# block 1

Figure 1. Signal wires by layer (block 1).
Scale bar: 50 um.
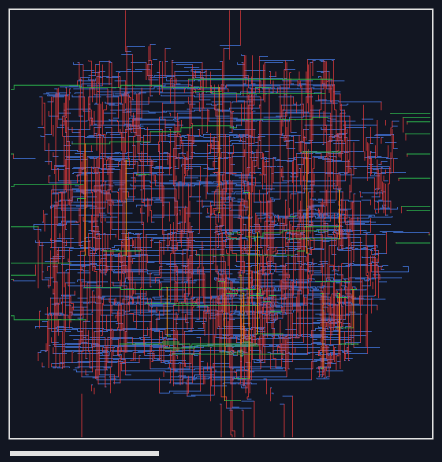
Figure 2. Clock routing (block 1).
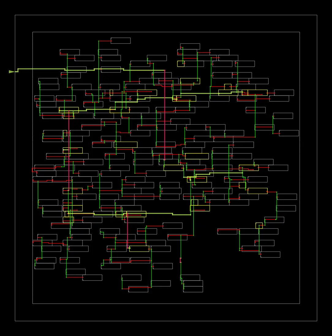
$ cat src/rtl/n2p_rx_if.sv
// n2p_rx_if: processor-side valid/ready byte stream of the NoC receive buffer.
//   proc_data  : byte at buffer head
//   proc_last  : head byte ends its packet
//   proc_valid : a committed byte is available
//   proc_ready : processor accepts the head byte
// master = byte source (n2p_rx), slave = processor.
interface n2p_rx_if;
   logic [7:0] proc_data;
   logic       proc_last;
   logic       proc_valid;
   logic       proc_ready;
   modport master (output proc_data, proc_last, proc_valid, input proc_ready);
   modport slave  (input proc_data, proc_last, proc_valid, output proc_ready);
endinterface

$ cat src/rtl/n2p_rx.sv
// n2p_rx: 9-bit NoC link receiver with a store-and-forward packet buffer.
//   clk, rst   : clock, asynchronous active-high reset
//   link_in    : link symbol (data byte, IDLE 100, SOP 101, EOP 102, else illegal)
//   proc       : first-word fall-through byte stream to the processor
//   pkt_count  : committed packets not yet fully read
//   drop_pulse : packet discarded (overflow or zero length)
//   err_pulse  : protocol error
module n2p_rx #(
   parameter int ADDR_WIDTH = 4,
   parameter int RAM_DEPTH  = 1 << ADDR_WIDTH
) (
   input  logic                  clk,
   input  logic                  rst,
   input  logic [8:0]            link_in,
   n2p_rx_if.master              proc,
   output logic [ADDR_WIDTH:0]   pkt_count,
   output logic                  drop_pulse,
   output logic                  err_pulse
);
   localparam logic [ADDR_WIDTH:0] DEPTH = (ADDR_WIDTH + 1)'(RAM_DEPTH);
   typedef enum logic [1:0] {WAIT_SOP, RECV, DROP} state_t;
   state_t              state;
   logic [8:0]          mem [RAM_DEPTH];
   logic [ADDR_WIDTH:0] wr_ptr, commit_ptr, rd_ptr;
   logic                pend_valid;
   logic [7:0]          pend_byte;
   logic                is_data, is_idle, is_sop, is_eop, full, rd_en, wr_en, commit;
   assign proc.proc_valid = rd_ptr != commit_ptr;
   assign {proc.proc_last, proc.proc_data} = mem[rd_ptr[ADDR_WIDTH-1:0]];
   always_comb begin
      is_data = !link_in[8];
      is_idle = link_in == 9'h100;
      is_sop  = link_in == 9'h101;
      is_eop  = link_in == 9'h102;
      // occupancy includes uncommitted bytes; a same-cycle read frees space only next cycle
      full    = (wr_ptr - rd_ptr) == DEPTH;
      rd_en   = proc.proc_valid && proc.proc_ready;
      // the pending byte is flushed to the buffer by the next data byte or by EOP
      wr_en   = state == RECV && pend_valid && !full && (is_data || is_eop);
      commit  = wr_en && is_eop;
   end
   always_ff @(posedge clk or posedge rst) begin
      if (rst) begin
         state      <= WAIT_SOP;
         wr_ptr     <= '0;
         commit_ptr <= '0;
         rd_ptr     <= '0;
         pend_valid <= 1'b0;
         pend_byte  <= '0;
         pkt_count  <= '0;
         drop_pulse <= 1'b0;
         err_pulse  <= 1'b0;
         for (int i = 0; i < RAM_DEPTH; i++) mem[i] <= '0;
      end else begin
         drop_pulse <= 1'b0;
         err_pulse  <= 1'b0;
         if (rd_en) rd_ptr <= rd_ptr + 1'b1;
         pkt_count <= pkt_count + (ADDR_WIDTH + 1)'(commit) - (ADDR_WIDTH + 1)'(rd_en && proc.proc_last);
         if (wr_en) begin
            mem[wr_ptr[ADDR_WIDTH-1:0]] <= {is_eop, pend_byte};
            wr_ptr <= wr_ptr + 1'b1;
         end
         case (state)
            WAIT_SOP: begin
               if (is_sop) begin
                  state      <= RECV;
                  pend_valid <= 1'b0;
               end else if (!is_idle) err_pulse <= 1'b1;
            end
            RECV: begin
               if (is_data) begin
                  if (pend_valid && full) begin
                     wr_ptr     <= commit_ptr;
                     pend_valid <= 1'b0;
                     drop_pulse <= 1'b1;
                     state      <= DROP;
                  end else begin
                     pend_valid <= 1'b1;
                     pend_byte  <= link_in[7:0];
                  end
               end else if (is_eop) begin
                  if (commit) commit_ptr <= wr_ptr + 1'b1;
                  else begin
                     // overflow at the last byte, or an empty packet
                     wr_ptr     <= commit_ptr;
                     drop_pulse <= 1'b1;
                  end
                  pend_valid <= 1'b0;
                  state      <= WAIT_SOP;
               end else if (!is_idle) begin
                  // SOP restarts a new packet in place; illegal codes abandon it
                  wr_ptr     <= commit_ptr;
                  pend_valid <= 1'b0;
                  err_pulse  <= 1'b1;
                  state      <= is_sop ? RECV : WAIT_SOP;
               end
            end
            default: begin
               if (is_eop) state <= WAIT_SOP;
               else if (is_sop) begin
                  state      <= RECV;
                  pend_valid <= 1'b0;
               end
            end
         endcase
      end
   end
endmodule
$ cat src/flat_wrapper.sv
// flat-port wrapper written by rule: the top's interface ports become plain ports
module n2p_rx_flat 
#(
   parameter int ADDR_WIDTH = 4,
   parameter int RAM_DEPTH  = 1 << ADDR_WIDTH
)
  (clk, rst, link_in, pkt_count, drop_pulse, err_pulse, proc_proc_data, proc_proc_last, proc_proc_valid, proc_proc_ready);
  n2p_rx_if proc_i ();
  input  logic clk;
  input  logic rst;
  input  logic [8:0] link_in;
  output logic [ADDR_WIDTH:0] pkt_count;
  output logic drop_pulse;
  output logic err_pulse;
  output wire logic [$bits(proc_i.proc_data)-1:0] proc_proc_data;
  output wire logic [$bits(proc_i.proc_last)-1:0] proc_proc_last;
  output wire logic [$bits(proc_i.proc_valid)-1:0] proc_proc_valid;
  input wire logic [$bits(proc_i.proc_ready)-1:0] proc_proc_ready;
  assign proc_proc_data = proc_i.proc_data;
  assign proc_proc_last = proc_i.proc_last;
  assign proc_proc_valid = proc_i.proc_valid;
  assign proc_i.proc_ready = proc_proc_ready;
  n2p_rx #(.ADDR_WIDTH(ADDR_WIDTH), .RAM_DEPTH(RAM_DEPTH)) u_core (.clk(clk), .rst(rst), .link_in(link_in), .proc(proc_i), .pkt_count(pkt_count), .drop_pulse(drop_pulse), .err_pulse(err_pulse));
endmodule
$ cat config.mk
export PLATFORM = sky130hd
export DESIGN_NAME = n2p_rx_flat
export DESIGN_NICKNAME = d
export VERILOG_FILES = /design/src/rtl/n2p_rx_if.sv /design/src/rtl/n2p_rx.sv /design/src/flat_wrapper.sv
export SDC_FILE = /design/constraint.sdc
export NUM_CORES = 1
export LEC_CHECK = 0
export ABC_CLOCK_PERIOD_IN_PS = 5800
export CAP_MARGIN = 30
export CORE_AREA = 8 8 134 136
export CTS_CLUSTER_DIAMETER = 120
export DETAILED_ROUTE_END_ITERATION = 7
export DIE_AREA = 0 0 142 144
export PLACE_DENSITY = 0.76
export SLEW_MARGIN = 20
export SYNTH_ARGS = -nofsm -noshare
export SYNTH_HDL_FRONTEND = slang
export SYNTH_SLANG_ARGS = --single-unit
$ cat constraint.sdc
create_clock -name clk -period 5.8 [get_ports clk]
set_input_delay 1.16 -clock clk [delete_from_list [all_inputs] [get_ports clk]]
set_output_delay 1.16 -clock clk [all_outputs]
set_load 0.02 [all_outputs]
==> results.env <==
P_LEAK_uW=0.00445
GRT_OVERFLOW=0
FP-UTILIZATION_PCT=52.8
TOP_REGISTER='u_core.mem'
DRT_DRC_VIOLATIONS_LEFT=0
SETUP_VIOL_COUNT_FINAL=0
FINCLKSKEW_NS=0.0173
RUN_STATUS='completed'
GRT_USAGE_PCT=19.6
HTREE_LEVELS=4
SYNTH.LOGIC.TOP_FAMILY='multiplexers'
SYNTH_WARNINGS=0
LARGEST_VDD_SUPPLY_DROP_uV=263
MET2ROUTEDLENGTH_UM=9640
NETS=624
CRITICAL_PATH_CELL_SEQUENCE='clkdlybuf4s50_1, or4_4, or4_4, a21oi_2, buf_4, and3_1, and2_1, mux2_2'
MULTI_INPUT_COMB_AREA_UM2=3830
CRITICAL_PATH_BUF_INV_COUNT=2
IO_BUFFER_COUNT=28
YS_CHIP_AREA_UM2=8470
CRIT_PATH_MAX_FO=15
WORSTREG2REGEND='u_core.pkt_count[4]'
CLOCK_BUFFER_COUNT=21
VIA_COUNT=4941
SYNTHDOMINANTCELLAREASHARE_PCT=52.3
WORSTREG2REGSTART='u_core.rd_ptr[3]'
SYNTH-EDFF-COUNT=0
COMBINATIONALPOWER_uW=628
CRITICAL_PATH.TOP_DELAY_FAMILY='simple AND/OR/NAND/NOR gates'
PLACE_INST=798
WORSTSETUPPATHDEPTH=8
FLOORPLAN.ROWS=47
ROUTEDLENGTHMET1_UM=7640
HOLD_CLASS='register to register'
WORST-SETUP-PATH-TYPE='input pin to register'
LAYOUT_TOP_CELLS_EXCL_FILL_TAP='176 x dfrtp_1, 142 x mux2_2, 44 x mux4_2'
DRV_CAP=0
PWR-SHARE-COMB_PCT=19.8
POST_SYNTH_MAIN_AREA_CONTRIBUTORS='dfrtp_1 52%, mux2_2 19%, mux4_2 12%'
YOSYS_CELLS=577
CRITICAL_PATH.SLOWEST_CELL='or4_4'
YOSYS.AREA.TOP_TYPE='dfrtp_1'
GRTUSAGEMET1_PCT=24.0
SYNTH_FLOP_COUNT=177
LAYOUT-DRIVE-GT1-SHARE_PCT=39.8
DR.PASS1.ITERS=4
HPWL_DP_UM=11600
AREA_INSIDE_THE_CORE_BOUNDARY_UM2=16100
ENDPOINT_KIND='register'
REGAREA_UM2=4430
TRITONCTS_CLOCK_TREE='yes'
PLACED_CELL_AREA_UM2=8940
GLOBAL_ROUTE.PEAK_USAGE_LAYER='met2'
YOSYS_MOST_USED_DFF='dfrtp_1'
SIGNAL_BUFFER_AREA_FRACTION_PCT=3.59
POWER.SEQUENTIAL.TOTAL_uW=1390
SYNTHMUXAREASHARE_PCT=30.7
PLACEMENT.SETUP.WORST_SLACK_NS=1.02
TIMING_WORST_SLEW_PIN_VALUE_NS=0.927
FLOORPLAN.DIE_AREA_UM2=20400
AVGVIACOUNTPERCELL=5.95
FINAL_HOLD_VIOLATIONS=0
CLKPWRFRAC_PCT=36.4
SEQAREAFRACTION_PCT=46.5
TIMING.CRITICAL_PATH.REQUIRED_NS=6.10
CTSLONGESTPATHBUFFERS=2
COMB_SHARE_PCT=40.2
NETSWITCHINGFRACTION_PCT=29.1
HOLD-WORST-SLACK_NS=0.484
About Figure 1:
layer	colour	wire length
metal 3	green	891 um
metal 1	blue	7640 um
metal 4	orange	411 um
metal 2	red	9640 um

About Figure 2:
Flops: 177
latest clock arrival within the worst-skew pair: 0.43 ns
number of buffers added by the clock tree synthesis step: 17
TritonCTS sink count: 177
power of the clock network: 1150 uW

-- worst max-delay path by stage --
stage | from | end | slack [ns]
after floorplan | link_in[3] | u_core.pkt_count[4] | 2.02
after global placement | link_in[2] | u_core.mem[38] | 1.08
after detailed placement | link_in[2] | u_core.mem[40] | 1.02
after CTS | u_core.rd_ptr[0] | proc_proc_data[4] | 1.41
after global routing | u_core.rd_ptr[0] | proc_proc_data[3] | 1.32
final | link_in[2] | u_core.mem[40] | 1.42

# block 2

Figure 3. Cell sizes after repair (block 2).
Scale bar: 50 um.
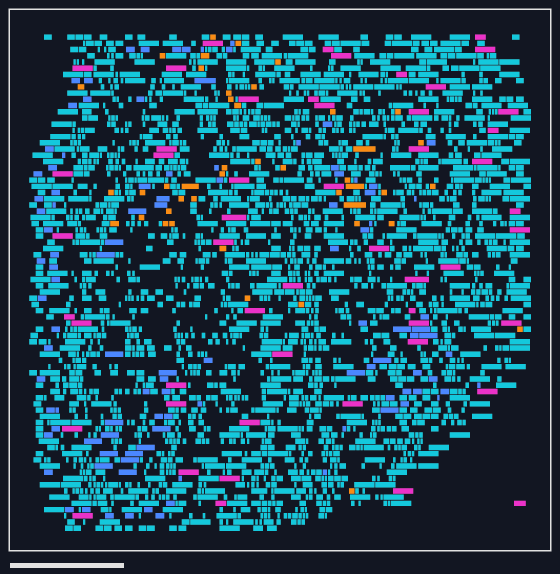
Figure 4. Signal wires by layer (block 2).
Scale bar: 50 um.
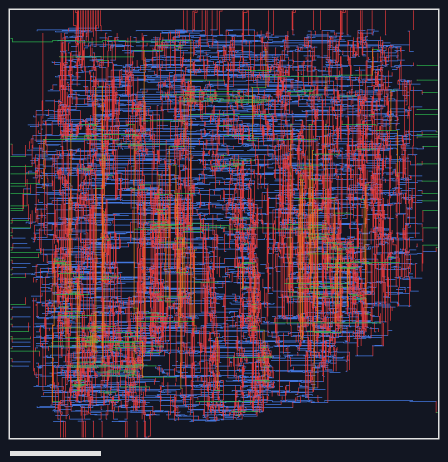
Figure 5. Wires at chosen ports, followed through buffers (block 2).
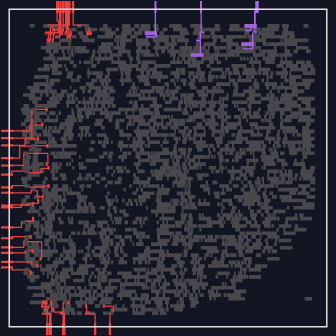
`config.mk`:
```
export PLATFORM = sky130hd
export DESIGN_NAME = fp_addsub_seq
export DESIGN_NICKNAME = d
export VERILOG_FILES = /design/src/rtl/fp_pkg.sv /design/src/rtl/fp_lzc.sv /design/src/rtl/fp_addsub_seq.sv
export SDC_FILE = /design/constraint.sdc
export NUM_CORES = 1
export LEC_CHECK = 0
export CORE_MARGIN = 8
export CORE_UTILIZATION = 43
export DETAILED_ROUTE_END_ITERATION = 10
export REMOVE_ABC_BUFFERS = 1
export SLEW_MARGIN = 20
export SYNTH_ARGS = -nofsm -noshare
export SYNTH_HDL_FRONTEND = slang
export SYNTH_SLANG_ARGS = --single-unit
```
`constraint.sdc`:
```
create_clock -name CLK -period 15.1 [get_ports CLK]
set_input_delay 4.53 -clock CLK [delete_from_list [all_inputs] [get_ports CLK]]
set_output_delay 4.53 -clock CLK [all_outputs]
set_load 0.01 [all_outputs]
```
`src/rtl/fp_pkg.sv`:
```
// fp_pkg: shared definitions for the sequential floating-point adder/subtractor.
//   state_e      : controller state encoding (also visible on Debug)
//   RM_*         : rounding-mode encodings for Rnd_mode
//   EXC_*        : bit positions inside the 4-bit Exc vector {NV, OF, UF, NX}
//   round_up()   : rounding increment decision from mode, sign and G/R/S
package fp_pkg;

  typedef enum logic [2:0] {
    ST_IDLE  = 3'd0,
    ST_ALIGN = 3'd1,
    ST_ADD   = 3'd2,
    ST_NORM  = 3'd3,
    ST_ROUND = 3'd4,
    ST_OUT   = 3'd5
  } state_e;

  localparam logic [1:0] RM_RNE = 2'b00;
  localparam logic [1:0] RM_RTZ = 2'b01;
  localparam logic [1:0] RM_RUP = 2'b10;
  localparam logic [1:0] RM_RDN = 2'b11;

  localparam int EXC_NV = 3;
  localparam int EXC_OF = 2;
  localparam int EXC_UF = 1;
  localparam int EXC_NX = 0;

  // Returns 1 when the truncated magnitude must be incremented by one ulp.
  // RNE: round up above half, or exactly half with an odd lsb (ties to even).
  function automatic logic round_up(input logic [1:0] rm, input logic sign,
                                    input logic lsb, input logic g,
                                    input logic r, input logic s);
    logic inc;
    case (rm)
      RM_RNE:  inc = g & (r | s | lsb);
      RM_RTZ:  inc = 1'b0;
      RM_RUP:  inc = ~sign & (g | r | s);
      RM_RDN:  inc = sign & (g | r | s);
      default: inc = 1'b0;
    endcase
    return inc;
  endfunction

endpackage

```
`src/rtl/fp_lzc.sv`:
```
// fp_lzc: combinational leading-zero counter.
//   din   : input vector, WIDTH bits
//   count : number of zeros above the most significant set bit (WIDTH if din is 0)
module fp_lzc #(
  parameter int WIDTH = 27,
  parameter int CNT_W = $clog2(WIDTH + 1)
) (
  input  logic [WIDTH-1:0] din,
  output logic [CNT_W-1:0] count
);

  // Scan upward so the highest set bit is the last one to update the count.
  always_comb begin
    count = CNT_W'(WIDTH);
    for (int i = 0; i < WIDTH; i++) begin
      if (din[i]) count = CNT_W'(WIDTH - 1 - i);
      else        count = count;
    end
  end

endmodule

```
`src/rtl/fp_addsub_seq.sv`:
```
// fp_addsub_seq: multi-cycle IEEE-754-style adder/subtractor, one operation in flight.
//   CLK, RSTn          : clock, asynchronous active-low reset
//   In_valid/In_ready  : operation handshake (ready only in IDLE)
//   Datain1, Datain2   : operands A and B; Sub selects A-B; Rnd_mode selects rounding
//   Dataout/_valid     : result, held with Exc until Out_ready is sampled high
//   Exc                : {NV, OF, UF, NX}
//   Debug              : current controller state
// Pipeline of states: IDLE -> ALIGN -> ADD -> NORM -> ROUND -> OUT. The result is
// moved into the output registers on the first OUT cycle, so Dataout_valid rises
// five edges after the accepting edge.
module fp_addsub_seq #(
  parameter int EXP_W = 8,
  parameter int MAN_W = 23
) (
  input  logic                   CLK,
  input  logic                   RSTn,
  input  logic                   In_valid,
  output logic                   In_ready,
  input  logic [EXP_W+MAN_W:0]   Datain1,
  input  logic [EXP_W+MAN_W:0]   Datain2,
  input  logic                   Sub,
  input  logic [1:0]             Rnd_mode,
  output logic [EXP_W+MAN_W:0]   Dataout,
  output logic                   Dataout_valid,
  input  logic                   Out_ready,
  output logic [3:0]             Exc,
  output logic [2:0]             Debug
);
  import fp_pkg::*;

  localparam int W  = 1 + EXP_W + MAN_W;
  localparam int DW = MAN_W + 4;            // hidden + fraction + G + R + S
  localparam int EW = EXP_W + 2;            // exponent with headroom for carries
  localparam int SW = $clog2(DW + 1);
  localparam logic [EXP_W-1:0] EXP_ONES  = {EXP_W{1'b1}};
  localparam logic [EW-1:0]    EXP_ONE   = {{(EW-1){1'b0}}, 1'b1};
  localparam logic [EW-1:0]    EXP_MAX   = {2'b00, EXP_ONES};
  localparam logic [EW-1:0]    SHIFT_LIM = EW'(DW - 1);
  localparam logic [W-1:0]     QNAN      = {1'b0, EXP_ONES, 1'b1, {(MAN_W-1){1'b0}}};

  state_e state_r, state_s;
  logic   accept_s, in_ready_r;

  // Captured operation
  logic [W-1:0] a_r, b_r;
  logic [1:0]   rm_r;
  // Datapath registers
  logic          sign_r, eff_sub_r, special_r, zero_r;
  logic [EW-1:0] exp_r;
  logic [DW-1:0] sig1_r, sig2_r, mant_r;
  logic [DW:0]   sum_r;
  logic [W-1:0]  spec_res_r, res_r;
  logic [3:0]    spec_exc_r, res_exc_r;
  // Output registers
  logic [W-1:0]  dout_r;
  logic [3:0]    dexc_r;
  logic          dvalid_r;

  // ALIGN combinational signals
  logic [EXP_W-1:0] a_exp_s, b_exp_s, op1_exp_s, op2_exp_s;
  logic [MAN_W-1:0] a_frac_s, b_frac_s, op1_frac_s, op2_frac_s;
  logic             a_nan_s, b_nan_s, a_inf_s, b_inf_s, a_snan_s, b_snan_s;
  logic             swap_s, op1_sign_s, special_s;
  logic [EW-1:0]    e1_s, e2_s, diff_s;
  logic [DW-1:0]    sig1_s, sig2_full_s, sig2_s;
  logic [2*DW-1:0]  ext_s;
  logic [W-1:0]     spec_res_s;
  logic [3:0]       spec_exc_s;
  // NORM combinational signals
  logic [SW-1:0]    lz_s;
  logic [EW-1:0]    lim_s, shamt_s, norm_exp_s;
  logic [DW-1:0]    norm_mant_s;
  logic             norm_zero_s;
  // ROUND combinational signals
  logic             inc_s, inexact_s, hid_s, inf_sel_s;
  logic [MAN_W+1:0] rsum_s;
  logic [MAN_W-1:0] frac_s;
  logic [EW-1:0]    rexp_s;
  logic [W-1:0]     round_res_s;
  logic [3:0]       round_exc_s;

  assign accept_s      = In_valid && in_ready_r;
  assign In_ready      = in_ready_r;
  assign Dataout       = dout_r;
  assign Dataout_valid = dvalid_r;
  assign Exc           = dexc_r;
  assign Debug         = state_r;

  fp_lzc #(.WIDTH(DW)) u_lzc (
    .din   (sum_r[DW-1:0]),
    .count (lz_s)
  );

  // Next-state logic: only IDLE and OUT wait on a handshake.
  always_comb begin
    state_s = state_r;
    case (state_r)
      ST_IDLE:  if (accept_s) state_s = ST_ALIGN; else state_s = ST_IDLE;
      ST_ALIGN: state_s = ST_ADD;
      ST_ADD:   state_s = ST_NORM;
      ST_NORM:  state_s = ST_ROUND;
      ST_ROUND: state_s = ST_OUT;
      ST_OUT:   if (dvalid_r && Out_ready) state_s = ST_IDLE; else state_s = ST_OUT;
      default:  state_s = ST_IDLE;
    endcase
  end

  // Operand classification, magnitude ordering and alignment shift.
  always_comb begin
    a_exp_s  = a_r[W-2:MAN_W];
    b_exp_s  = b_r[W-2:MAN_W];
    a_frac_s = a_r[MAN_W-1:0];
    b_frac_s = b_r[MAN_W-1:0];
    a_nan_s  = (a_exp_s == EXP_ONES) && (a_frac_s != {MAN_W{1'b0}});
    b_nan_s  = (b_exp_s == EXP_ONES) && (b_frac_s != {MAN_W{1'b0}});
    a_inf_s  = (a_exp_s == EXP_ONES) && (a_frac_s == {MAN_W{1'b0}});
    b_inf_s  = (b_exp_s == EXP_ONES) && (b_frac_s == {MAN_W{1'b0}});
    a_snan_s = a_nan_s && !a_frac_s[MAN_W-1];
    b_snan_s = b_nan_s && !b_frac_s[MAN_W-1];
    // Exponent:fraction compares as an unsigned magnitude, subnormals included.
    swap_s   = (b_r[W-2:0] > a_r[W-2:0]);
    if (swap_s) begin
      op1_sign_s = b_r[W-1];
      op1_exp_s  = b_exp_s;  op1_frac_s = b_frac_s;
      op2_exp_s  = a_exp_s;  op2_frac_s = a_frac_s;
    end else begin
      op1_sign_s = a_r[W-1];
      op1_exp_s  = a_exp_s;  op1_frac_s = a_frac_s;
      op2_exp_s  = b_exp_s;  op2_frac_s = b_frac_s;
    end
    // Subnormals: hidden bit 0, effective exponent 1.
    e1_s        = (op1_exp_s == {EXP_W{1'b0}}) ? EXP_ONE : {2'b00, op1_exp_s};
    e2_s        = (op2_exp_s == {EXP_W{1'b0}}) ? EXP_ONE : {2'b00, op2_exp_s};
    sig1_s      = {(op1_exp_s != {EXP_W{1'b0}}), op1_frac_s, 3'b000};
    sig2_full_s = {(op2_exp_s != {EXP_W{1'b0}}), op2_frac_s, 3'b000};
    diff_s      = e1_s - e2_s;
    // Upper half is the shifted significand, lower half collects shifted-out bits.
    ext_s       = {sig2_full_s, {DW{1'b0}}} >> diff_s;
    if (diff_s >= SHIFT_LIM) begin
      sig2_s = {{(DW-1){1'b0}}, |sig2_full_s};
    end else begin
      sig2_s = {ext_s[2*DW-1:DW+1], ext_s[DW] | (|ext_s[DW-1:0])};
    end
    special_s  = 1'b1;
    spec_res_s = {W{1'b0}};
    spec_exc_s = 4'b0000;
    if (a_nan_s || b_nan_s) begin
      spec_res_s         = QNAN;
      spec_exc_s[EXC_NV] = a_snan_s | b_snan_s;
    end else if (a_inf_s && b_inf_s) begin
      if (a_r[W-1] != b_r[W-1]) begin
        spec_res_s         = QNAN;
        spec_exc_s[EXC_NV] = 1'b1;
      end else begin
        spec_res_s = a_r;
      end
    end else if (a_inf_s) begin
      spec_res_s = a_r;
    end else if (b_inf_s) begin
      spec_res_s = b_r;
    end else begin
      special_s = 1'b0;
    end
  end

  // Normalisation: right shift on carry-out, else left shift clamped at exponent 1.
  always_comb begin
    lim_s       = exp_r - EXP_ONE;
    shamt_s     = ({{(EW-SW){1'b0}}, lz_s} > lim_s) ? lim_s : {{(EW-SW){1'b0}}, lz_s};
    norm_zero_s = (sum_r == {(DW+1){1'b0}});
    if (sum_r[DW]) begin
      norm_mant_s = {sum_r[DW:2], sum_r[1] | sum_r[0]};
      norm_exp_s  = exp_r + EXP_ONE;
    end else begin
      norm_mant_s = sum_r[DW-1:0] << shamt_s;
      norm_exp_s  = exp_r - shamt_s;
    end
  end

  // Rounding, overflow saturation, zero sign and final packing.
  always_comb begin
    inc_s     = round_up(rm_r, sign_r, mant_r[3], mant_r[2], mant_r[1], mant_r[0]);
    inexact_s = |mant_r[2:0];
    rsum_s    = {1'b0, mant_r[DW-1:3]} + {{(MAN_W+1){1'b0}}, inc_s};
    if (rsum_s[MAN_W+1]) begin
      hid_s  = 1'b1;
      frac_s = rsum_s[MAN_W:1];
      rexp_s = exp_r + EXP_ONE;
    end else begin
      hid_s  = rsum_s[MAN_W];
      frac_s = rsum_s[MAN_W-1:0];
      rexp_s = exp_r;
    end
    inf_sel_s   = (rm_r == RM_RNE) || ((rm_r == RM_RUP) && !sign_r) ||
                  ((rm_r == RM_RDN) && sign_r);
    round_res_s = {W{1'b0}};
    round_exc_s = 4'b0000;
    if (special_r) begin
      round_res_s = spec_res_r;
      round_exc_s = spec_exc_r;
    end else if (zero_r) begin
      // Exact cancellation gives +0 (-0 under RDN); like-signed zeros keep their sign.
      round_res_s = {(eff_sub_r ? (rm_r == RM_RDN) : sign_r), {(W-1){1'b0}}};
    end else if (rexp_s >= EXP_MAX) begin
      round_exc_s[EXC_OF] = 1'b1;
      round_exc_s[EXC_NX] = 1'b1;
      if (inf_sel_s) round_res_s = {sign_r, EXP_ONES, {MAN_W{1'b0}}};
      else           round_res_s = {sign_r, EXP_ONES[EXP_W-1:1], 1'b0, {MAN_W{1'b1}}};
    end else begin
      round_res_s         = {sign_r, (hid_s ? rexp_s[EXP_W-1:0] : {EXP_W{1'b0}}), frac_s};
      round_exc_s[EXC_NX] = inexact_s;
      round_exc_s[EXC_UF] = inexact_s & ~hid_s;
    end
  end

  // Controller state, ready flag and output registers.
  always_ff @(posedge CLK or negedge RSTn) begin
    if (!RSTn) begin
      state_r    <= ST_IDLE;
      in_ready_r <= 1'b1;
      dout_r     <= {W{1'b0}};
      dexc_r     <= 4'b0000;
      dvalid_r   <= 1'b0;
    end else begin
      state_r    <= state_s;
      in_ready_r <= (state_s == ST_IDLE);
      if (state_r == ST_OUT && !dvalid_r) begin
        dout_r   <= res_r;
        dexc_r   <= res_exc_r;
        dvalid_r <= 1'b1;
      end else if (state_r == ST_OUT && Out_ready) begin
        dout_r   <= {W{1'b0}};
        dexc_r   <= 4'b0000;
        dvalid_r <= 1'b0;
      end
    end
  end

  // Datapath registers, each stage written only in its own state.
  always_ff @(posedge CLK or negedge RSTn) begin
    if (!RSTn) begin
      a_r        <= {W{1'b0}};
      b_r        <= {W{1'b0}};
      rm_r       <= 2'b00;
      sign_r     <= 1'b0;
      eff_sub_r  <= 1'b0;
      special_r  <= 1'b0;
      zero_r     <= 1'b0;
      exp_r      <= {EW{1'b0}};
      sig1_r     <= {DW{1'b0}};
      sig2_r     <= {DW{1'b0}};
      mant_r     <= {DW{1'b0}};
      sum_r      <= {(DW+1){1'b0}};
      spec_res_r <= {W{1'b0}};
      spec_exc_r <= 4'b0000;
      res_r      <= {W{1'b0}};
      res_exc_r  <= 4'b0000;
    end else begin
      case (state_r)
        ST_IDLE: begin
          if (accept_s) begin
            a_r  <= Datain1;
            b_r  <= {Datain2[W-1] ^ Sub, Datain2[W-2:0]};
            rm_r <= Rnd_mode;
          end
        end
        ST_ALIGN: begin
          sign_r     <= op1_sign_s;
          eff_sub_r  <= a_r[W-1] ^ b_r[W-1];
          exp_r      <= e1_s;
          sig1_r     <= sig1_s;
          sig2_r     <= sig2_s;
          special_r  <= special_s;
          spec_res_r <= spec_res_s;
          spec_exc_r <= spec_exc_s;
        end
        ST_ADD: begin
          if (eff_sub_r) sum_r <= {1'b0, sig1_r} - {1'b0, sig2_r};
          else           sum_r <= {1'b0, sig1_r} + {1'b0, sig2_r};
        end
        ST_NORM: begin
          mant_r <= norm_mant_s;
          exp_r  <= norm_exp_s;
          zero_r <= norm_zero_s;
        end
        ST_ROUND: begin
          res_r     <= round_res_s;
          res_exc_r <= round_exc_s;
        end
        default: begin
          res_r <= res_r;
        end
      endcase
    end
  end

endmodule

```
==> results.env <==
RUN_STATUS='completed'
AVGVIACOUNTPERCELL=6.01
TAP_CELLS=615
PIN_COUNT_OF_THE_BIGGEST_NET_ENTERING_GLOBAL_ROUTING=93
CTS_MADE_BUFFERS=37
AOI_OAI_FAMILY_SHARE_OF_THE_SYNTHESIZED_AREA_PCT=22.3
MIN_FROM='res_exc_r[2]'
REGAREA_UM2=7410
POST_CTS.REPAIR.SETUP_BUFFERS=0
MET3_USAGE_PCT=2.79
COMB_SHARE_PCT=52.7
NETLIST_INSTANCES=2446
FINAL_PERIOD_MINUS_WORST_SETUP_SLACK_NS=7.88
YOSYS.AREA.TOP_TYPE='dfrtp_1'
WORSTREG2REGEND='sig2_r[0]'
GRT_USAGE_PCT=23.5
DRT_ITER0_DRC=1639
HOLD_CLASS='register to register'
FIN_CRIT_SH_PCT=52.2
SYNTH-EDFF-COUNT=0
SIGNAL_BUFFER_AREA_FRACTION_PCT=5.73
WORST-SETUP-PATH-TYPE='register to register'
IO_BUFFER_COUNT=111
NUMBER_OF_FILLER_CELLS_PLACED_IN_THE_LAYOUT=4614
TIMING_MAX_TRANSITION_VIOLATIONS_FINAL=0
CRITICAL_PATH_BUF_INV_COUNT=3
INVERTERS=111
LATEST_CLOCK_ARRIVAL_WITHIN_THE_WORST_SKEW_PAIR_NS=0.56
TIMING.CRITICAL_PATH.REQUIRED_NS=15.48
POST_SYNTH_MAIN_AREA_CONTRIBUTORS='dfrtp_1 35%, ha_1 6.4%, o21ai_0 5.3%'
ACHIEVABLE_CLOCK_FREQUENCY_MHz=127
SYNTH_SEQUENTIAL_AREA_RATIO_PCT=35.5
COMB_CELLS=1885
FLOORPLAN.DIE_AREA_UM2=55800
CRITICAL_PATH.SLOWEST_CELL='or4_1'
SYNTH.LOGIC.TOP_FAMILY='AND-OR/OR-AND gates'
FP-UTILIZATION_PCT=43.6
POSTLAYOUTCOREUTIL_PCT=49.5
SYNTH.TOP_CELLS.BY_COUNT='295 x dfrtp_1, 262 x nand2_1, 255 x nor2_1, 222 x o21ai_0, 169 x a21oi_1'
FIRST_PASS_GRT_WIRE_LENGTH_UM=107000
SYNTHDOMINANTCELLAREASHARE_PCT=35.4
SEQAREAFRACTION_PCT=31.3
GRTUSAGEMET1_PCT=30.5
POST_SYNTH_NUM_CELL_TYPES=87
FINAL_AREA_UM2=23700
WARNING_COUNT=50
PATH_CLK_SLEW_NS=0.06
SYNTH_FLOP_COUNT=296
REG2REG_DEPTH=26
CLOCK_AREA_SHARE_PCT=5.30
SYNTHMUXAREASHARE_PCT=10.2
CRITICAL_PATH.TOP_DELAY_FAMILY='simple AND/OR/NAND/NOR gates'
TRITONCTS_CLOCK_TREE='yes'
FINAL_ANTENNA_DIODE_COUNT=0
FINAL_HOLD_VIOLATIONS=0
BUFFERS=143
ADDERS_MAJORITY_BY_AREA_PCT=6.64
DRT_DRC_VIOLATIONS_LEFT=0
YOSYS_CELLS=2446
About Figure 3:
size	colour	cells
_6 and larger	magenta	51
_3 and _4 cells	orange	43
_0 and _1 cells	cyan	2303
_2 cells	blue	106

About Figure 4:
layer	colour	wire length
metal 1	blue	29.3 mm
metal 3	green	2940 um
metal 4	orange	2940 um
metal 2	red	31.5 mm
total number of vias: 18700
total length of routed wires: 66700 um

About Figure 5:
port	colour	bits	direction	edge	end cells	buffers	wire
Exc	purple	4	output	north	4	4	137 um
Datain1	red	32	input	16 west, 9 north, 7 south	32	32	812 um

[worst min path at each step]
stage,to
after global routing,spec_res_r[12]
after global placement,res_exc_r[3]
after CTS,res_exc_r[3]
final,res_exc_r[2]
after detailed placement,res_exc_r[3]
after floorplan,res_exc_r[0]
[stage by stage]
step	setup slack, ns
after floorplan	6.19
after global placement	7.51
after detailed placement	7.38
after CTS	7.33
after global routing	6.63
final	7.22
[tightest hold or removal path: stages (launching register included)]
cell and delay (ns):
dfrtp_1 0.34, nand2_1 0.05, nand2_1 0.05

# block 3

Figure 6. Sequential cells grouped by signal name (block 3).
Scale bar: 20 um.
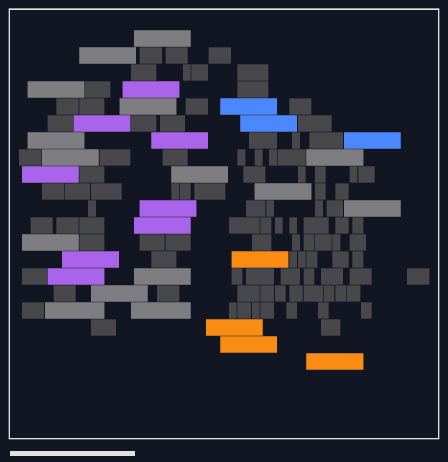
Figure 7. Cell sizes after repair (block 3).
Scale bar: 20 um.
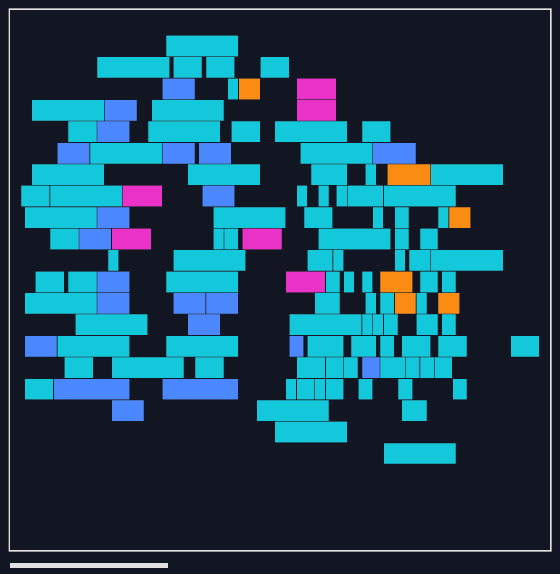
Figure 8. Clock routing (block 3).
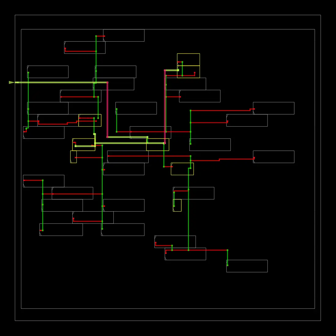
<file path="config.mk">
export PLATFORM = sky130hd
export DESIGN_NAME = rx_uart
export DESIGN_NICKNAME = d
export VERILOG_FILES = /design/src/rtl/rx_uart.sv
export SDC_FILE = /design/constraint.sdc
export NUM_CORES = 1
export LEC_CHECK = 0
export ABC_CLOCK_PERIOD_IN_PS = 2500
export CORE_UTILIZATION = 30
export CTS_CLUSTER_DIAMETER = 200
export DETAILED_ROUTE_END_ITERATION = 16
export SYNTH_ARGS = -nofsm -noshare
export SYNTH_HDL_FRONTEND = slang
export SYNTH_SLANG_ARGS = --single-unit
</file>
<file path="constraint.sdc">
create_clock -name i_clock -period 2.5 [get_ports i_clock]
set_clock_uncertainty 0.15 [all_clocks]
set_input_delay 0.375 -clock i_clock [delete_from_list [all_inputs] [get_ports i_clock]]
set_output_delay 0.375 -clock i_clock [all_outputs]
set_load 0.05 [all_outputs]
</file>
<file path="src/rtl/rx_uart.sv">
// 8N1 UART receiver with 16x oversampling, start-glitch rejection, framing-error
// reporting and break suppression (a held-low line yields a single frame).
module rx_uart #(
    parameter int NB_DATA  = 8,
    parameter int SB_TICK  = 16,
    parameter int NB_STATE = 2
) (
    input  logic               i_clock,
    input  logic               i_reset,
    input  logic               i_s_tick,
    input  logic               i_rx,
    output logic [NB_DATA-1:0] o_data,
    output logic               o_rx_done_tick,
    output logic               o_frame_err
);

    // state | meaning
    // IDLE  | waiting for a falling edge on the line (blocked while break_hold)
    // START | timing to mid start bit, rejecting glitches
    // DATA  | sampling NB_DATA bits at mid-bit, LSB first
    // STOP  | timing the stop bit, then publishing the byte
    typedef enum logic [NB_STATE-1:0] {
        IDLE  = 0,
        START = 1,
        DATA  = 2,
        STOP  = 3
    } state_t;

    localparam int NB_TICK = ($clog2(SB_TICK) > 4) ? $clog2(SB_TICK) : 4;
    localparam int NB_BIT  = (NB_DATA > 1) ? $clog2(NB_DATA) : 1;

    localparam logic [NB_TICK-1:0] S_MID  = NB_TICK'(7);
    localparam logic [NB_TICK-1:0] S_BIT  = NB_TICK'(15);
    localparam logic [NB_TICK-1:0] S_STOP = NB_TICK'(SB_TICK - 1);
    localparam logic [NB_BIT-1:0]  N_LAST = NB_BIT'(NB_DATA - 1);

    logic               rx_meta;
    logic               rx_s;
    state_t             state;
    logic [NB_TICK-1:0] s;
    logic [NB_BIT-1:0]  n;
    logic [NB_DATA-1:0] b;
    logic               break_hold;
    logic               stop_ok;
    logic               stop_level;

    always_ff @(posedge i_clock or posedge i_reset) begin
        if (i_reset) begin
            rx_meta <= 1'b1;
            rx_s    <= 1'b1;
        end else begin
            rx_meta <= i_rx;
            rx_s    <= rx_meta;
        end
    end

    // With a single stop bit the mid-stop sample and completion share a tick.
    assign stop_level = (SB_TICK == 16) ? rx_s : stop_ok;

    always_ff @(posedge i_clock or posedge i_reset) begin
        if (i_reset) begin
            state          <= IDLE;
            s              <= '0;
            n              <= '0;
            b              <= '0;
            break_hold     <= 1'b0;
            stop_ok        <= 1'b1;
            o_data         <= '0;
            o_rx_done_tick <= 1'b0;
            o_frame_err    <= 1'b0;
        end else begin
            o_rx_done_tick <= 1'b0;
            case (state)
                IDLE: begin
                    if (rx_s) begin
                        break_hold <= 1'b0;
                    end else if (!break_hold) begin
                        state <= START;
                        s     <= '0;
                    end
                end
                START: begin
                    if (i_s_tick) begin
                        if (s == S_MID) begin
                            if (!rx_s) begin
                                state <= DATA;
                                s     <= '0;
                                n     <= '0;
                            end else begin
                                state <= IDLE;
                            end
                        end else begin
                            s <= s + NB_TICK'(1);
                        end
                    end
                end
                DATA: begin
                    if (i_s_tick) begin
                        if (s == S_BIT) begin
                            b <= {rx_s, b[NB_DATA-1:1]};
                            s <= '0;
                            if (n == N_LAST) begin
                                state <= STOP;
                            end else begin
                                n <= n + NB_BIT'(1);
                            end
                        end else begin
                            s <= s + NB_TICK'(1);
                        end
                    end
                end
                STOP: begin
                    if (i_s_tick) begin
                        if (s == S_BIT) begin
                            stop_ok <= rx_s;
                        end
                        if (s == S_STOP) begin
                            o_data         <= b;
                            o_rx_done_tick <= 1'b1;
                            o_frame_err    <= ~stop_level;
                            break_hold     <= ~stop_level;
                            state          <= IDLE;
                        end else begin
                            s <= s + NB_TICK'(1);
                        end
                    end
                end
                default: state <= IDLE;
            endcase
        end
    end

endmodule
</file>
==> results.env <==
TIMING.REG2REG.SETUP_SLACK_NS=0.34
IO_BUFFER_COUNT=13
YOSYS.AREA.TOP_TYPE='dfrtp_1'
SETUP_TOTAL_NEGATIVE_SLACK_NS=0
CP_SLOWEST_STAGE_DELAY_NS=0.40
CRITICAL_PATH.SLOWEST_CELL='dfrtp_1'
BIGGESTREGSBYFLOPS='b (8), o_data (8), s (4)'
VIA_COUNT=877
LAYOUT-DRIVE-GT1-SHARE_PCT=25.6
ENDPOINT_KIND='register'
FINALWEIGHTEDCONGESTION=0.827
WHS_ENDPOINT='rx_s'
TIMING.HOLD.WORST_PATH_DEPTH=0
SYNTH_WARNINGS=0
P_LEAK_uW=0.000767
RUN_STATUS='completed'
WARNING_COUNT=26
NETLIST_AREA_UM2=1330
CRITICAL_PATH_BUF_INV_COUNT=0
DRT_ITER0_DRC=92
GRT_OVERFLOW=0
PLACE_INST=171
MULTI_INPUT_COMB_AREA_UM2=524
HPWL_DP_UM=1730
CTS_MADE_BUFFERS=5
CTS-HOLD-FIX-BUFFERS=0
NETSWITCHINGFRACTION_PCT=34.3
## Picture notes: Figure 6
netlist name	colour	sequential cells
n	blue	3
s	orange	4
b	purple	8

## Picture notes: Figure 7
size	colour	cells
_6 and larger	magenta	6
_3 and _4 cells	orange	6
_2 cells	blue	21
_0 and _1 cells	cyan	96
Worst Slack Setup Final: 0.340 ns
number of signal-net buffers in the layout: 17
area growth from synthesis to layout: 22.3%

## Picture notes: Figure 8
power of the clock network: 395 uW
latest clock arrival within the worst-skew pair: 0.27 ns
Flops: 30

[routing by layer]
layer | part of all wire (%) | vias to the layer above | GRT usage [%]
met5 | 0 | - | 0
met1 | 50 | 433 | 17.1
met4 | 1.1 | 0 | 5.47
li1 | - | 427 | -
met3 | 3.0 | 4 | 4.44
met2 | 46 | 13 | 19.6
[layout make-up]
class                           count  area share, %
Clock inverter                      1          0.309
Tap cell                           50           3.86
Inverter                            8           1.85
Multi-Input combinational cell     66           32.3
Clock buffer                        7           5.32
Sequential cell                    30           46.5
Timing Repair Buffer               17           9.88

# block 4

`src/rtl/alu_dec_core.sv`:
```
// alu_dec_core: registered 8-bit ALU with NMOS-style BCD adjust, carry chain and page-cross output
module alu_dec_core (
  input  logic       clk,
  input  logic       reset,
  input  logic [7:0] a_in,
  input  logic [7:0] b_in,
  input  logic       b_load,
  input  logic [1:0] c_sel,
  input  logic       p_c,
  input  logic       p_d,
  input  logic       dec_en,
  input  logic [3:0] alu_op,
  output logic [7:0] alu_out,
  output logic [7:0] adj_out,
  output logic       carry_out,
  output logic       half_carry,
  output logic       flag_z,
  output logic       flag_v,
  output logic       flag_n,
  output logic       carry_last,
  output logic       a_sign,
  output logic       page_cross
);
  logic [7:0] a_reg, b_reg;
  logic [4:0] lo, hi;
  logic       c, adder, dec_add, dec_sub, hc_add, cy_add;
  logic [3:0] adj_lo, adj_hi;
  always_ff @(posedge clk or negedge reset)
    if (!reset) begin
      a_reg      <= '0;
      b_reg      <= '0;
      carry_last <= 1'b0;
    end else begin
      a_reg      <= a_in;
      carry_last <= carry_out;
      if (b_load) b_reg <= b_in;
    end
  always_comb begin
    c       = c_sel == 2'd0 ? 1'b0 : c_sel == 2'd1 ? 1'b1 : c_sel == 2'd2 ? p_c : carry_last;
    adder   = alu_op[3:1] == 3'd0;
    dec_add = p_d & dec_en & (alu_op == 4'd0);
    dec_sub = p_d & dec_en & (alu_op == 4'd1);
    lo      = {1'b0, a_reg[3:0]} + {1'b0, b_reg[3:0]} + {4'd0, c};
    hc_add  = dec_add ? (lo > 5'd9) : lo[4];
    hi      = {1'b0, a_reg[7:4]} + {1'b0, b_reg[7:4]} + {4'd0, hc_add};
    cy_add  = dec_add ? (hi > 5'd9) : hi[4];
    alu_out    = 8'h00;
    carry_out  = 1'b0;
    half_carry = adder & hc_add;
    case (alu_op)
      4'd0, 4'd1: begin
        alu_out   = {hi[3:0], lo[3:0]};
        carry_out = cy_add;
      end
      4'd2: alu_out = a_reg | b_reg;
      4'd3: alu_out = a_reg & b_reg;
      4'd4: alu_out = a_reg ^ b_reg;
      4'd5: begin
        alu_out   = {c, a_reg[7:1]};
        carry_out = a_reg[0];
      end
      4'd6: begin
        alu_out   = {a_reg[6:0], c};
        carry_out = a_reg[7];
      end
      4'd7: alu_out = a_reg;
      4'd8: alu_out = b_reg;
      default: alu_out = 8'h00;
    endcase
    // Nibbles adjust independently; the inter-nibble carry already went through the adder.
    adj_lo  = alu_out[3:0] + (dec_add & half_carry ? 4'h6 : dec_sub & ~half_carry ? 4'hA : 4'h0);
    adj_hi  = alu_out[7:4] + (dec_add & carry_out ? 4'h6 : dec_sub & ~carry_out ? 4'hA : 4'h0);
    adj_out = {adj_hi, adj_lo};
    flag_z  = alu_out == 8'h00;
    flag_n  = alu_out[7];
    flag_v  = adder & ~(a_reg[7] ^ b_reg[7]) & (a_reg[7] ^ alu_out[7]);
  end
  assign a_sign     = a_reg[7];
  assign page_cross = carry_out ^ a_sign;
endmodule

```
`config.mk`:
```
export PLATFORM = sky130hd
export DESIGN_NAME = alu_dec_core
export DESIGN_NICKNAME = d
export VERILOG_FILES = /design/src/rtl/alu_dec_core.sv
export SDC_FILE = /design/constraint.sdc
export NUM_CORES = 1
export LEC_CHECK = 0
export CORE_AREA = 2 2 67 69
export CTS_BUF_LIST = sky130_fd_sc_hd__clkbuf_16
export DETAILED_ROUTE_END_ITERATION = 12
export DIE_AREA = 0 0 69 71
export DONT_BUFFER_PORTS = 1
export SKIP_CTS_REPAIR_TIMING = 1
export SLEW_MARGIN = 20
export SYNTH_ARGS = -nofsm -noshare
export SYNTH_HDL_FRONTEND = slang
export SYNTH_SLANG_ARGS = --single-unit
```
`constraint.sdc`:
```
create_clock -name clk -period 8.8 [get_ports clk]
set_input_delay 1.76 -clock clk [delete_from_list [all_inputs] [get_ports clk]]
set_output_delay 1.76 -clock clk [all_outputs]
set_load 0.05 [all_outputs]
```
Figure 9. Zoomed window (block 4).
Window x 20 to 50, y 20 to 50 um. Cells in grey, sequential cells in the stronger grey; small squares are vias.
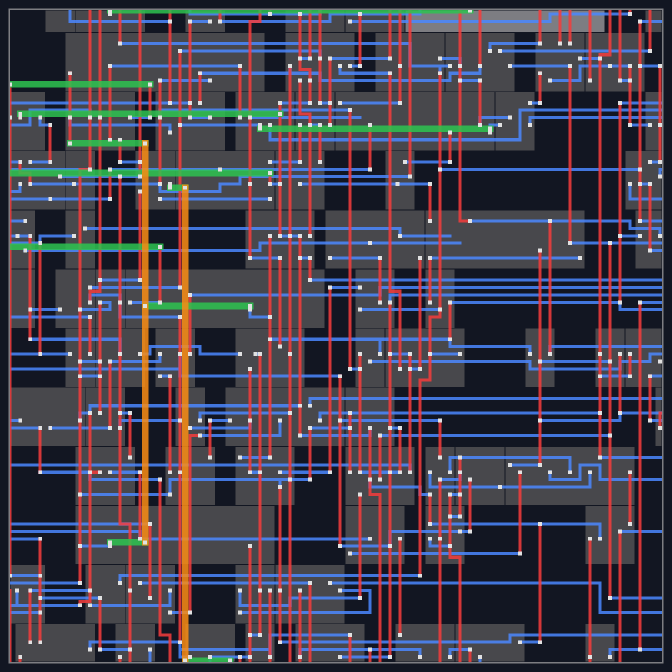
layer	colour
metal 1	blue
metal 4	orange
metal 3	green
metal 2	red
most frequent	o21ai_0 (6), nor2_1 (6)
cells with their middle in the window	69
sequential cells in the window	0

==> results.env <==
RUN_STATUS='completed'
GRTUSAGEMET1_PCT=31.3
WORSTPATHARRIVAL_NS=6.09
NETLIST_INSTANCES=237
POST_SYNTH_NUM_CELL_TYPES=58
AREA_INSIDE_THE_CORE_BOUNDARY_UM2=4200
CRITICAL_PATH.SLOWEST_CELL='fa_1'
DRT_WL_TOTAL_UM=5090
DIE_Y_UM=71
ADDERS_MAJORITY_BY_AREA_PCT=17.3
ROUTE.MET3.WL_UM=408
SYNTH-XOR-AREA-SHARE_PCT=3.06
POSTLAYOUTCOREUTIL_PCT=50.2
GRT_SETUP_UNREPAIRED='no'
YS_CHIP_AREA_UM2=2000
TIMING.REG2REG.SETUP_SLACK_NS=4.55
SYNTH-ASYNC-RESET-RATIO_PCT=100
FIRST_PASS_GRT_WIRE_LENGTH_UM=8250
SYNTHESIS.AREA_PER_INSTANCE_UM2=8.45
HOLD_CLASS='register to register'
NETLIST_AREA_UM2=2000
DRT_DRC_VIOLATIONS_LEFT=0
FP-UTILIZATION_PCT=47.6
MAX_SLEW_MARGIN_PCT=23.7
FLOORPLAN.DIE_AREA_UM2=4900
VIA_COUNT=1711
POWER_DENS_CELLS_nW_PER_UM2=151
YOSYS_CELLS=237
WORSTREG2REGEND='carry_last'
HOLD-WORST-SLACK_NS=0.593
CTS_MADE_BUFFERS=3
TIMING.CRITICAL_PATH.REQUIRED_NS=7.04
LAYOUT-AREA-OVERHEAD-VS-SYNTH_PCT=5.37
P_LEAK_uW=0.000977
## through the flow
step                power (uW)  area, um^2  std cells
finish                     319        2110        287
global placement           226        2030        283
floorplan                  211        2000        237
CTS                        321        2110        287
global route               336        2110        287
detailed placement         227        2030        283
## report_power, final
part / switching (uW) / internal (uW)
Sequential: 7.38 / 83.7
Clock: 32.3 / 60.4
Combinational: 89.9 / 45.2
## final cells by class
type / count / share of cell area (%)
multi-input cells: 177 / 64.8
flip-flops and latches: 17 / 20.2
inverters: 28 / 4.98
clock buffers: 3 / 3.56
repair buffers: 9 / 3.20
well taps: 52 / 3.08
clock inverters: 1 / 0.178

# block 5

Figure 10. Wires at chosen ports, followed through buffers (block 5).
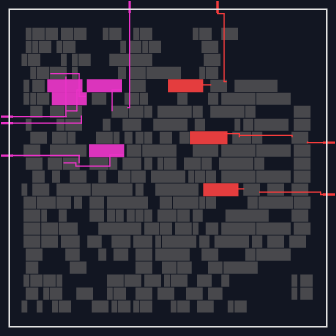
Figure 11. Cell sizes after repair (block 5).
Scale bar: 20 um.
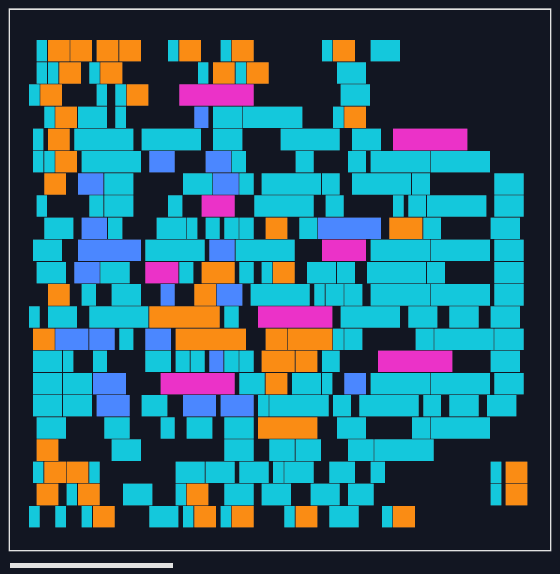
$ cat src/rtl/ctrl_pipe_pkg.sv
// Shared control-bundle constants for the EX/M/WB pipeline: bit positions,
// bubble encodings and the MIPS opcodes the decoder recognises.
package ctrl_pkg;

  localparam int EX_REGDST   = 3;
  localparam int EX_ALUSRC   = 0;
  localparam int M_BRANCH    = 2;
  localparam int M_MEMRD     = 1;
  localparam int M_MEMWR     = 0;
  localparam int WB_REGWR    = 1;
  localparam int WB_MEMTOREG = 0;

  localparam logic [3:0] EX_NOP = 4'b0000;
  localparam logic [2:0] M_NOP  = 3'b000;
  localparam logic [1:0] WB_NOP = 2'b00;

  localparam logic [5:0] OP_RTYPE = 6'd0;
  localparam logic [5:0] OP_LW    = 6'd35;
  localparam logic [5:0] OP_SW    = 6'd43;
  localparam logic [5:0] OP_BEQ   = 6'd4;

endpackage

$ cat src/rtl/ctrl_hazard.sv
// Load-use detector: a load sitting in EX whose destination matches either
// source field of the instruction in ID. Register 0 never creates a hazard.
module ctrl_hazard #(
  parameter int REG_W = 5
) (
  input  logic             ex_memread,
  input  logic [REG_W-1:0] ex_dest,
  input  logic [REG_W-1:0] id_rs,
  input  logic [REG_W-1:0] id_rt,
  output logic             load_use
);

  // rt is compared even for I-type consumers; a spurious stall is harmless.
  assign load_use = ex_memread & (ex_dest != '0) &
                    ((ex_dest == id_rs) | (ex_dest == id_rt));

endmodule

$ cat src/rtl/ctrl_pipe.sv
// ID/EX, EX/MEM and MEM/WB control registers with load-use stall and
// taken-branch flush. Define CTRL_PIPE_CNT_EN to build the stall/flush counters.
module ctrl_pipe
  import ctrl_pkg::*;
#(
  parameter int REG_W = 5,
  parameter int CNT_W = 16
) (
  input  logic             clk,
  input  logic             rst,
  input  logic             id_valid,
  input  logic [3:0]       id_ex,
  input  logic [2:0]       id_m,
  input  logic [1:0]       id_wb,
  input  logic [REG_W-1:0] id_rs,
  input  logic [REG_W-1:0] id_rt,
  input  logic [REG_W-1:0] id_rd,
  input  logic             ex_zero,
  output logic [3:0]       ex_ctrl,
  output logic [2:0]       mem_ctrl,
  output logic [1:0]       wb_ctrl,
  output logic [REG_W-1:0] ex_dest,
  output logic [REG_W-1:0] mem_dest,
  output logic [REG_W-1:0] wb_dest,
  output logic             stall,
  output logic             flush_id,
  output logic             br_taken,
  output logic [CNT_W-1:0] stall_cnt,
  output logic [CNT_W-1:0] flush_cnt
);

  logic [2:0]       ex_m;
  logic [1:0]       ex_wb;
  logic [1:0]       mem_wb;
  logic             mem_zero_q;
  logic [REG_W-1:0] id_dest;
  logic             load_use;
  logic             id_bubble;

  assign id_dest = id_ex[EX_REGDST] ? id_rd : id_rt;

  ctrl_hazard #(.REG_W(REG_W)) u_hazard (
    .ex_memread (ex_m[M_MEMRD]),
    .ex_dest    (ex_dest),
    .id_rs      (id_rs),
    .id_rt      (id_rt),
    .load_use   (load_use)
  );

  // A taken branch squashes the load-use consumer too, so the flush wins.
  assign br_taken  = mem_ctrl[M_BRANCH] & mem_zero_q;
  assign stall     = id_valid & load_use & ~br_taken;
  assign flush_id  = br_taken;
  assign id_bubble = br_taken | stall | ~id_valid;

  always_ff @(posedge clk) begin
    if (!rst) begin
      ex_ctrl    <= EX_NOP;
      ex_m       <= M_NOP;
      ex_wb      <= WB_NOP;
      ex_dest    <= '0;
      mem_ctrl   <= M_NOP;
      mem_wb     <= WB_NOP;
      mem_dest   <= '0;
      mem_zero_q <= 1'b0;
      wb_ctrl    <= WB_NOP;
      wb_dest    <= '0;
    end else begin
      wb_ctrl <= mem_wb;
      wb_dest <= mem_dest;

      if (br_taken) begin
        mem_ctrl   <= M_NOP;
        mem_wb     <= WB_NOP;
        mem_dest   <= '0;
        mem_zero_q <= 1'b0;
      end else begin
        mem_ctrl   <= ex_m;
        mem_wb     <= ex_wb;
        mem_dest   <= ex_dest;
        mem_zero_q <= ex_zero;
      end

      if (id_bubble) begin
        ex_ctrl <= EX_NOP;
        ex_m    <= M_NOP;
        ex_wb   <= WB_NOP;
        ex_dest <= '0;
      end else begin
        ex_ctrl <= id_ex;
        ex_m    <= id_m;
        ex_wb   <= id_wb;
        ex_dest <= id_dest;
      end
    end
  end

`ifdef CTRL_PIPE_CNT_EN
  localparam logic [CNT_W-1:0] CNT_ONE = CNT_W'(1);

  always_ff @(posedge clk) begin
    if (!rst) begin
      stall_cnt <= '0;
      flush_cnt <= '0;
    end else begin
      if (stall && (stall_cnt != '1)) stall_cnt <= stall_cnt + CNT_ONE;
      if (br_taken && (flush_cnt != '1)) flush_cnt <= flush_cnt + CNT_ONE;
    end
  end
`else
  assign stall_cnt = '0;
  assign flush_cnt = '0;
`endif

endmodule

$ cat config.mk
export PLATFORM = sky130hd
export DESIGN_NAME = ctrl_pipe
export DESIGN_NICKNAME = d
export VERILOG_FILES = /design/src/rtl/ctrl_pipe_pkg.sv /design/src/rtl/ctrl_hazard.sv /design/src/rtl/ctrl_pipe.sv
export SDC_FILE = /design/constraint.sdc
export NUM_CORES = 1
export LEC_CHECK = 0
export CORE_MARGIN = 2
export CORE_UTILIZATION = 37
export CTS_BUF_LIST = sky130_fd_sc_hd__clkbuf_16
export DETAILED_ROUTE_END_ITERATION = 12
export GPL_TIMING_DRIVEN = 0
export HOLD_SLACK_MARGIN = 0.1
export PLACE_DENSITY_LB_ADDON = 0.2
export SLEW_MARGIN = 5
export SYNTH_ARGS = -nofsm -noshare
export SYNTH_HDL_FRONTEND = slang
export SYNTH_SLANG_ARGS = --single-unit
$ cat constraint.sdc
create_clock -name clk -period 1.93 [get_ports clk]
set_clock_uncertainty 0.2 [all_clocks]
set_input_delay 0.193 -clock clk [delete_from_list [all_inputs] [get_ports clk]]
set_output_delay 0.193 -clock clk [all_outputs]
set_load 0.005 [all_outputs]
==> results.env <==
RUN_STATUS='finished, violations left'
DRV_CAP=0
STDCELL_COUNT=294
ACHIEVABLE_CLOCK_FREQUENCY_MHz=497
FP.DIEW_UM=66.2
FINAL_ANTENNA_DIODE_COUNT=0
POSTLAYOUTCOREUTIL_PCT=64.8
POWER_TOTAL_uW=1690
VIA_COUNT=1175
DIE_Y_UM=66.2
AOI_OAI_FAMILY_SHARE_OF_THE_SYNTHESIZED_AREA_PCT=8.57
ENDPOINT_KIND='output port'
VIOLATIONS='setup timing'
DR.PASS1.ITERS=4
SYNTH_WARNINGS=0
HOLD_CLASS='register to register'
FIRST_PASS_GRT_WIRE_LENGTH_UM=4730
DETAIL_ROUTE.WL_PER_CELL_UM=10.4
SYNTHDOMINANTCELLAREASHARE_PCT=44.8
SETUP_VIOL_COUNT_FINAL=1
CTS.SINKS=32
GRT_SETUP_UNREPAIRED='yes'
HTREE_LEVELS=2
POST-ROUTE-WORST-SETUP-SLACK_NS=-0.0814
CTS_MADE_BUFFERS=5
MET3_USAGE_PCT=7.33
FIN_CRIT_SH_PCT=104
TRITONCTS_CLOCK_TREE='yes'
About Figure 10:
port	colour	bits	direction	edge	end cells	buffers	wire
ex_ctrl	magenta	4	output	3 west, 1 north	4	4	113 um
mem_ctrl	red	3	output	2 east, 1 north	3	3	54.2 um

About Figure 11:
size	colour	cells
_2 cells	blue	21
_3 and _4 cells	orange	46
_0 and _1 cells	cyan	171
_6 and larger	magenta	8
final instance area: 2390 um^2
number of signal-net buffers in the layout: 102
Worst Slack Setup Final: -0.0814 ns
area growth from synthesis to layout: 67.0%

power by group:
| part | internal, uW | switching [uW] | total [uW] |
|---|---|---|---|
| sequential | 684 | 13.3 | 697 |
| clock | 466 | 259 | 726 |
| combinational | 170 | 98.1 | 268 |
| total | 1320 | 371 | 1690 |
cell type report:
class	count	share of cell area, %
Inverter	1	0.157
Multi-Input combinational cell	103	27.1
Clock inverter	3	0.576
Clock buffer	5	5.24
Tap cell	48	2.51
Timing Repair Buffer	60	24.6
Sequential cell	32	27.2
Buffer	42	12.6

# block 6

**config.mk**
```make
export PLATFORM = sky130hd
export DESIGN_NAME = ffa_addsub_serial
export DESIGN_NICKNAME = d
export VERILOG_FILES = /design/src/rtl/ffa_addsub_serial.sv
export SDC_FILE = /design/constraint.sdc
export NUM_CORES = 2
export LEC_CHECK = 0
export CAP_MARGIN = 20
export CORE_UTILIZATION = 35
export CTS_CLUSTER_SIZE = 24
export DETAILED_ROUTE_END_ITERATION = 8
export PLACE_DENSITY = 0.55
export RECOVER_POWER = 100
export SYNTH_ARGS = -nofsm -noshare
export SYNTH_HDL_FRONTEND = slang
export SYNTH_SLANG_ARGS = --single-unit
```
**constraint.sdc**
```tcl
create_clock -name clk -period 81.2 [get_ports clk]
set_clock_uncertainty 0.1 [all_clocks]
set_input_delay 8.12 -clock clk [delete_from_list [all_inputs] [get_ports clk]]
set_output_delay 8.12 -clock clk [all_outputs]
set_load 0.01 [all_outputs]
```
**src/rtl/ffa_addsub_serial.sv**
```systemverilog
// Limb-serial modular add/subtract over prime P: one LIMB-wide primary adder plus a lagging correction adder.
// Optional operand range flag (range_err_o) is built only when FFA_RANGE_CHK_EN is defined.
module ffa_addsub_serial #(
  parameter int NBITS = 255,
  parameter int LIMB = 64,
  parameter logic [NBITS-1:0] P = {NBITS{1'b1}} - NBITS'(18)
) (
  input  logic             clk,
  input  logic             rst,
  input  logic             start_i,
  input  logic             op_i,
  input  logic [NBITS-1:0] a_i,
  input  logic [NBITS-1:0] b_i,
  output logic             busy_o,
  output logic             done_o,
  output logic [NBITS-1:0] out_o
`ifdef FFA_RANGE_CHK_EN
  ,
  output logic             range_err_o
`endif
);

  localparam int NLIMBS = (NBITS + LIMB) / LIMB;
  localparam int W = NLIMBS * LIMB;
  localparam int KW = $clog2(NLIMBS + 1);
  localparam logic [W-1:0] PEXT = {{(W-NBITS){1'b0}}, P};

  localparam logic [1:0] S_IDLE = 2'd0;
  localparam logic [1:0] S_RUN  = 2'd1;
  localparam logic [1:0] S_FIN  = 2'd2;

  logic [1:0]       state_q, state_d;
  logic [KW-1:0]    k_q, k_d;
  logic             op_q, op_d;
  logic [W-1:0]     a_q, a_d, b_q, b_d;
  logic [W-1:0]     s_q, s_d, corr_q, corr_d;
  logic             cPrim_q, cPrim_d, cCorr_q, cCorr_d;
  logic             busy_q, busy_d, done_q, done_d;
  logic [NBITS-1:0] out_q, out_d;
  logic [LIMB:0]    primRes, corrRes;
  logic [LIMB-1:0]  pLimb, sTop;
  logic [KW-1:0]    cIdx;
  logic             useCorr;

  // Primary stage consumes the low limb of the shifting operands; the correction stage
  // works on the limb the primary stage produced last cycle, which sits at the top of s_q.
  always_comb begin
    sTop = s_q[W-1 -: LIMB];
    cIdx = k_q - KW'(1);
    pLimb = '0;
    for (int i = 0; i < NLIMBS; i++) begin
      if (cIdx == KW'(i)) pLimb = PEXT[i*LIMB +: LIMB];
    end
    if (op_q) begin
      primRes = {1'b0, a_q[LIMB-1:0]} - {1'b0, b_q[LIMB-1:0]} - {{LIMB{1'b0}}, cPrim_q};
      corrRes = {1'b0, sTop} + {1'b0, pLimb} + {{LIMB{1'b0}}, cCorr_q};
    end else begin
      primRes = {1'b0, a_q[LIMB-1:0]} + {1'b0, b_q[LIMB-1:0]} + {{LIMB{1'b0}}, cPrim_q};
      corrRes = {1'b0, sTop} - {1'b0, pLimb} - {{LIMB{1'b0}}, cCorr_q};
    end
    useCorr = op_q ? cPrim_q : ~cCorr_q;
  end

  always_comb begin
    state_d = state_q;
    k_d     = k_q;
    op_d    = op_q;
    a_d     = a_q;
    b_d     = b_q;
    s_d     = s_q;
    corr_d  = corr_q;
    cPrim_d = cPrim_q;
    cCorr_d = cCorr_q;
    busy_d  = busy_q;
    done_d  = 1'b0;
    out_d   = out_q;
    case (state_q)
      S_IDLE: begin
        if (start_i) begin
          state_d = S_RUN;
          k_d     = '0;
          op_d    = op_i;
          a_d     = {{(W-NBITS){1'b0}}, a_i};
          b_d     = {{(W-NBITS){1'b0}}, b_i};
          s_d     = '0;
          corr_d  = '0;
          cPrim_d = 1'b0;
          cCorr_d = 1'b0;
          busy_d  = 1'b1;
        end
      end
      S_RUN: begin
        if (k_q < KW'(NLIMBS)) begin
          s_d     = {primRes[LIMB-1:0], s_q[W-1:LIMB]};
          cPrim_d = primRes[LIMB];
          a_d     = a_q >> LIMB;
          b_d     = b_q >> LIMB;
        end
        if (k_q != '0) begin
          corr_d  = {corrRes[LIMB-1:0], corr_q[W-1:LIMB]};
          cCorr_d = corrRes[LIMB];
        end
        if (k_q == KW'(NLIMBS)) state_d = S_FIN;
        else k_d = k_q + KW'(1);
      end
      S_FIN: begin
        out_d   = useCorr ? corr_q[NBITS-1:0] : s_q[NBITS-1:0];
        done_d  = 1'b1;
        busy_d  = 1'b0;
        state_d = S_IDLE;
      end
      default: state_d = S_IDLE;
    endcase
  end

  always_ff @(posedge clk or posedge rst) begin
    if (rst) begin
      state_q <= S_IDLE;
      k_q     <= '0;
      op_q    <= 1'b0;
      a_q     <= '0;
      b_q     <= '0;
      s_q     <= '0;
      corr_q  <= '0;
      cPrim_q <= 1'b0;
      cCorr_q <= 1'b0;
      busy_q  <= 1'b0;
      done_q  <= 1'b0;
      out_q   <= '0;
    end else begin
      state_q <= state_d;
      k_q     <= k_d;
      op_q    <= op_d;
      a_q     <= a_d;
      b_q     <= b_d;
      s_q     <= s_d;
      corr_q  <= corr_d;
      cPrim_q <= cPrim_d;
      cCorr_q <= cCorr_d;
      busy_q  <= busy_d;
      done_q  <= done_d;
      out_q   <= out_d;
    end
  end

`ifdef FFA_RANGE_CHK_EN
  logic rangeErr_q, rangeErr_d;

  always_comb begin
    rangeErr_d = rangeErr_q;
    if (state_q == S_IDLE && start_i) rangeErr_d = (a_i >= P) || (b_i >= P);
  end

  always_ff @(posedge clk or posedge rst) begin
    if (rst) rangeErr_q <= 1'b0;
    else     rangeErr_q <= rangeErr_d;
  end

  assign range_err_o = rangeErr_q;
`endif

  assign busy_o = busy_q;
  assign done_o = done_q;
  assign out_o  = out_q;

endmodule

```
Figure 12. Clock routing (block 6).
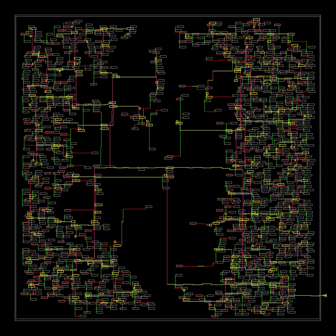
CLK BUF: 223
TritonCTS sink count: 1287
Flops: 1287
latest clock arrival within the worst-skew pair: 0.81 ns
number of buffers added by the clock tree synthesis step: 150

==> results.env <==
COMB_CELLS=5377
FIRST_PASS_GRT_WIRE_LENGTH_UM=364000
FINAL_AREA_UM2=84400
LAYOUT_TOP_CELLS_EXCL_FILL_TAP='1306 x nand2_1, 1286 x dfrtp_1, 612 x nor2_1'
TIMING_MAX_TRANSITION_VIOLATIONS_FINAL=3602
DRT_DRC_VIOLATIONS_LEFT=0
ROUTE.MET3.WL_UM=12800
SYNTH_FLOP_COUNT=1287
SETUP.WORST_PATH.START_CLASS='input pin'
SYNTH.CELLMIX.SIMPLESHARE_PCT=13.4
SIGNAL_BUFFER_AREA_FRACTION_PCT=9.56
TIMING.CRITICAL_PATH.TO='out_o[50]'
MIN_FROM='out_o[167]'
POST_CTS.REPAIR.SETUP_BUFFERS=0
BIGGESTREGSBYFLOPS='corr_q (256), s_q (256)'
ANTENNA_VIOLATIONS_BEFORE_REPAIR=69
TIMING.HOLD.WORST_PATH_DEPTH=2
GRTUSAGEMET1_PCT=34.2
CRITICAL_PATH_CELL_SEQUENCE='dlygate4sd3_1, clkinvlp_2, clkbuf_1, clkbuf_1, clkbuf_1'
CTSLONGESTPATHBUFFERS=3
COMB_SHARE_PCT=40.4
FINALWEIGHTEDCONGESTION=0.926
ENDPOINT_KIND='async pin'
BUFFERS=833
DRV_CAP=41
SYNTH_WARNINGS=0
FP-UTILIZATION_PCT=35.3
CRIT_PATH_MAX_FO=170
FINAL_PERIOD_MINUS_WORST_SETUP_SLACK_NS=24.12
SYNTH-ASYNC-RESET-RATIO_PCT=100
POST_SYNTH_NUM_CELL_TYPES=107
TOP_AREA_CELL_CLASS='multi-input combinational cells'
VIA_COUNT=57700
NETLIST_AREA_UM2=69700
DIE_Y_UM=448
PLACEMENT.SETUP.WORST_SLACK_NS=68.82
FINAL_HOLD_VIOLATIONS=0
MET2ROUTEDLENGTH_UM=107000
RUN_STATUS='finished, violations left'
GRT_USE_MET2_PCT=36.3
FIN_CRIT_SH_PCT=29.7
ADDERS_MAJORITY_BY_AREA_PCT=7.12
FINAL_ANTENNA_DIODE_COUNT=22
SETUP_VIOL_COUNT_FINAL=0
SETUP_TOTAL_NEGATIVE_SLACK_NS=0
CRITICAL_PATH.TOP_DELAY_FAMILY='buffers and inverters'
LAYOUT-AREA-OVERHEAD-VS-SYNTH_PCT=21.0
VIOLATIONS='capacitance limit, slew limit'
DRT_ITER0_DRC=4510
ANTENNA_LEFT=0
INVERTERS=441
-- logic make-up after synthesis --
kind of cell,Yosys count
buf+inv,919
xor+xnor,233
mux,272
compound gates,2224
simple gates,2256
flops,1287
fa+ha+maj,392
-- per-stage QoR --
stage | cells | hold WS (ns) | utilization [%]
final | 10900 | 0.368 | 42.7
after detailed placement | 10600 | 0.371 | 40.3
after floorplan | 7583 | 0.366 | -
after CTS | 10800 | 0.383 | 42.8
after global routing | 10900 | 0.394 | 42.7
after global placement | 10600 | 0.366 | 40.3

# block 7

## config.mk

```make
export PLATFORM = sky130hd
export DESIGN_NAME = ps2_writer
export DESIGN_NICKNAME = d
export VERILOG_FILES = /design/src/rtl/ps2_writer.sv
export SDC_FILE = /design/constraint.sdc
export NUM_CORES = 1
export LEC_CHECK = 0
export CAP_MARGIN = 20
export CORE_MARGIN = 2
export CORE_UTILIZATION = 54
export CTS_BUF_LIST = sky130_fd_sc_hd__clkbuf_16
export CTS_CLUSTER_SIZE = 12
export DETAILED_ROUTE_END_ITERATION = 10
export GPL_TIMING_DRIVEN = 0
export PLACE_DENSITY = 0.76
export SYNTH_ARGS = -nofsm -noshare
export SYNTH_HDL_FRONTEND = slang
export SYNTH_SLANG_ARGS = --single-unit
```

## constraint.sdc

```tcl
create_clock -name clk -period 2.3 [get_ports clk]
set_clock_uncertainty 0.1 [all_clocks]
set_input_delay 0.23 -clock clk [delete_from_list [all_inputs] [get_ports clk]]
set_output_delay 0.23 -clock clk [all_outputs]
set_load 0.02 [all_outputs]
```

## src/rtl/ps2_writer.sv

```systemverilog
// PS/2 host-to-device transmitter: inhibit, request-to-send, shift out
// one command byte on device clock falls, then check the device ACK.
module ps2_writer #(
    parameter int INHIBIT_CYCLES = 5000,
    parameter int RTS_CYCLES     = 1000,
    parameter int TIMEOUT_CYCLES = 750000
) (
    input  logic       clk,
    input  logic       rst,
    input  logic       ps2CLK,
    input  logic       ps2DATA,
    output logic       ps2CLK_drive,
    output logic       ps2DATA_drive,
    input  logic [7:0] txData,
    input  logic       txStart,
    output logic       busy,
    output logic       done,
    output logic [1:0] err,
    output logic       hostOwnsBus
);

    localparam int PMAX = (INHIBIT_CYCLES > RTS_CYCLES) ?
                          INHIBIT_CYCLES : RTS_CYCLES;
    localparam int PW   = $clog2(PMAX + 1);
    localparam int TW   = $clog2(TIMEOUT_CYCLES + 1);

    localparam logic [PW-1:0] INH_LAST = PW'(INHIBIT_CYCLES - 1);
    localparam logic [PW-1:0] RTS_LAST = PW'(RTS_CYCLES - 1);
    localparam logic [TW-1:0] TO_LAST  = TW'(TIMEOUT_CYCLES - 1);

    localparam logic [1:0] ERR_OK   = 2'b00;
    localparam logic [1:0] ERR_NACK = 2'b01;
    localparam logic [1:0] ERR_TO   = 2'b10;

    typedef enum logic [2:0] {
        IDLE,
        INHIBIT,
        RTS,
        SEND,
        ACK,
        WAIT_IDLE
    } state_t;

    state_t          state, state_n;
    logic [PW-1:0]   phase, phase_n;
    logic [TW-1:0]   tout, tout_n;
    logic [3:0]      bitCnt, bitCnt_n;
    logic [9:0]      shreg, shreg_n;
    logic            clkDrv, clkDrv_n;
    logic            dataDrv, dataDrv_n;
    logic            busyR, busy_n;
    logic            doneR, done_n;
    logic [1:0]      errR, err_n;

    logic            clk_s1, clk_s2, clk_prev;
    logic            data_s1, data_s2;
    logic            clkFall;

    // Synchronizers reset to the idle (high) bus level so that the
    // release of reset never looks like a clock fall.
    always_ff @(posedge clk or posedge rst) begin
        if (rst) begin
            clk_s1   <= 1'b1;
            clk_s2   <= 1'b1;
            clk_prev <= 1'b1;
            data_s1  <= 1'b1;
            data_s2  <= 1'b1;
        end else begin
            clk_s1   <= ps2CLK;
            clk_s2   <= clk_s1;
            clk_prev <= clk_s2;
            data_s1  <= ps2DATA;
            data_s2  <= data_s1;
        end
    end

    assign clkFall = clk_prev & ~clk_s2;

    always_ff @(posedge clk or posedge rst) begin
        if (rst) begin
            state   <= IDLE;
            phase   <= '0;
            tout    <= '0;
            bitCnt  <= '0;
            shreg   <= '0;
            clkDrv  <= 1'b0;
            dataDrv <= 1'b0;
            busyR   <= 1'b0;
            doneR   <= 1'b0;
            errR    <= ERR_OK;
        end else begin
            state   <= state_n;
            phase   <= phase_n;
            tout    <= tout_n;
            bitCnt  <= bitCnt_n;
            shreg   <= shreg_n;
            clkDrv  <= clkDrv_n;
            dataDrv <= dataDrv_n;
            busyR   <= busy_n;
            doneR   <= done_n;
            errR    <= err_n;
        end
    end

    always_comb begin
        state_n   = state;
        phase_n   = phase;
        tout_n    = tout;
        bitCnt_n  = bitCnt;
        shreg_n   = shreg;
        clkDrv_n  = clkDrv;
        dataDrv_n = dataDrv;
        busy_n    = busyR;
        done_n    = 1'b0;
        err_n     = errR;

        unique case (state)
            IDLE: begin
                if (txStart) begin
                    shreg_n   = {1'b1, ~^txData, txData};
                    busy_n    = 1'b1;
                    err_n     = ERR_OK;
                    phase_n   = '0;
                    clkDrv_n  = 1'b1;
                    dataDrv_n = 1'b0;
                    state_n   = INHIBIT;
                end
            end

            INHIBIT: begin
                if (phase == INH_LAST) begin
                    phase_n   = '0;
                    dataDrv_n = 1'b1;
                    state_n   = RTS;
                end else begin
                    phase_n = phase + PW'(1);
                end
            end

            RTS: begin
                if (phase == RTS_LAST) begin
                    phase_n  = '0;
                    clkDrv_n = 1'b0;
                    tout_n   = '0;
                    bitCnt_n = '0;
                    state_n  = SEND;
                end else begin
                    phase_n = phase + PW'(1);
                end
            end

            SEND, ACK, WAIT_IDLE: begin
                // Timeout takes priority over any clock fall this cycle.
                if (tout == TO_LAST) begin
                    clkDrv_n  = 1'b0;
                    dataDrv_n = 1'b0;
                    err_n     = ERR_TO;
                    done_n    = 1'b1;
                    busy_n    = 1'b0;
                    state_n   = IDLE;
                end else begin
                    tout_n = tout + TW'(1);
                    if (state == SEND) begin
                        if (clkFall) begin
                            dataDrv_n = ~shreg[bitCnt];
                            bitCnt_n  = bitCnt + 4'd1;
                            if (bitCnt == 4'd9) begin
                                state_n = ACK;
                            end
                        end
                    end else if (state == ACK) begin
                        if (clkFall) begin
                            err_n   = data_s2 ? ERR_NACK : ERR_OK;
                            state_n = WAIT_IDLE;
                        end
                    end else begin
                        if (clk_s2 && data_s2) begin
                            done_n  = 1'b1;
                            busy_n  = 1'b0;
                            state_n = IDLE;
                        end
                    end
                end
            end

            default: begin
                clkDrv_n  = 1'b0;
                dataDrv_n = 1'b0;
                busy_n    = 1'b0;
                state_n   = IDLE;
            end
        endcase
    end

    assign ps2CLK_drive  = clkDrv;
    assign ps2DATA_drive = dataDrv;
    assign busy          = busyR;
    assign hostOwnsBus   = busyR;
    assign done          = doneR;
    assign err           = errR;

endmodule

```

==> results.env <==
RUN_STATUS='finished, violations left'
VIOLATIONS='setup timing'
SETUP_VIOL_COUNT_FINAL=18
TIMING.CRITICAL_PATH.TO='tout[15]'
DRT_DRC_VIOLATIONS_LEFT=0
SYN-NUM-NETS=364
FINAL_COMMON_CELL='dfrtp_1'
DRV_CAP=0
DETAIL_ROUTE.WL_PER_CELL_UM=16.9
TIMING_MAX_TRANSITION_VIOLATIONS_FINAL=0
NUMBER_OF_GLOBAL_ROUTE_VIAS_BEFORE_REPAIR=2881
POST-ROUTE-WORST-SETUP-SLACK_NS=-0.130
INTPOWER_uW=1960
ANTENNA_VIOLATIONS_BEFORE_REPAIR=0
CRITICAL_PATH.TOP_DELAY_FAMILY='simple AND/OR/NAND/NOR gates'
## cell families (layout without fill, tap and decap cells)
family / count (synthesis) / in the layout / synth area share [%]
DFF: 61 / 61 / 44.5
AOI/OAI and AO/OA: 78 / 79 / 15.8
and+or+nand+nor: 145 / 145 / 23.3
xor gates and xnor gates: 19 / 19 / 4.83
muxes: 19 / 19 / 6.62
adders and majority gates: 4 / 4 / 1.45
buffers and inverters: 21 / 73 / 3.42
Figure 13. Signal wires by layer (block 7).
Scale bar: 20 um.
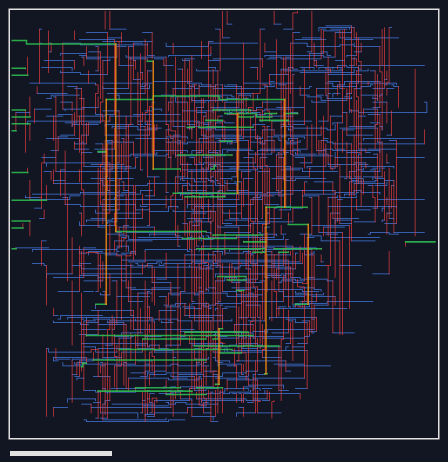
layer	colour	wire length
metal 3	green	446 um
metal 4	orange	194 um
metal 1	blue	3590 um
metal 2	red	3830 um

Figure 14. Clock routing (block 7).
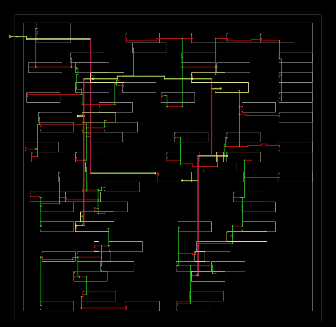
CLK BUF: 9
power of the clock network: 1270 uW
TritonCTS sink count: 61
Flops: 61

Figure 15. Sequential cells grouped by signal name (block 7).
Scale bar: 20 um.
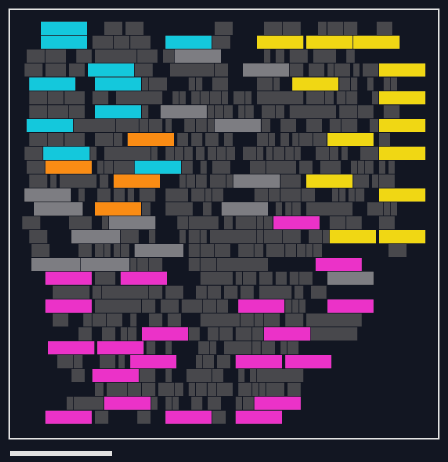
netlist name	colour	sequential cells
shreg	cyan	10
bitCnt	orange	4
phase	yellow	13
tout	magenta	20
not coloured	14


# block 8

Figure 16. Signal wires by layer (block 8).
Scale bar: 100 um.
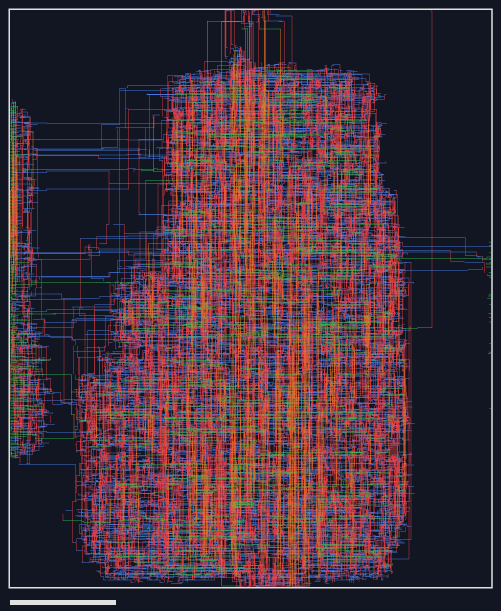
Figure 17. Clock routing (block 8).
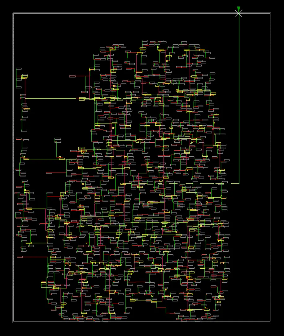
$ cat config.mk
export PLATFORM = sky130hd
export DESIGN_NAME = id_stage
export DESIGN_NICKNAME = d
export VERILOG_FILES = /design/src/rtl/id_stage.sv
export SDC_FILE = /design/constraint.sdc
export NUM_CORES = 2
export LEC_CHECK = 0
export ABC_AREA = 1
export CORE_ASPECT_RATIO = 1.2
export CORE_UTILIZATION = 26
export CTS_CLUSTER_SIZE = 16
export DETAILED_ROUTE_END_ITERATION = 12
export GPL_TIMING_DRIVEN = 1
export PLACE_DENSITY_LB_ADDON = 0.3
export SLEW_MARGIN = 25
export SYNTH_ARGS = -nofsm -noshare
export SYNTH_HDL_FRONTEND = slang
export SYNTH_SLANG_ARGS = --single-unit
$ cat constraint.sdc
create_clock -name clk -period 77.4 [get_ports clk]
set_clock_uncertainty 0.2 [all_clocks]
set_input_delay 15.48 -clock clk [delete_from_list [all_inputs] [get_ports clk]]
set_output_delay 15.48 -clock clk [all_outputs]
set_load 0.01 [all_outputs]
$ cat src/rtl/id_stage.sv
// MIPS instruction-decode stage: IF/ID pipeline register, field and immediate
// decode, and a 32x32 register file with write-first read bypass.
module id_stage #(
  parameter int unsigned          DATA_W   = 32,
  parameter logic [DATA_W-1:0]    NOP_WORD = 32'h0000_0000
) (
  input  logic              clk,
  input  logic              rst,
  input  logic [31:0]       if_instruction,
  input  logic [31:0]       if_pc_plus4,
  input  logic              if_valid,
  input  logic              stall,
  input  logic              flush,
  input  logic              wb_we,
  input  logic [4:0]        wb_addr,
  input  logic [DATA_W-1:0] wb_data,
  output logic              id_valid,
  output logic [31:0]       id_instruction,
  output logic [31:0]       id_pc_plus4,
  output logic [5:0]        opcode,
  output logic [4:0]        rs,
  output logic [4:0]        rt,
  output logic [4:0]        rd,
  output logic [4:0]        shamt,
  output logic [5:0]        funct,
  output logic [31:0]       imm_sext,
  output logic [31:0]       imm_zext,
  output logic [31:0]       jump_target,
  output logic [DATA_W-1:0] rs_data,
  output logic [DATA_W-1:0] rt_data
);

  logic [DATA_W-1:0] regs [32];
  logic              wb_hit;

  assign wb_hit = wb_we && (wb_addr != 5'd0);

  always_ff @(posedge clk or posedge rst) begin
    if (rst) begin
      id_instruction <= NOP_WORD;
      id_pc_plus4    <= '0;
      id_valid       <= 1'b0;
    end else if (flush) begin
      id_instruction <= NOP_WORD;
      id_pc_plus4    <= '0;
      id_valid       <= 1'b0;
    end else if (!stall) begin
      id_instruction <= if_instruction;
      id_pc_plus4    <= if_pc_plus4;
      id_valid       <= if_valid;
    end
  end

  // Write-back is independent of stall/flush so a retiring instruction is never lost.
  always_ff @(posedge clk or posedge rst) begin
    if (rst) begin
      for (int unsigned i = 0; i < 32; i++) begin
        regs[i] <= '0;
      end
    end else if (wb_hit) begin
      regs[wb_addr] <= wb_data;
    end
  end

  assign opcode      = id_instruction[31:26];
  assign rs          = id_instruction[25:21];
  assign rt          = id_instruction[20:16];
  assign rd          = id_instruction[15:11];
  assign shamt       = id_instruction[10:6];
  assign funct       = id_instruction[5:0];
  assign imm_sext    = {{16{id_instruction[15]}}, id_instruction[15:0]};
  assign imm_zext    = {16'h0000, id_instruction[15:0]};
  assign jump_target = {id_pc_plus4[31:28], id_instruction[25:0], 2'b00};

  always_comb begin
    rs_data = '0;
    if (rs != 5'd0) begin
      if (wb_hit && (wb_addr == rs)) rs_data = wb_data;
      else                           rs_data = regs[rs];
    end
  end

  always_comb begin
    rt_data = '0;
    if (rt != 5'd0) begin
      if (wb_hit && (wb_addr == rt)) rt_data = wb_data;
      else                           rt_data = regs[rt];
    end
  end

endmodule
==> results.env <==
SYNTHESIS.AREA_PER_INSTANCE_UM2=6.83
SYNTHMUXAREASHARE_PCT=0
SYNTH_FLOP_COUNT=1089
P_SEQ_SHARE_PCT=40.2
NETLIST_INSTANCES=9266
SYNTH-EDFF-COUNT=0
RUN_STATUS='finished, violations left'
SEQAREAFRACTION_PCT=37.6
NETSWITCHINGPOWER_uW=628
LARGEST_REGISTER_FFS=1024
LAYOUT-DRIVE-GT1-SHARE_PCT=5.33
TOP_AREA_CELL_CLASS='multi-input combinational cells'
VIOLATIONS='DRC'
YOSYS_MOST_USED_DFF='dfrtp_1'
SETUP.WORST_PATH.START_CLASS='input pin'
NETLIST_AREA_UM2=63300
FINAL_COMMON_CELL='nand2_1'
DRT_DRC_VIOLATIONS_LEFT=2
LATEST_CLOCK_ARRIVAL_WITHIN_THE_WORST_SKEW_PAIR_NS=0.79
## Picture notes: Figure 16
layer	colour	wire length
metal 1	blue	109 mm
metal 4	orange	21.8 mm
metal 3	green	23.8 mm
metal 2	red	129 mm

## Picture notes: Figure 17
power of the clock network: 653 uW
TritonCTS sink count: 1089
Flops: 1089
CLK BUF: 182

## through the flow
| stage | area [um^2] | std cells | util, % |
|---|---|---|---|
| 5_1_grt | 72700 | 12300 | 30.0 |
| 3_5_place_dp | 68100 | 12000 | 28.1 |
| 4_1_cts | 72600 | 12300 | 29.9 |
| 3_3_place_gp | 68000 | 12000 | 28.1 |
| 2_1_floorplan | 63400 | 9283 | - |
| 6_report | 72700 | 12300 | 30.0 |
## metal layers
layer	global-route usage, %	vias to the layer above	wire length [um]
met5	0	-	0
met2	36.3	3394	129000
met4	15.9	0	21800
met3	3.83	741	23800
li1	-	28900	-
met1	27.1	30700	109000

# block 9

Figure 18. Sequential cells grouped by signal name (block 9).
Scale bar: 50 um.
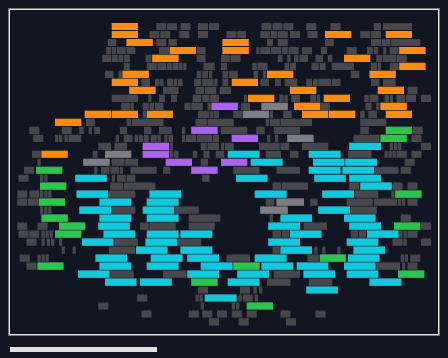
Figure 19. Cell sizes after repair (block 9).
Scale bar: 50 um.
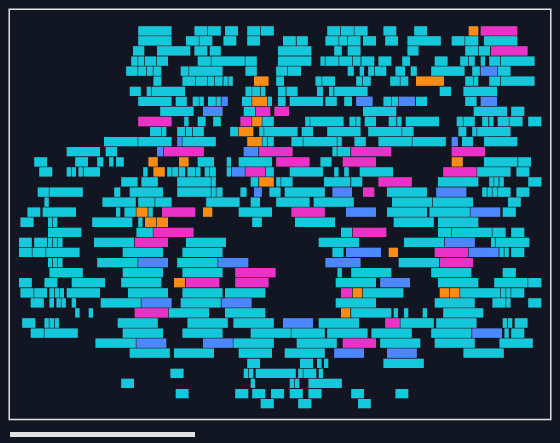
### src/rtl/axis_rx_pkg.sv
// Shared constants and helpers for axis_throttled_receiver.
// Build option: AXIS_RX_RAND_STALL_EN selects LFSR-derived stall lengths.
package axis_rx_pkg;

  localparam int unsigned         LFSR_W            = 16;
  // Fibonacci taps for x^16 + x^14 + x^13 + x^11 + 1 (bits 15, 13, 12, 10)
  localparam logic [LFSR_W-1:0]   LFSR_TAPS         = 16'hB400;
  localparam logic [LFSR_W-1:0]   LFSR_DEFAULT_SEED = 16'hACE1;
  localparam int unsigned         STALL_W           = 8;

  // Ceiling log2; returns 0 for n <= 1
  function automatic int unsigned clog2(input int unsigned n);
    int unsigned r;
    r = 0;
    while ((64'd1 << r) < 64'(n)) r++;
    return r;
  endfunction

endpackage

### src/rtl/axis_rx_lfsr16.sv
// 16-bit Fibonacci LFSR that advances one step per cycle with step high.
// Only compiled when AXIS_RX_RAND_STALL_EN is defined.
`ifdef AXIS_RX_RAND_STALL_EN
module axis_rx_lfsr16
  import axis_rx_pkg::*;
(
  input  logic              clk,
  input  logic              rst_n,
  input  logic [LFSR_W-1:0] seed,
  input  logic              step,
  output logic [LFSR_W-1:0] q
);

  logic [LFSR_W-1:0] lfsr_q;
  logic [LFSR_W-1:0] lfsr_d;

  // Shift left, feeding back the XOR of the tapped bits
  always_comb begin
    lfsr_d = lfsr_q;
    if (step) lfsr_d = {lfsr_q[LFSR_W-2:0], ^(lfsr_q & LFSR_TAPS)};
  end

  // State register, reloads the seed on reset
  always_ff @(posedge clk or negedge rst_n) begin
    if (!rst_n) lfsr_q <= seed;
    else        lfsr_q <= lfsr_d;
  end

  assign q = lfsr_q;

endmodule
`endif

### src/rtl/axis_throttled_receiver.sv
// AXI-Stream sink with a small FIFO pass-through and post-beat stall throttling.
// Build option: AXIS_RX_RAND_STALL_EN -- when defined, each stall length is
// MIN_STALL + (lfsr % (MAX_STALL-MIN_STALL+1)); otherwise it is always MIN_STALL.
module axis_throttled_receiver
  import axis_rx_pkg::*;
#(
  parameter int unsigned       DATA_WIDTH = 16,
  parameter int unsigned       DEPTH      = 4,
  parameter int unsigned       MIN_STALL  = 20,
  parameter int unsigned       MAX_STALL  = 50,
  parameter logic [LFSR_W-1:0] LFSR_SEED  = LFSR_DEFAULT_SEED,
  parameter int unsigned       CNT_WIDTH  = 32
) (
  input  logic                    clk,
  input  logic                    rst_n,
  input  logic [DATA_WIDTH-1:0]   s_axis_data,
  input  logic                    s_axis_valid,
  output logic                    s_axis_ready,
  output logic [DATA_WIDTH-1:0]   m_axis_data,
  output logic                    m_axis_valid,
  input  logic                    m_axis_ready,
  output logic [DATA_WIDTH-1:0]   result,
  output logic [CNT_WIDTH-1:0]    beat_cnt,
  output logic [clog2(DEPTH):0]   level
);

  localparam int unsigned PTR_W  = clog2(DEPTH);
  localparam int unsigned LVL_W  = PTR_W + 1;
  // Illegal stall/seed settings degrade to no stall instead of an out-of-range count
  localparam bit          CFG_OK = (MIN_STALL <= MAX_STALL) && (MAX_STALL <= 255) &&
                                   (LFSR_SEED != '0);
  localparam int unsigned MIN_EFF = CFG_OK ? MIN_STALL : 0;

  logic [DATA_WIDTH-1:0] mem_q [DEPTH];
  logic [PTR_W-1:0]      wr_ptr_q, wr_ptr_d;
  logic [PTR_W-1:0]      rd_ptr_q, rd_ptr_d;
  logic [LVL_W-1:0]      level_q, level_d;
  logic [STALL_W-1:0]    stall_q, stall_d;
  logic [DATA_WIDTH-1:0] result_q, result_d;
  logic [CNT_WIDTH-1:0]  beat_cnt_q, beat_cnt_d;

  logic                  push_c;
  logic                  pop_c;
  logic [STALL_W-1:0]    stall_len_c;

  // Handshake qualifiers; ready depends only on registers and reset
  assign s_axis_ready = rst_n && (stall_q == '0) && (level_q < LVL_W'(DEPTH));
  assign push_c       = s_axis_valid && s_axis_ready;
  assign m_axis_valid = (level_q != '0);
  assign pop_c        = m_axis_valid && m_axis_ready;
  assign m_axis_data  = mem_q[rd_ptr_q];
  assign result       = result_q;
  assign beat_cnt     = beat_cnt_q;
  assign level        = level_q;

`ifdef AXIS_RX_RAND_STALL_EN
  localparam int unsigned STALL_RANGE = CFG_OK ? (MAX_STALL - MIN_STALL + 1) : 1;

  logic [LFSR_W-1:0] lfsr_c;

  axis_rx_lfsr16 u_lfsr (
    .clk   (clk),
    .rst_n (rst_n),
    .seed  (LFSR_SEED),
    .step  (push_c),
    .q     (lfsr_c)
  );

  // Stall length from the LFSR value before it advances on this accept
  always_comb begin
    stall_len_c = STALL_W'(MIN_EFF) + STALL_W'(lfsr_c % LFSR_W'(STALL_RANGE));
  end
`else
  assign stall_len_c = STALL_W'(MIN_EFF);
`endif

  // Next-state for FIFO bookkeeping, stall counter, result and beat count
  always_comb begin
    wr_ptr_d   = wr_ptr_q;
    rd_ptr_d   = rd_ptr_q;
    level_d    = level_q;
    stall_d    = stall_q;
    result_d   = result_q;
    beat_cnt_d = beat_cnt_q;

    if (push_c) begin
      wr_ptr_d   = wr_ptr_q + PTR_W'(1);
      result_d   = s_axis_data;
      beat_cnt_d = beat_cnt_q + CNT_WIDTH'(1);
      stall_d    = stall_len_c;
    end else if (stall_q != '0) begin
      stall_d    = stall_q - STALL_W'(1);
    end

    if (pop_c) rd_ptr_d = rd_ptr_q + PTR_W'(1);

    case ({push_c, pop_c})
      2'b10:   level_d = level_q + LVL_W'(1);
      2'b01:   level_d = level_q - LVL_W'(1);
      default: level_d = level_q;
    endcase
  end

  // Control registers
  always_ff @(posedge clk or negedge rst_n) begin
    if (!rst_n) begin
      wr_ptr_q   <= '0;
      rd_ptr_q   <= '0;
      level_q    <= '0;
      stall_q    <= '0;
      result_q   <= '0;
      beat_cnt_q <= '0;
    end else begin
      wr_ptr_q   <= wr_ptr_d;
      rd_ptr_q   <= rd_ptr_d;
      level_q    <= level_d;
      stall_q    <= stall_d;
      result_q   <= result_d;
      beat_cnt_q <= beat_cnt_d;
    end
  end

  // FIFO storage; contents are don't-care until written, so no reset
  always_ff @(posedge clk) begin
    if (push_c) mem_q[wr_ptr_q] <= s_axis_data;
  end

endmodule

### config.mk
export PLATFORM = sky130hd
export DESIGN_NAME = axis_throttled_receiver
export DESIGN_NICKNAME = d
export VERILOG_FILES = /design/src/rtl/axis_rx_pkg.sv /design/src/rtl/axis_rx_lfsr16.sv /design/src/rtl/axis_throttled_receiver.sv
export SDC_FILE = /design/constraint.sdc
export NUM_CORES = 1
export LEC_CHECK = 0
export CAP_MARGIN = 25
export CORE_ASPECT_RATIO = 0.75
export CORE_MARGIN = 2
export CORE_UTILIZATION = 35
export CTS_BUF_LIST = sky130_fd_sc_hd__clkbuf_16
export DETAILED_ROUTE_END_ITERATION = 10
export GPL_TIMING_DRIVEN = 0
export SLEW_MARGIN = 20
export SYNTH_ARGS = -nofsm -noshare
export SYNTH_HDL_FRONTEND = slang
export SYNTH_HIERARCHICAL = 1
export SYNTH_SLANG_ARGS = --single-unit
### constraint.sdc
create_clock -name clk -period 2.5 [get_ports clk]
set_input_delay 0.375 -clock clk [delete_from_list [all_inputs] [get_ports clk]]
set_output_delay 0.375 -clock clk [all_outputs]
set_load 0.01 [all_outputs]
==> results.env <==
PLACEMENT.SETUP.WORST_SLACK_NS=-0.667
TOP_REGISTER='mem_q'
CTS-HOLD-FIX-BUFFERS=2
COMB_CELLS=219
DRT_ITER0_DRC=237
POST-ROUTE-WORST-SETUP-SLACK_NS=0.0849
AVGVIACOUNTPERCELL=4.80
SYNTH_SEQUENTIAL_AREA_RATIO_PCT=66.3
TIMING_MAX_TRANSITION_VIOLATIONS_FINAL=0
CLOCK_AREA_SHARE_PCT=8.85
FP.DIEW_UM=146
RUN_STATUS='completed'
WORSTPATHARRIVAL_NS=2.04
DETAIL_ROUTE.WL_PER_CELL_UM=16.6
INVERTERS=15
ANTENNA_LEFT=0
POWER_DENS_CELLS_nW_PER_UM2=982
CRIT_PATH_MAX_FO=4
REGAREA_UM2=3500
About Figure 18:
netlist name	colour	sequential cells
mem_q	cyan	64
beat_cnt	orange	32
result	green	16
stall_q	purple	8

About Figure 19:
size	colour	cells
_6 and larger	magenta	30
_3 and _4 cells	orange	22
_2 cells	blue	31
_0 and _1 cells	cyan	416

-- cell families after synthesis --
family | Yosys count
DFF | 127
muxes | 18
and+or+nand+nor | 143
adders and majority gates | 9
buffers and inverters | 29
AOI/OAI and AO/OA | 9
xor gates and xnor gates | 40
-- worst reg2reg max path, stage by stage (launching register included) --
cell,delay [ns]
dfrtp_1,0.37
inv_1,0.08
ha_2,0.20
nor3b_1,0.15
and3_4,0.20
inv_2,0.08
buf_8,0.15
ha_2,0.20
inv_1,0.05
fa_1,0.37
xor2_1,0.15
nor2_1,0.13
xor2_1,0.15

# block 10

===== config.mk =====
export PLATFORM = sky130hd
export DESIGN_NAME = spike_io_bank
export DESIGN_NICKNAME = d
export VERILOG_FILES = /design/src/rtl/spike_io_pkg.sv /design/src/rtl/spike_io_ch.sv /design/src/rtl/spike_io_bank.sv
export SDC_FILE = /design/constraint.sdc
export NUM_CORES = 1
export LEC_CHECK = 0
export CAP_MARGIN = 25
export CELL_PAD_IN_SITES_DETAIL_PLACEMENT = 0
export CELL_PAD_IN_SITES_GLOBAL_PLACEMENT = 1
export CORE_ASPECT_RATIO = 1.4
export CORE_MARGIN = 2
export CORE_UTILIZATION = 41
export CTS_CLUSTER_DIAMETER = 150
export DETAILED_ROUTE_END_ITERATION = 6
export PLACE_DENSITY_LB_ADDON = 0.1
export RECOVER_POWER = 25
export REMOVE_ABC_BUFFERS = 1
export SLEW_MARGIN = 25
export SYNTH_ARGS = -nofsm -noshare
export SYNTH_HDL_FRONTEND = slang
export SYNTH_SLANG_ARGS = --single-unit

===== constraint.sdc =====
create_clock -name clk -period 2.7 [get_ports clk]
set_clock_uncertainty 0.1 [all_clocks]
set_input_delay 0.54 -clock clk [delete_from_list [all_inputs] [get_ports clk]]
set_output_delay 0.54 -clock clk [all_outputs]
set_load 0.03 [all_outputs]

===== src/rtl/spike_io_pkg.sv =====
// Shared register map, control/status bit positions and pulse counter sizing
// for the spike I/O bank.
package spike_io_pkg;

  // Offsets above the channel accumulators, which occupy 0..NUM_CH-1.
  localparam int REG_OUT_OFS  = 0;
  localparam int REG_CNT_OFS  = 1;
  localparam int REG_STAT_OFS = 2;
  localparam int REG_CTRL_OFS = 3;
  localparam int REG_TS_OFS   = 4;

  localparam int CTRL_PULSE_BIT  = 0;
  localparam int CTRL_IRQ_EN_BIT = 1;
  localparam int CTRL_W          = 2;
  localparam int STAT_PULSE_BIT  = 31;

  localparam int PULSE_CNT_W = 8;
  typedef logic [PULSE_CNT_W-1:0] pulse_cnt_t;

endpackage


===== src/rtl/spike_io_ch.sv =====
// One spike channel: input stage, sticky OR accumulator with read-clear and,
// when SPIKE_IO_TIMESTAMP_EN is defined, a first-spike timestamp.
module spike_io_ch
  import spike_io_pkg::*;
#(
  parameter int DATA_W = 32
) (
  input  logic              clk,
  input  logic              reset,
  input  logic [DATA_W-1:0] spike,
  input  logic              clr,
  output logic [DATA_W-1:0] acc
`ifdef SPIKE_IO_TIMESTAMP_EN
  ,
  input  logic [DATA_W-1:0] counter_in,
  output logic [DATA_W-1:0] ts
`endif
);

  logic [DATA_W-1:0] stage_q;

  // A read-clear loads only the staged bits, so a spike arriving with the
  // read survives into the next read.
  always_ff @(posedge clk or negedge reset) begin
    if (!reset) begin
      stage_q <= '0;
      acc     <= '0;
    end else begin
      stage_q <= spike;
      acc     <= clr ? stage_q : (acc | stage_q);
    end
  end

`ifdef SPIKE_IO_TIMESTAMP_EN
  // counter_in is what the top's counter stage loads on this same edge, so the
  // timestamp equals the registered counter in the first nonzero cycle.
  always_ff @(posedge clk or negedge reset) begin
    if (!reset) begin
      ts <= '0;
    end else if (clr) begin
      ts <= (|stage_q) ? counter_in : '0;
    end else if ((acc == '0) && (|stage_q)) begin
      ts <= counter_in;
    end
  end
`endif

endmodule


===== src/rtl/spike_io_bank.sv =====
// Memory-mapped spike I/O bank: per-channel sticky accumulators, level/pulse
// spike output, status/control and level irq. Option: SPIKE_IO_TIMESTAMP_EN.
module spike_io_bank
  import spike_io_pkg::*;
#(
  parameter int NUM_CH    = 4,
  parameter int DATA_W    = 32,
  parameter int PULSE_CYC = 1
) (
  input  logic                     clk,
  input  logic                     reset,
  input  logic [31:0]              addr,
  input  logic [DATA_W-1:0]        data_in,
  input  logic                     wren,
  input  logic                     rden,
  output logic [DATA_W-1:0]        data_out,
  output logic                     rd_valid,
  input  logic [NUM_CH*DATA_W-1:0] spike_in,
  output logic [DATA_W-1:0]        spike_data,
  input  logic [DATA_W-1:0]        counter_in,
  output logic                     irq
);

  localparam logic [31:0] A_OUT  = 32'(NUM_CH + REG_OUT_OFS);
  localparam logic [31:0] A_CNT  = 32'(NUM_CH + REG_CNT_OFS);
  localparam logic [31:0] A_STAT = 32'(NUM_CH + REG_STAT_OFS);
  localparam logic [31:0] A_CTRL = 32'(NUM_CH + REG_CTRL_OFS);
`ifdef SPIKE_IO_TIMESTAMP_EN
  localparam logic [31:0] A_TS   = 32'(NUM_CH + REG_TS_OFS);
  logic [DATA_W-1:0] ts [NUM_CH];
`endif

  logic [DATA_W-1:0] acc [NUM_CH];
  logic [NUM_CH-1:0] clr;
  logic [NUM_CH-1:0] pending;
  logic [DATA_W-1:0] cnt_q;
  logic [DATA_W-1:0] out_q;
  logic [DATA_W-1:0] status;
  logic [DATA_W-1:0] rd_mux;
  logic [CTRL_W-1:0] ctrl_q;
  pulse_cnt_t        pulse_cnt;
  logic              pulse_act;
  logic              wr_out;
  logic              wr_ctrl;

  for (genvar k = 0; k < NUM_CH; k++) begin : g_ch
    assign clr[k] = rden && (addr == 32'(k));
    spike_io_ch #(.DATA_W(DATA_W)) u_ch (
      .clk        (clk),
      .reset      (reset),
      .spike      (spike_in[k*DATA_W +: DATA_W]),
      .clr        (clr[k]),
      .acc        (acc[k])
`ifdef SPIKE_IO_TIMESTAMP_EN
      ,
      .counter_in (counter_in),
      .ts         (ts[k])
`endif
    );
    assign pending[k] = |acc[k];
  end

  assign wr_out    = wren && (addr == A_OUT);
  assign wr_ctrl   = wren && (addr == A_CTRL);
  assign pulse_act = (pulse_cnt != '0);

  // A write in pulse mode (re)starts the count; the last count clears out_q.
  always_ff @(posedge clk or negedge reset) begin
    if (!reset) begin
      cnt_q     <= '0;
      out_q     <= '0;
      ctrl_q    <= '0;
      pulse_cnt <= '0;
    end else begin
      cnt_q <= counter_in;
      if (wr_ctrl) ctrl_q <= data_in[CTRL_W-1:0];
      if (wr_out) begin
        out_q     <= data_in;
        pulse_cnt <= ctrl_q[CTRL_PULSE_BIT] ? pulse_cnt_t'(PULSE_CYC) : '0;
      end else if (pulse_act) begin
        pulse_cnt <= pulse_cnt - 1'b1;
        if (pulse_cnt == pulse_cnt_t'(1)) out_q <= '0;
      end
    end
  end

  assign spike_data = (ctrl_q[CTRL_PULSE_BIT] && !pulse_act) ? '0 : out_q;
  assign irq        = ctrl_q[CTRL_IRQ_EN_BIT] && (|pending);

  always_comb begin
    status                 = '0;
    status[NUM_CH-1:0]     = pending;
    status[STAT_PULSE_BIT] = pulse_act;
  end

  always_comb begin
    rd_mux = '0;
    for (int k = 0; k < NUM_CH; k++) begin
      if (addr == 32'(k)) rd_mux = acc[k];
    end
    if (addr == A_OUT)  rd_mux = out_q;
    if (addr == A_CNT)  rd_mux = cnt_q;
    if (addr == A_STAT) rd_mux = status;
    if (addr == A_CTRL) rd_mux = DATA_W'(ctrl_q);
`ifdef SPIKE_IO_TIMESTAMP_EN
    for (int k = 0; k < NUM_CH; k++) begin
      if (addr == A_TS + 32'(k)) rd_mux = ts[k];
    end
`endif
  end

  // Read handshake: rden is a one-cycle strobe with no backpressure; rd_valid
  // pulses on the next cycle with data_out, which otherwise holds its value.
  always_ff @(posedge clk or negedge reset) begin
    if (!reset) begin
      data_out <= '0;
      rd_valid <= 1'b0;
    end else begin
      rd_valid <= rden;
      if (rden) data_out <= rd_mux;
    end
  end

endmodule


Figure 20. Wires at chosen ports, followed through buffers (block 10).
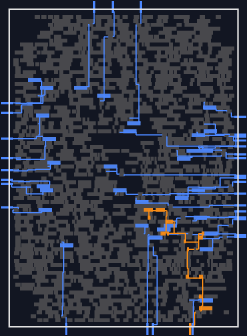
port	colour	bits	direction	edge	end cells	buffers	wire
data_out	blue	32	output	17 east, 8 west, 4 south, 3 north	32	32	1600 um
rden	orange	1	input	south	15	2	170 um

Figure 21. Clock routing (block 10).
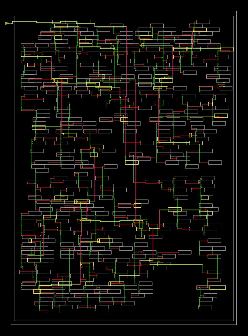
latest clock arrival within the worst-skew pair: 0.53 ns
number of buffers added by the clock tree synthesis step: 37

Figure 22. Sequential cells grouped by signal name (block 10).
Scale bar: 50 um.
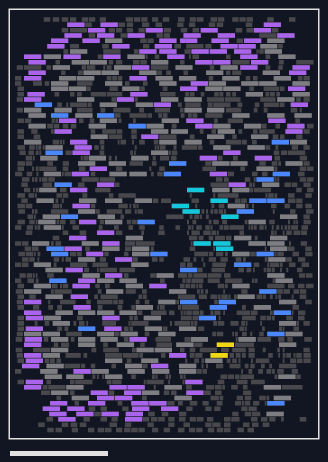
netlist name	colour	sequential cells
ctrl_q	yellow	2
pulse_cnt	cyan	8
data_out	blue	32
g_ch.u_ch.stage_q	purple	128
not coloured	193
sequential cell area: 9080 um^2
share of cell area taken by flip-flops and latches: 48.0%
fin util: 58.4%
P_seq: 5610 uW

## cells by family (layout without fill, tap and decap cells)
| logic type | count (synthesis) | count (layout) | share of synthesized area [%] |
|---|---|---|---|
| DFF | 363 | 363 | 67.5 |
| and+or+nand+nor | 231 | 231 | 9.30 |
| muxes | 39 | 39 | 5.90 |
| buffers and inverters | 64 | 446 | 2.57 |
| adders and majority gates | 2 | 2 | 0.186 |
| xor gates and xnor gates | 4 | 4 | 0.260 |
| AOI/OAI and AO/OA | 270 | 270 | 14.3 |
==> results.env <==
FIRST_PASS_GRT_WIRE_LENGTH_UM=60700
NETSWITCHINGPOWER_uW=2390
YS_CHIP_AREA_UM2=13500
CTSRESIZECOUNT=204
FINAL_HOLD_VIOLATIONS=0
VIOLATIONS='capacitance limit, slew limit, setup timing'
YOSYS_CELLS=973
ENDPOINT_KIND='output port'
ANTENNA_VIOLATIONS_BEFORE_REPAIR=6
NUMBER_OF_FILLER_CELLS_PLACED_IN_THE_LAYOUT=2755
TIMING.REG2REG.SETUP_SLACK_NS=0.75
LAYOUT_TOP_CELLS_EXCL_FILL_TAP='363 x dfrtp_1, 162 x dlygate4sd3_1, 128 x a21o_1'
POWER_DENS_CELLS_nW_PER_UM2=599
POST_SYNTH_MAIN_AREA_CONTRIBUTORS='dfrtp_1 67%, a21o_1 7.1%, mux4_2 5.4%'
CP_SLOWEST_STAGE_DELAY_NS=0.43
MULTI_INPUT_COMB_AREA_UM2=4180
YOSYS_MOST_USED_DFF='dfrtp_1'
FLOORPLAN.DIE_AREA_UM2=34300
SETUP_VIOL_COUNT_FINAL=26
INVERTERS=8
HTREE_LEVELS=2
POWER.GROUP.TOP='sequential cells'
WORSTSETUPSTARTPOINT='g_ch[0].u_ch.acc[3]'
NETLIST_INSTANCES=973
RUN_STATUS='finished, violations left'
TRITONCTS_CLOCK_TREE='yes'
GRT_OVERFLOW=0
COMB_CELLS=546
CTS.SINKS=363
TAP_CELLS=440
NETLIST_AREA_UM2=13500
CRITICAL_PATH.TOP_DELAY_FAMILY='simple AND/OR/NAND/NOR gates'
CLK_ROOT_BUFFER_CELL='clkbuf_16'
TIMING_MAX_TRANSITION_VIOLATIONS_FINAL=54
FF_COUNT=363
MIN_FROM='g_ch[1].u_ch.stage_q[5]'
WORSTREG2REGSTART='g_ch[0].u_ch.acc[3]'
P_LEAK_uW=0.00757
COMB_SHARE_PCT=22.1
LARGEST_VDD_SUPPLY_DROP_uV=468
TOP_AREA_CELL_CLASS='flip-flops and latches'
CRIT_PATH_MAX_FO=3
BIGGESTREGSBYFLOPS='g_ch.u_ch.acc (128), g_ch.u_ch.stage_q (128)'
FINAL_PERIOD_MINUS_WORST_SETUP_SLACK_NS=2.97
P_SEQ_SHARE_PCT=49.5
SIGNAL_BUFFER_AREA_FRACTION_PCT=20.3
DRV_CAP=1
STDCELL_COUNT=1795
PATH_CLK_SLEW_NS=0.06
PLACEMENT.SETUP.WORST_SLACK_NS=-0.00138
TIMING_WORST_SLEW_PIN_VALUE_NS=1.68
POST-ROUTE-WORST-SETUP-SLACK_NS=-0.274

# block 11

<file path="config.mk">
export PLATFORM = sky130hd
export DESIGN_NAME = seg_display_scan
export DESIGN_NICKNAME = d
export VERILOG_FILES = /design/src/rtl/display_pkg.sv /design/src/rtl/hex7seg.sv /design/src/rtl/seg_display_scan.sv
export SDC_FILE = /design/constraint.sdc
export NUM_CORES = 1
export LEC_CHECK = 0
export ABC_AREA = 1
export CORE_UTILIZATION = 50
export DETAILED_ROUTE_END_ITERATION = 16
export GPL_TIMING_DRIVEN = 0
export PLACE_DENSITY = 0.86
export SLEW_MARGIN = 20
export SYNTH_ARGS = -nofsm -noshare
export SYNTH_HDL_FRONTEND = slang
export SYNTH_SLANG_ARGS = --single-unit
</file>
<file path="constraint.sdc">
create_clock -name clk -period 3.5 [get_ports clk]
set_input_delay 0.7 -clock clk [delete_from_list [all_inputs] [get_ports clk]]
set_output_delay 0.7 -clock clk [all_outputs]
set_load 0.02 [all_outputs]
</file>
<file path="src/rtl/display_pkg.sv">
// Shared definitions for the seven-segment display path: source selects,
// blank code and the active-low hex font (bit order g,f,e,d,c,b,a).
package display_pkg;

  typedef enum logic [1:0] {
    SEL_DISP      = 2'd0,
    SEL_CYCLE     = 2'd1,
    SEL_PRED_OK   = 2'd2,
    SEL_PRED_FAIL = 2'd3
  } sel_e;

  localparam logic [6:0] SEG_BLANK = 7'h7F;

  // Active-low hex font, indexed by nibble value.
  localparam logic [6:0] HEX_FONT [16] = '{
    7'h40, 7'h79, 7'h24, 7'h30,  // 0 1 2 3
    7'h19, 7'h12, 7'h02, 7'h78,  // 4 5 6 7
    7'h00, 7'h10, 7'h08, 7'h03,  // 8 9 A b
    7'h46, 7'h21, 7'h06, 7'h0E   // C d E F
  };

endpackage

</file>
<file path="src/rtl/hex7seg.sv">
// Combinational nibble to active-low seven-segment code.
module hex7seg
  import display_pkg::*;
(
  input  logic [3:0] nib,
  output logic [6:0] seg
);

  assign seg = HEX_FONT[nib];

endmodule

</file>
<file path="src/rtl/seg_display_scan.sv">
// Multiplexed 8-digit seven-segment scanner. One of four 32-bit words is
// latched once per scan frame and its nibbles are shown one digit at a time.
module seg_display_scan
  import display_pkg::*;
#(
  parameter int SCAN_DIV = 100000
) (
  input  logic        clk,
  input  logic        CLR,
  input  logic [31:0] disp_data,
  input  logic [31:0] cycle_cnt,
  input  logic [31:0] pred_ok,
  input  logic [31:0] pred_fail,
  input  logic [1:0]  sel,
  input  logic        freeze,
  input  logic        blank_lz,
  output logic [7:0]  an,
  output logic [6:0]  seg,
  output logic        dp
);

  localparam int              DIV_W    = (SCAN_DIV > 1) ? $clog2(SCAN_DIV) : 1;
  localparam logic [DIV_W-1:0] DIV_LAST = DIV_W'(SCAN_DIV - 1);

  logic [DIV_W-1:0] div_cnt;
  logic             tick;
  logic [2:0]       idx;
  logic             frame_end;
  logic [31:0]      snap;
  logic [31:0]      src_word;
  logic [31:0]      upper;
  logic [3:0]       nibble;
  logic [6:0]       font_code;
  logic             blank;

  assign tick      = (div_cnt == DIV_LAST);
  assign frame_end = tick && (idx == 3'd7);

  // Source word selection; only sampled at the frame boundary.
  always_comb begin
    src_word = disp_data;
    case (sel_e'(sel))
      SEL_DISP:      src_word = disp_data;
      SEL_CYCLE:     src_word = cycle_cnt;
      SEL_PRED_OK:   src_word = pred_ok;
      SEL_PRED_FAIL: src_word = pred_fail;
      default:       src_word = disp_data;
    endcase
  end

  // Shifting the snapshot down by the digit position gives both the nibble
  // to show (low 4 bits) and the leading-zero test (whole remainder zero).
  assign upper  = snap >> {idx, 2'b00};
  assign nibble = upper[3:0];
  assign blank  = blank_lz && (idx != 3'd0) && (upper == 32'd0);

  hex7seg u_hex7seg (
    .nib (nibble),
    .seg (font_code)
  );

  // Digit-slot divider: counts 0..SCAN_DIV-1 and wraps on tick.
  always_ff @(posedge clk or posedge CLR) begin
    if (CLR) begin
      div_cnt <= '0;
    end else if (tick) begin
      div_cnt <= '0;
    end else begin
      div_cnt <= div_cnt + 1'b1;
    end
  end

  // Digit index advances once per slot, wrapping 7 -> 0 naturally.
  always_ff @(posedge clk or posedge CLR) begin
    if (CLR) begin
      idx <= 3'd0;
    end else if (tick) begin
      idx <= idx + 3'd1;
    end
  end

  // Coherent per-frame snapshot; freeze holds the current word.
  always_ff @(posedge clk or posedge CLR) begin
    if (CLR) begin
      snap <= 32'd0;
    end else if (frame_end && !freeze) begin
      snap <= src_word;
    end
  end

  // Output stage: an/seg/dp registered together so they never disagree.
  always_ff @(posedge clk or posedge CLR) begin
    if (CLR) begin
      an  <= 8'hFF;
      seg <= SEG_BLANK;
      dp  <= 1'b1;
    end else begin
      an  <= ~(8'h01 << idx);
      seg <= blank ? SEG_BLANK : font_code;
      dp  <= ~(freeze && (idx == 3'd0));
    end
  end

endmodule
</file>
Figure 23. Sequential cells grouped by signal name (block 11).
Scale bar: 20 um.
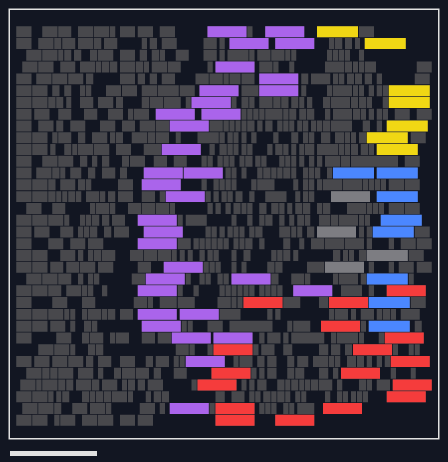
netlist name	colour	sequential cells
an	blue	8
seg	yellow	7
div_cnt	red	17
snap	purple	32

Figure 24. Signal wires by layer (block 11).
Scale bar: 20 um.
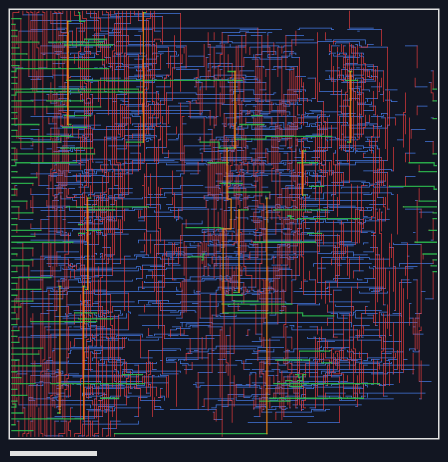
layer	colour	wire length
metal 2	red	6820 um
metal 3	green	934 um
metal 4	orange	293 um
metal 1	blue	5960 um
WL per Instance: 15.3 um
total length of routed wires: 14000 um
total number of vias: 4960
overall fraction of global-route tracks in use: 29.8%

==> results.env <==
SETUP_VIOL_COUNT_FINAL=0
GRT_SETUP_UNREPAIRED='no'
CTSRESIZECOUNT=0
CTS_MADE_BUFFERS=9
HTREE_LEVELS=3
CLOCK_NET_POWER_uW=630
CP_SLOWEST_STAGE_DELAY_NS=0.41
HPWL_DP_UM=11500
POST-ROUTE-WORST-SETUP-SLACK_NS=0.830
P_SEQ_SHARE_PCT=46.3
LARGEST_VDD_SUPPLY_DROP_uV=159
CRITICAL_PATH_BUF_INV_COUNT=4
POWER.SEQUENTIAL.TOTAL_uW=788
FLOORPLAN.DIE_AREA_UM2=9780
FP.DIEW_UM=98.9
WORST-SETUP-PATH-TYPE='register to register'
IO_BUFFER_COUNT=148
POST_CTS.REPAIR.SETUP_BUFFERS=0
RUN_STATUS='completed'
FP-UTILIZATION_PCT=52.8
SETUP.WORST_PATH.START_CLASS='register'
DRV_CAP=0
NUMBER_OF_GLOBAL_ROUTE_VIAS_BEFORE_REPAIR=4889
AVGVIACOUNTPERCELL=5.40
FIRST_PASS_GRT_WIRE_LENGTH_UM=22900
TOP_LAYER='met4'
YS_CHIP_AREA_UM2=4690
CRIT_TOP_CELL='nand2_1'
CTS-HOLD-FIX-BUFFERS=0
final timing paths:
check,endpoint,cells after the start
setup / recovery,seg[2],18
hold / removal,div_cnt[0],1
setup reg to reg,seg[2],18
hold reg to reg,div_cnt[0],1
max in group asynchronous,seg[1],3
min in group asynchronous,div_cnt[9],2
through the flow:
step	instances	power (uW)	hold slack (ns)	instance area [um^2]	utilization [%]
after global routing	918	1760	0.502	6530	73.4
final	918	1700	0.480	6530	73.4
after CTS	918	1710	0.488	6530	73.4
after detailed placement	902	1080	0.472	6340	71.3
after global placement	901	1080	0.445	6310	71.0
after floorplan	645	896	0.430	4690	-


==> layout pictures side by side <==
Signal wires by layer.
(a)
Scale bar: 100 um.
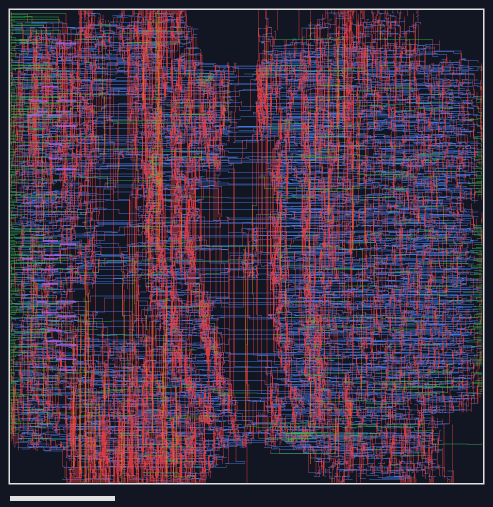
(b)
Scale bar: 20 um.
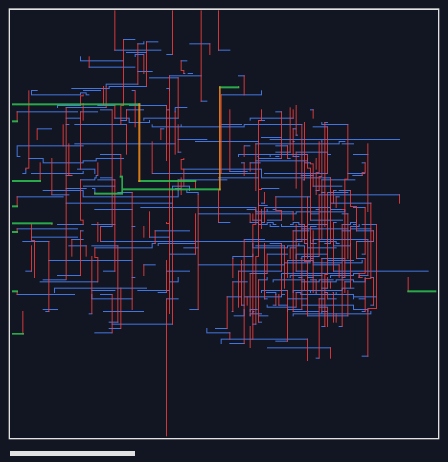
(c)
Scale bar: 50 um.
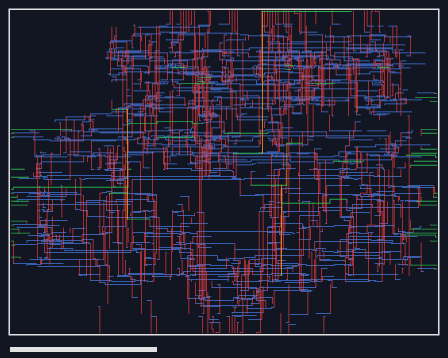
(d)
Scale bar: 20 um.
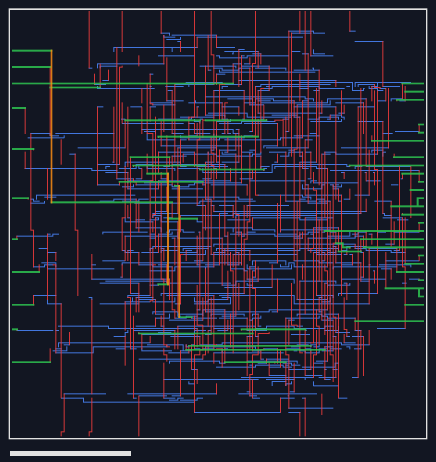
(e)
Scale bar: 20 um.
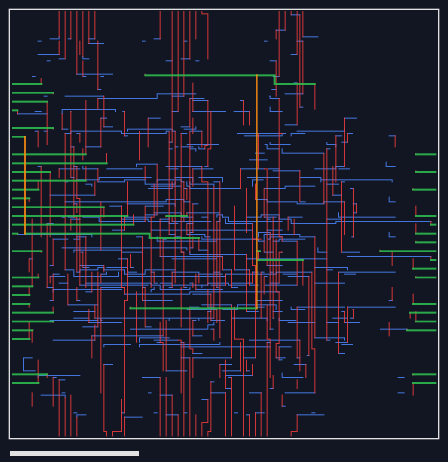
(f)
Scale bar: 50 um.
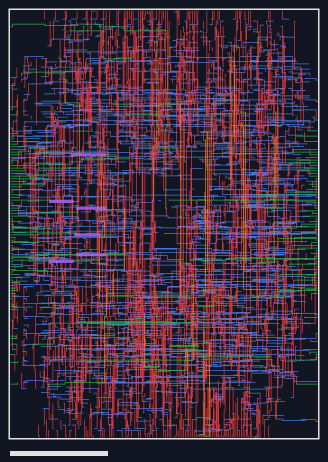
- most wire: (a)
- least wire: (b)
| from | picture |
|---|---|
| block 3 | (b) |
| block 4 | (d) |
| block 5 | (e) |
| block 6 | (a) |
| block 9 | (c) |
| block 10 | (f) |

Key to (c):
layer	colour	wire length
metal 4	orange	131 um
metal 2	red	5340 um
metal 1	blue	5680 um
metal 3	green	429 um


==> notes/layouts.md <==
Pictures saved along the way, in no particular order.

Wires at chosen ports, followed through buffers.
shot_01.png
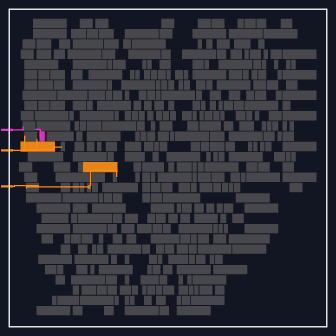
shot_02.png
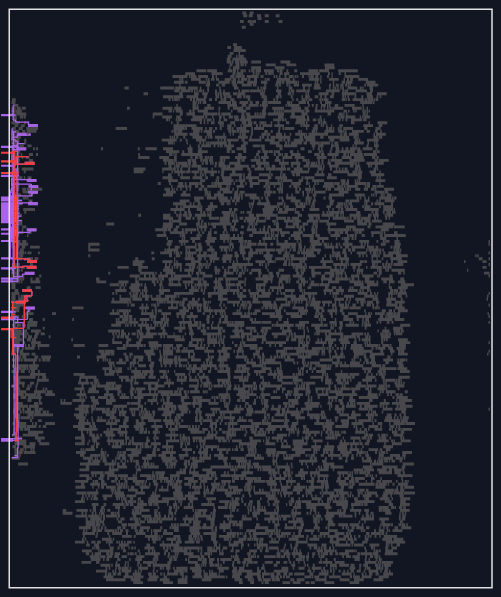
shot_03.png
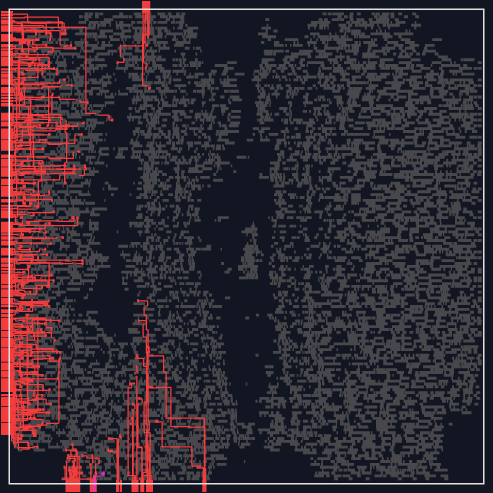
shot_04.png
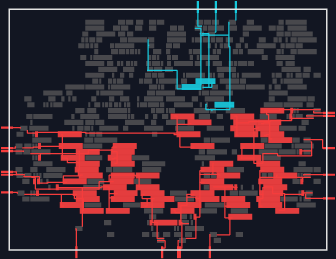
shot_05.png
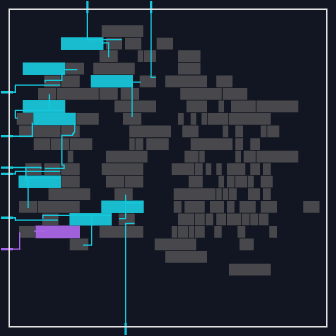
shot_06.png
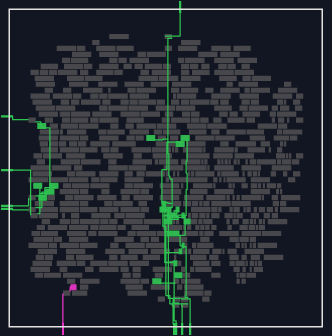
block 8: shot_02.png
block 6: shot_03.png
block 9: shot_04.png
block 1: shot_06.png
block 3: shot_05.png
block 7: shot_01.png
- fewest cells: shot_05.png

Key to shot_04.png:
port	colour	bits	direction	edge	end cells	buffers	wire
level	cyan	3	output	north	3	3	207 um
s_axis_data	red	16	input	6 west, 5 east, 5 south	80	16	983 um

Power and IR drop assume default switching activity.
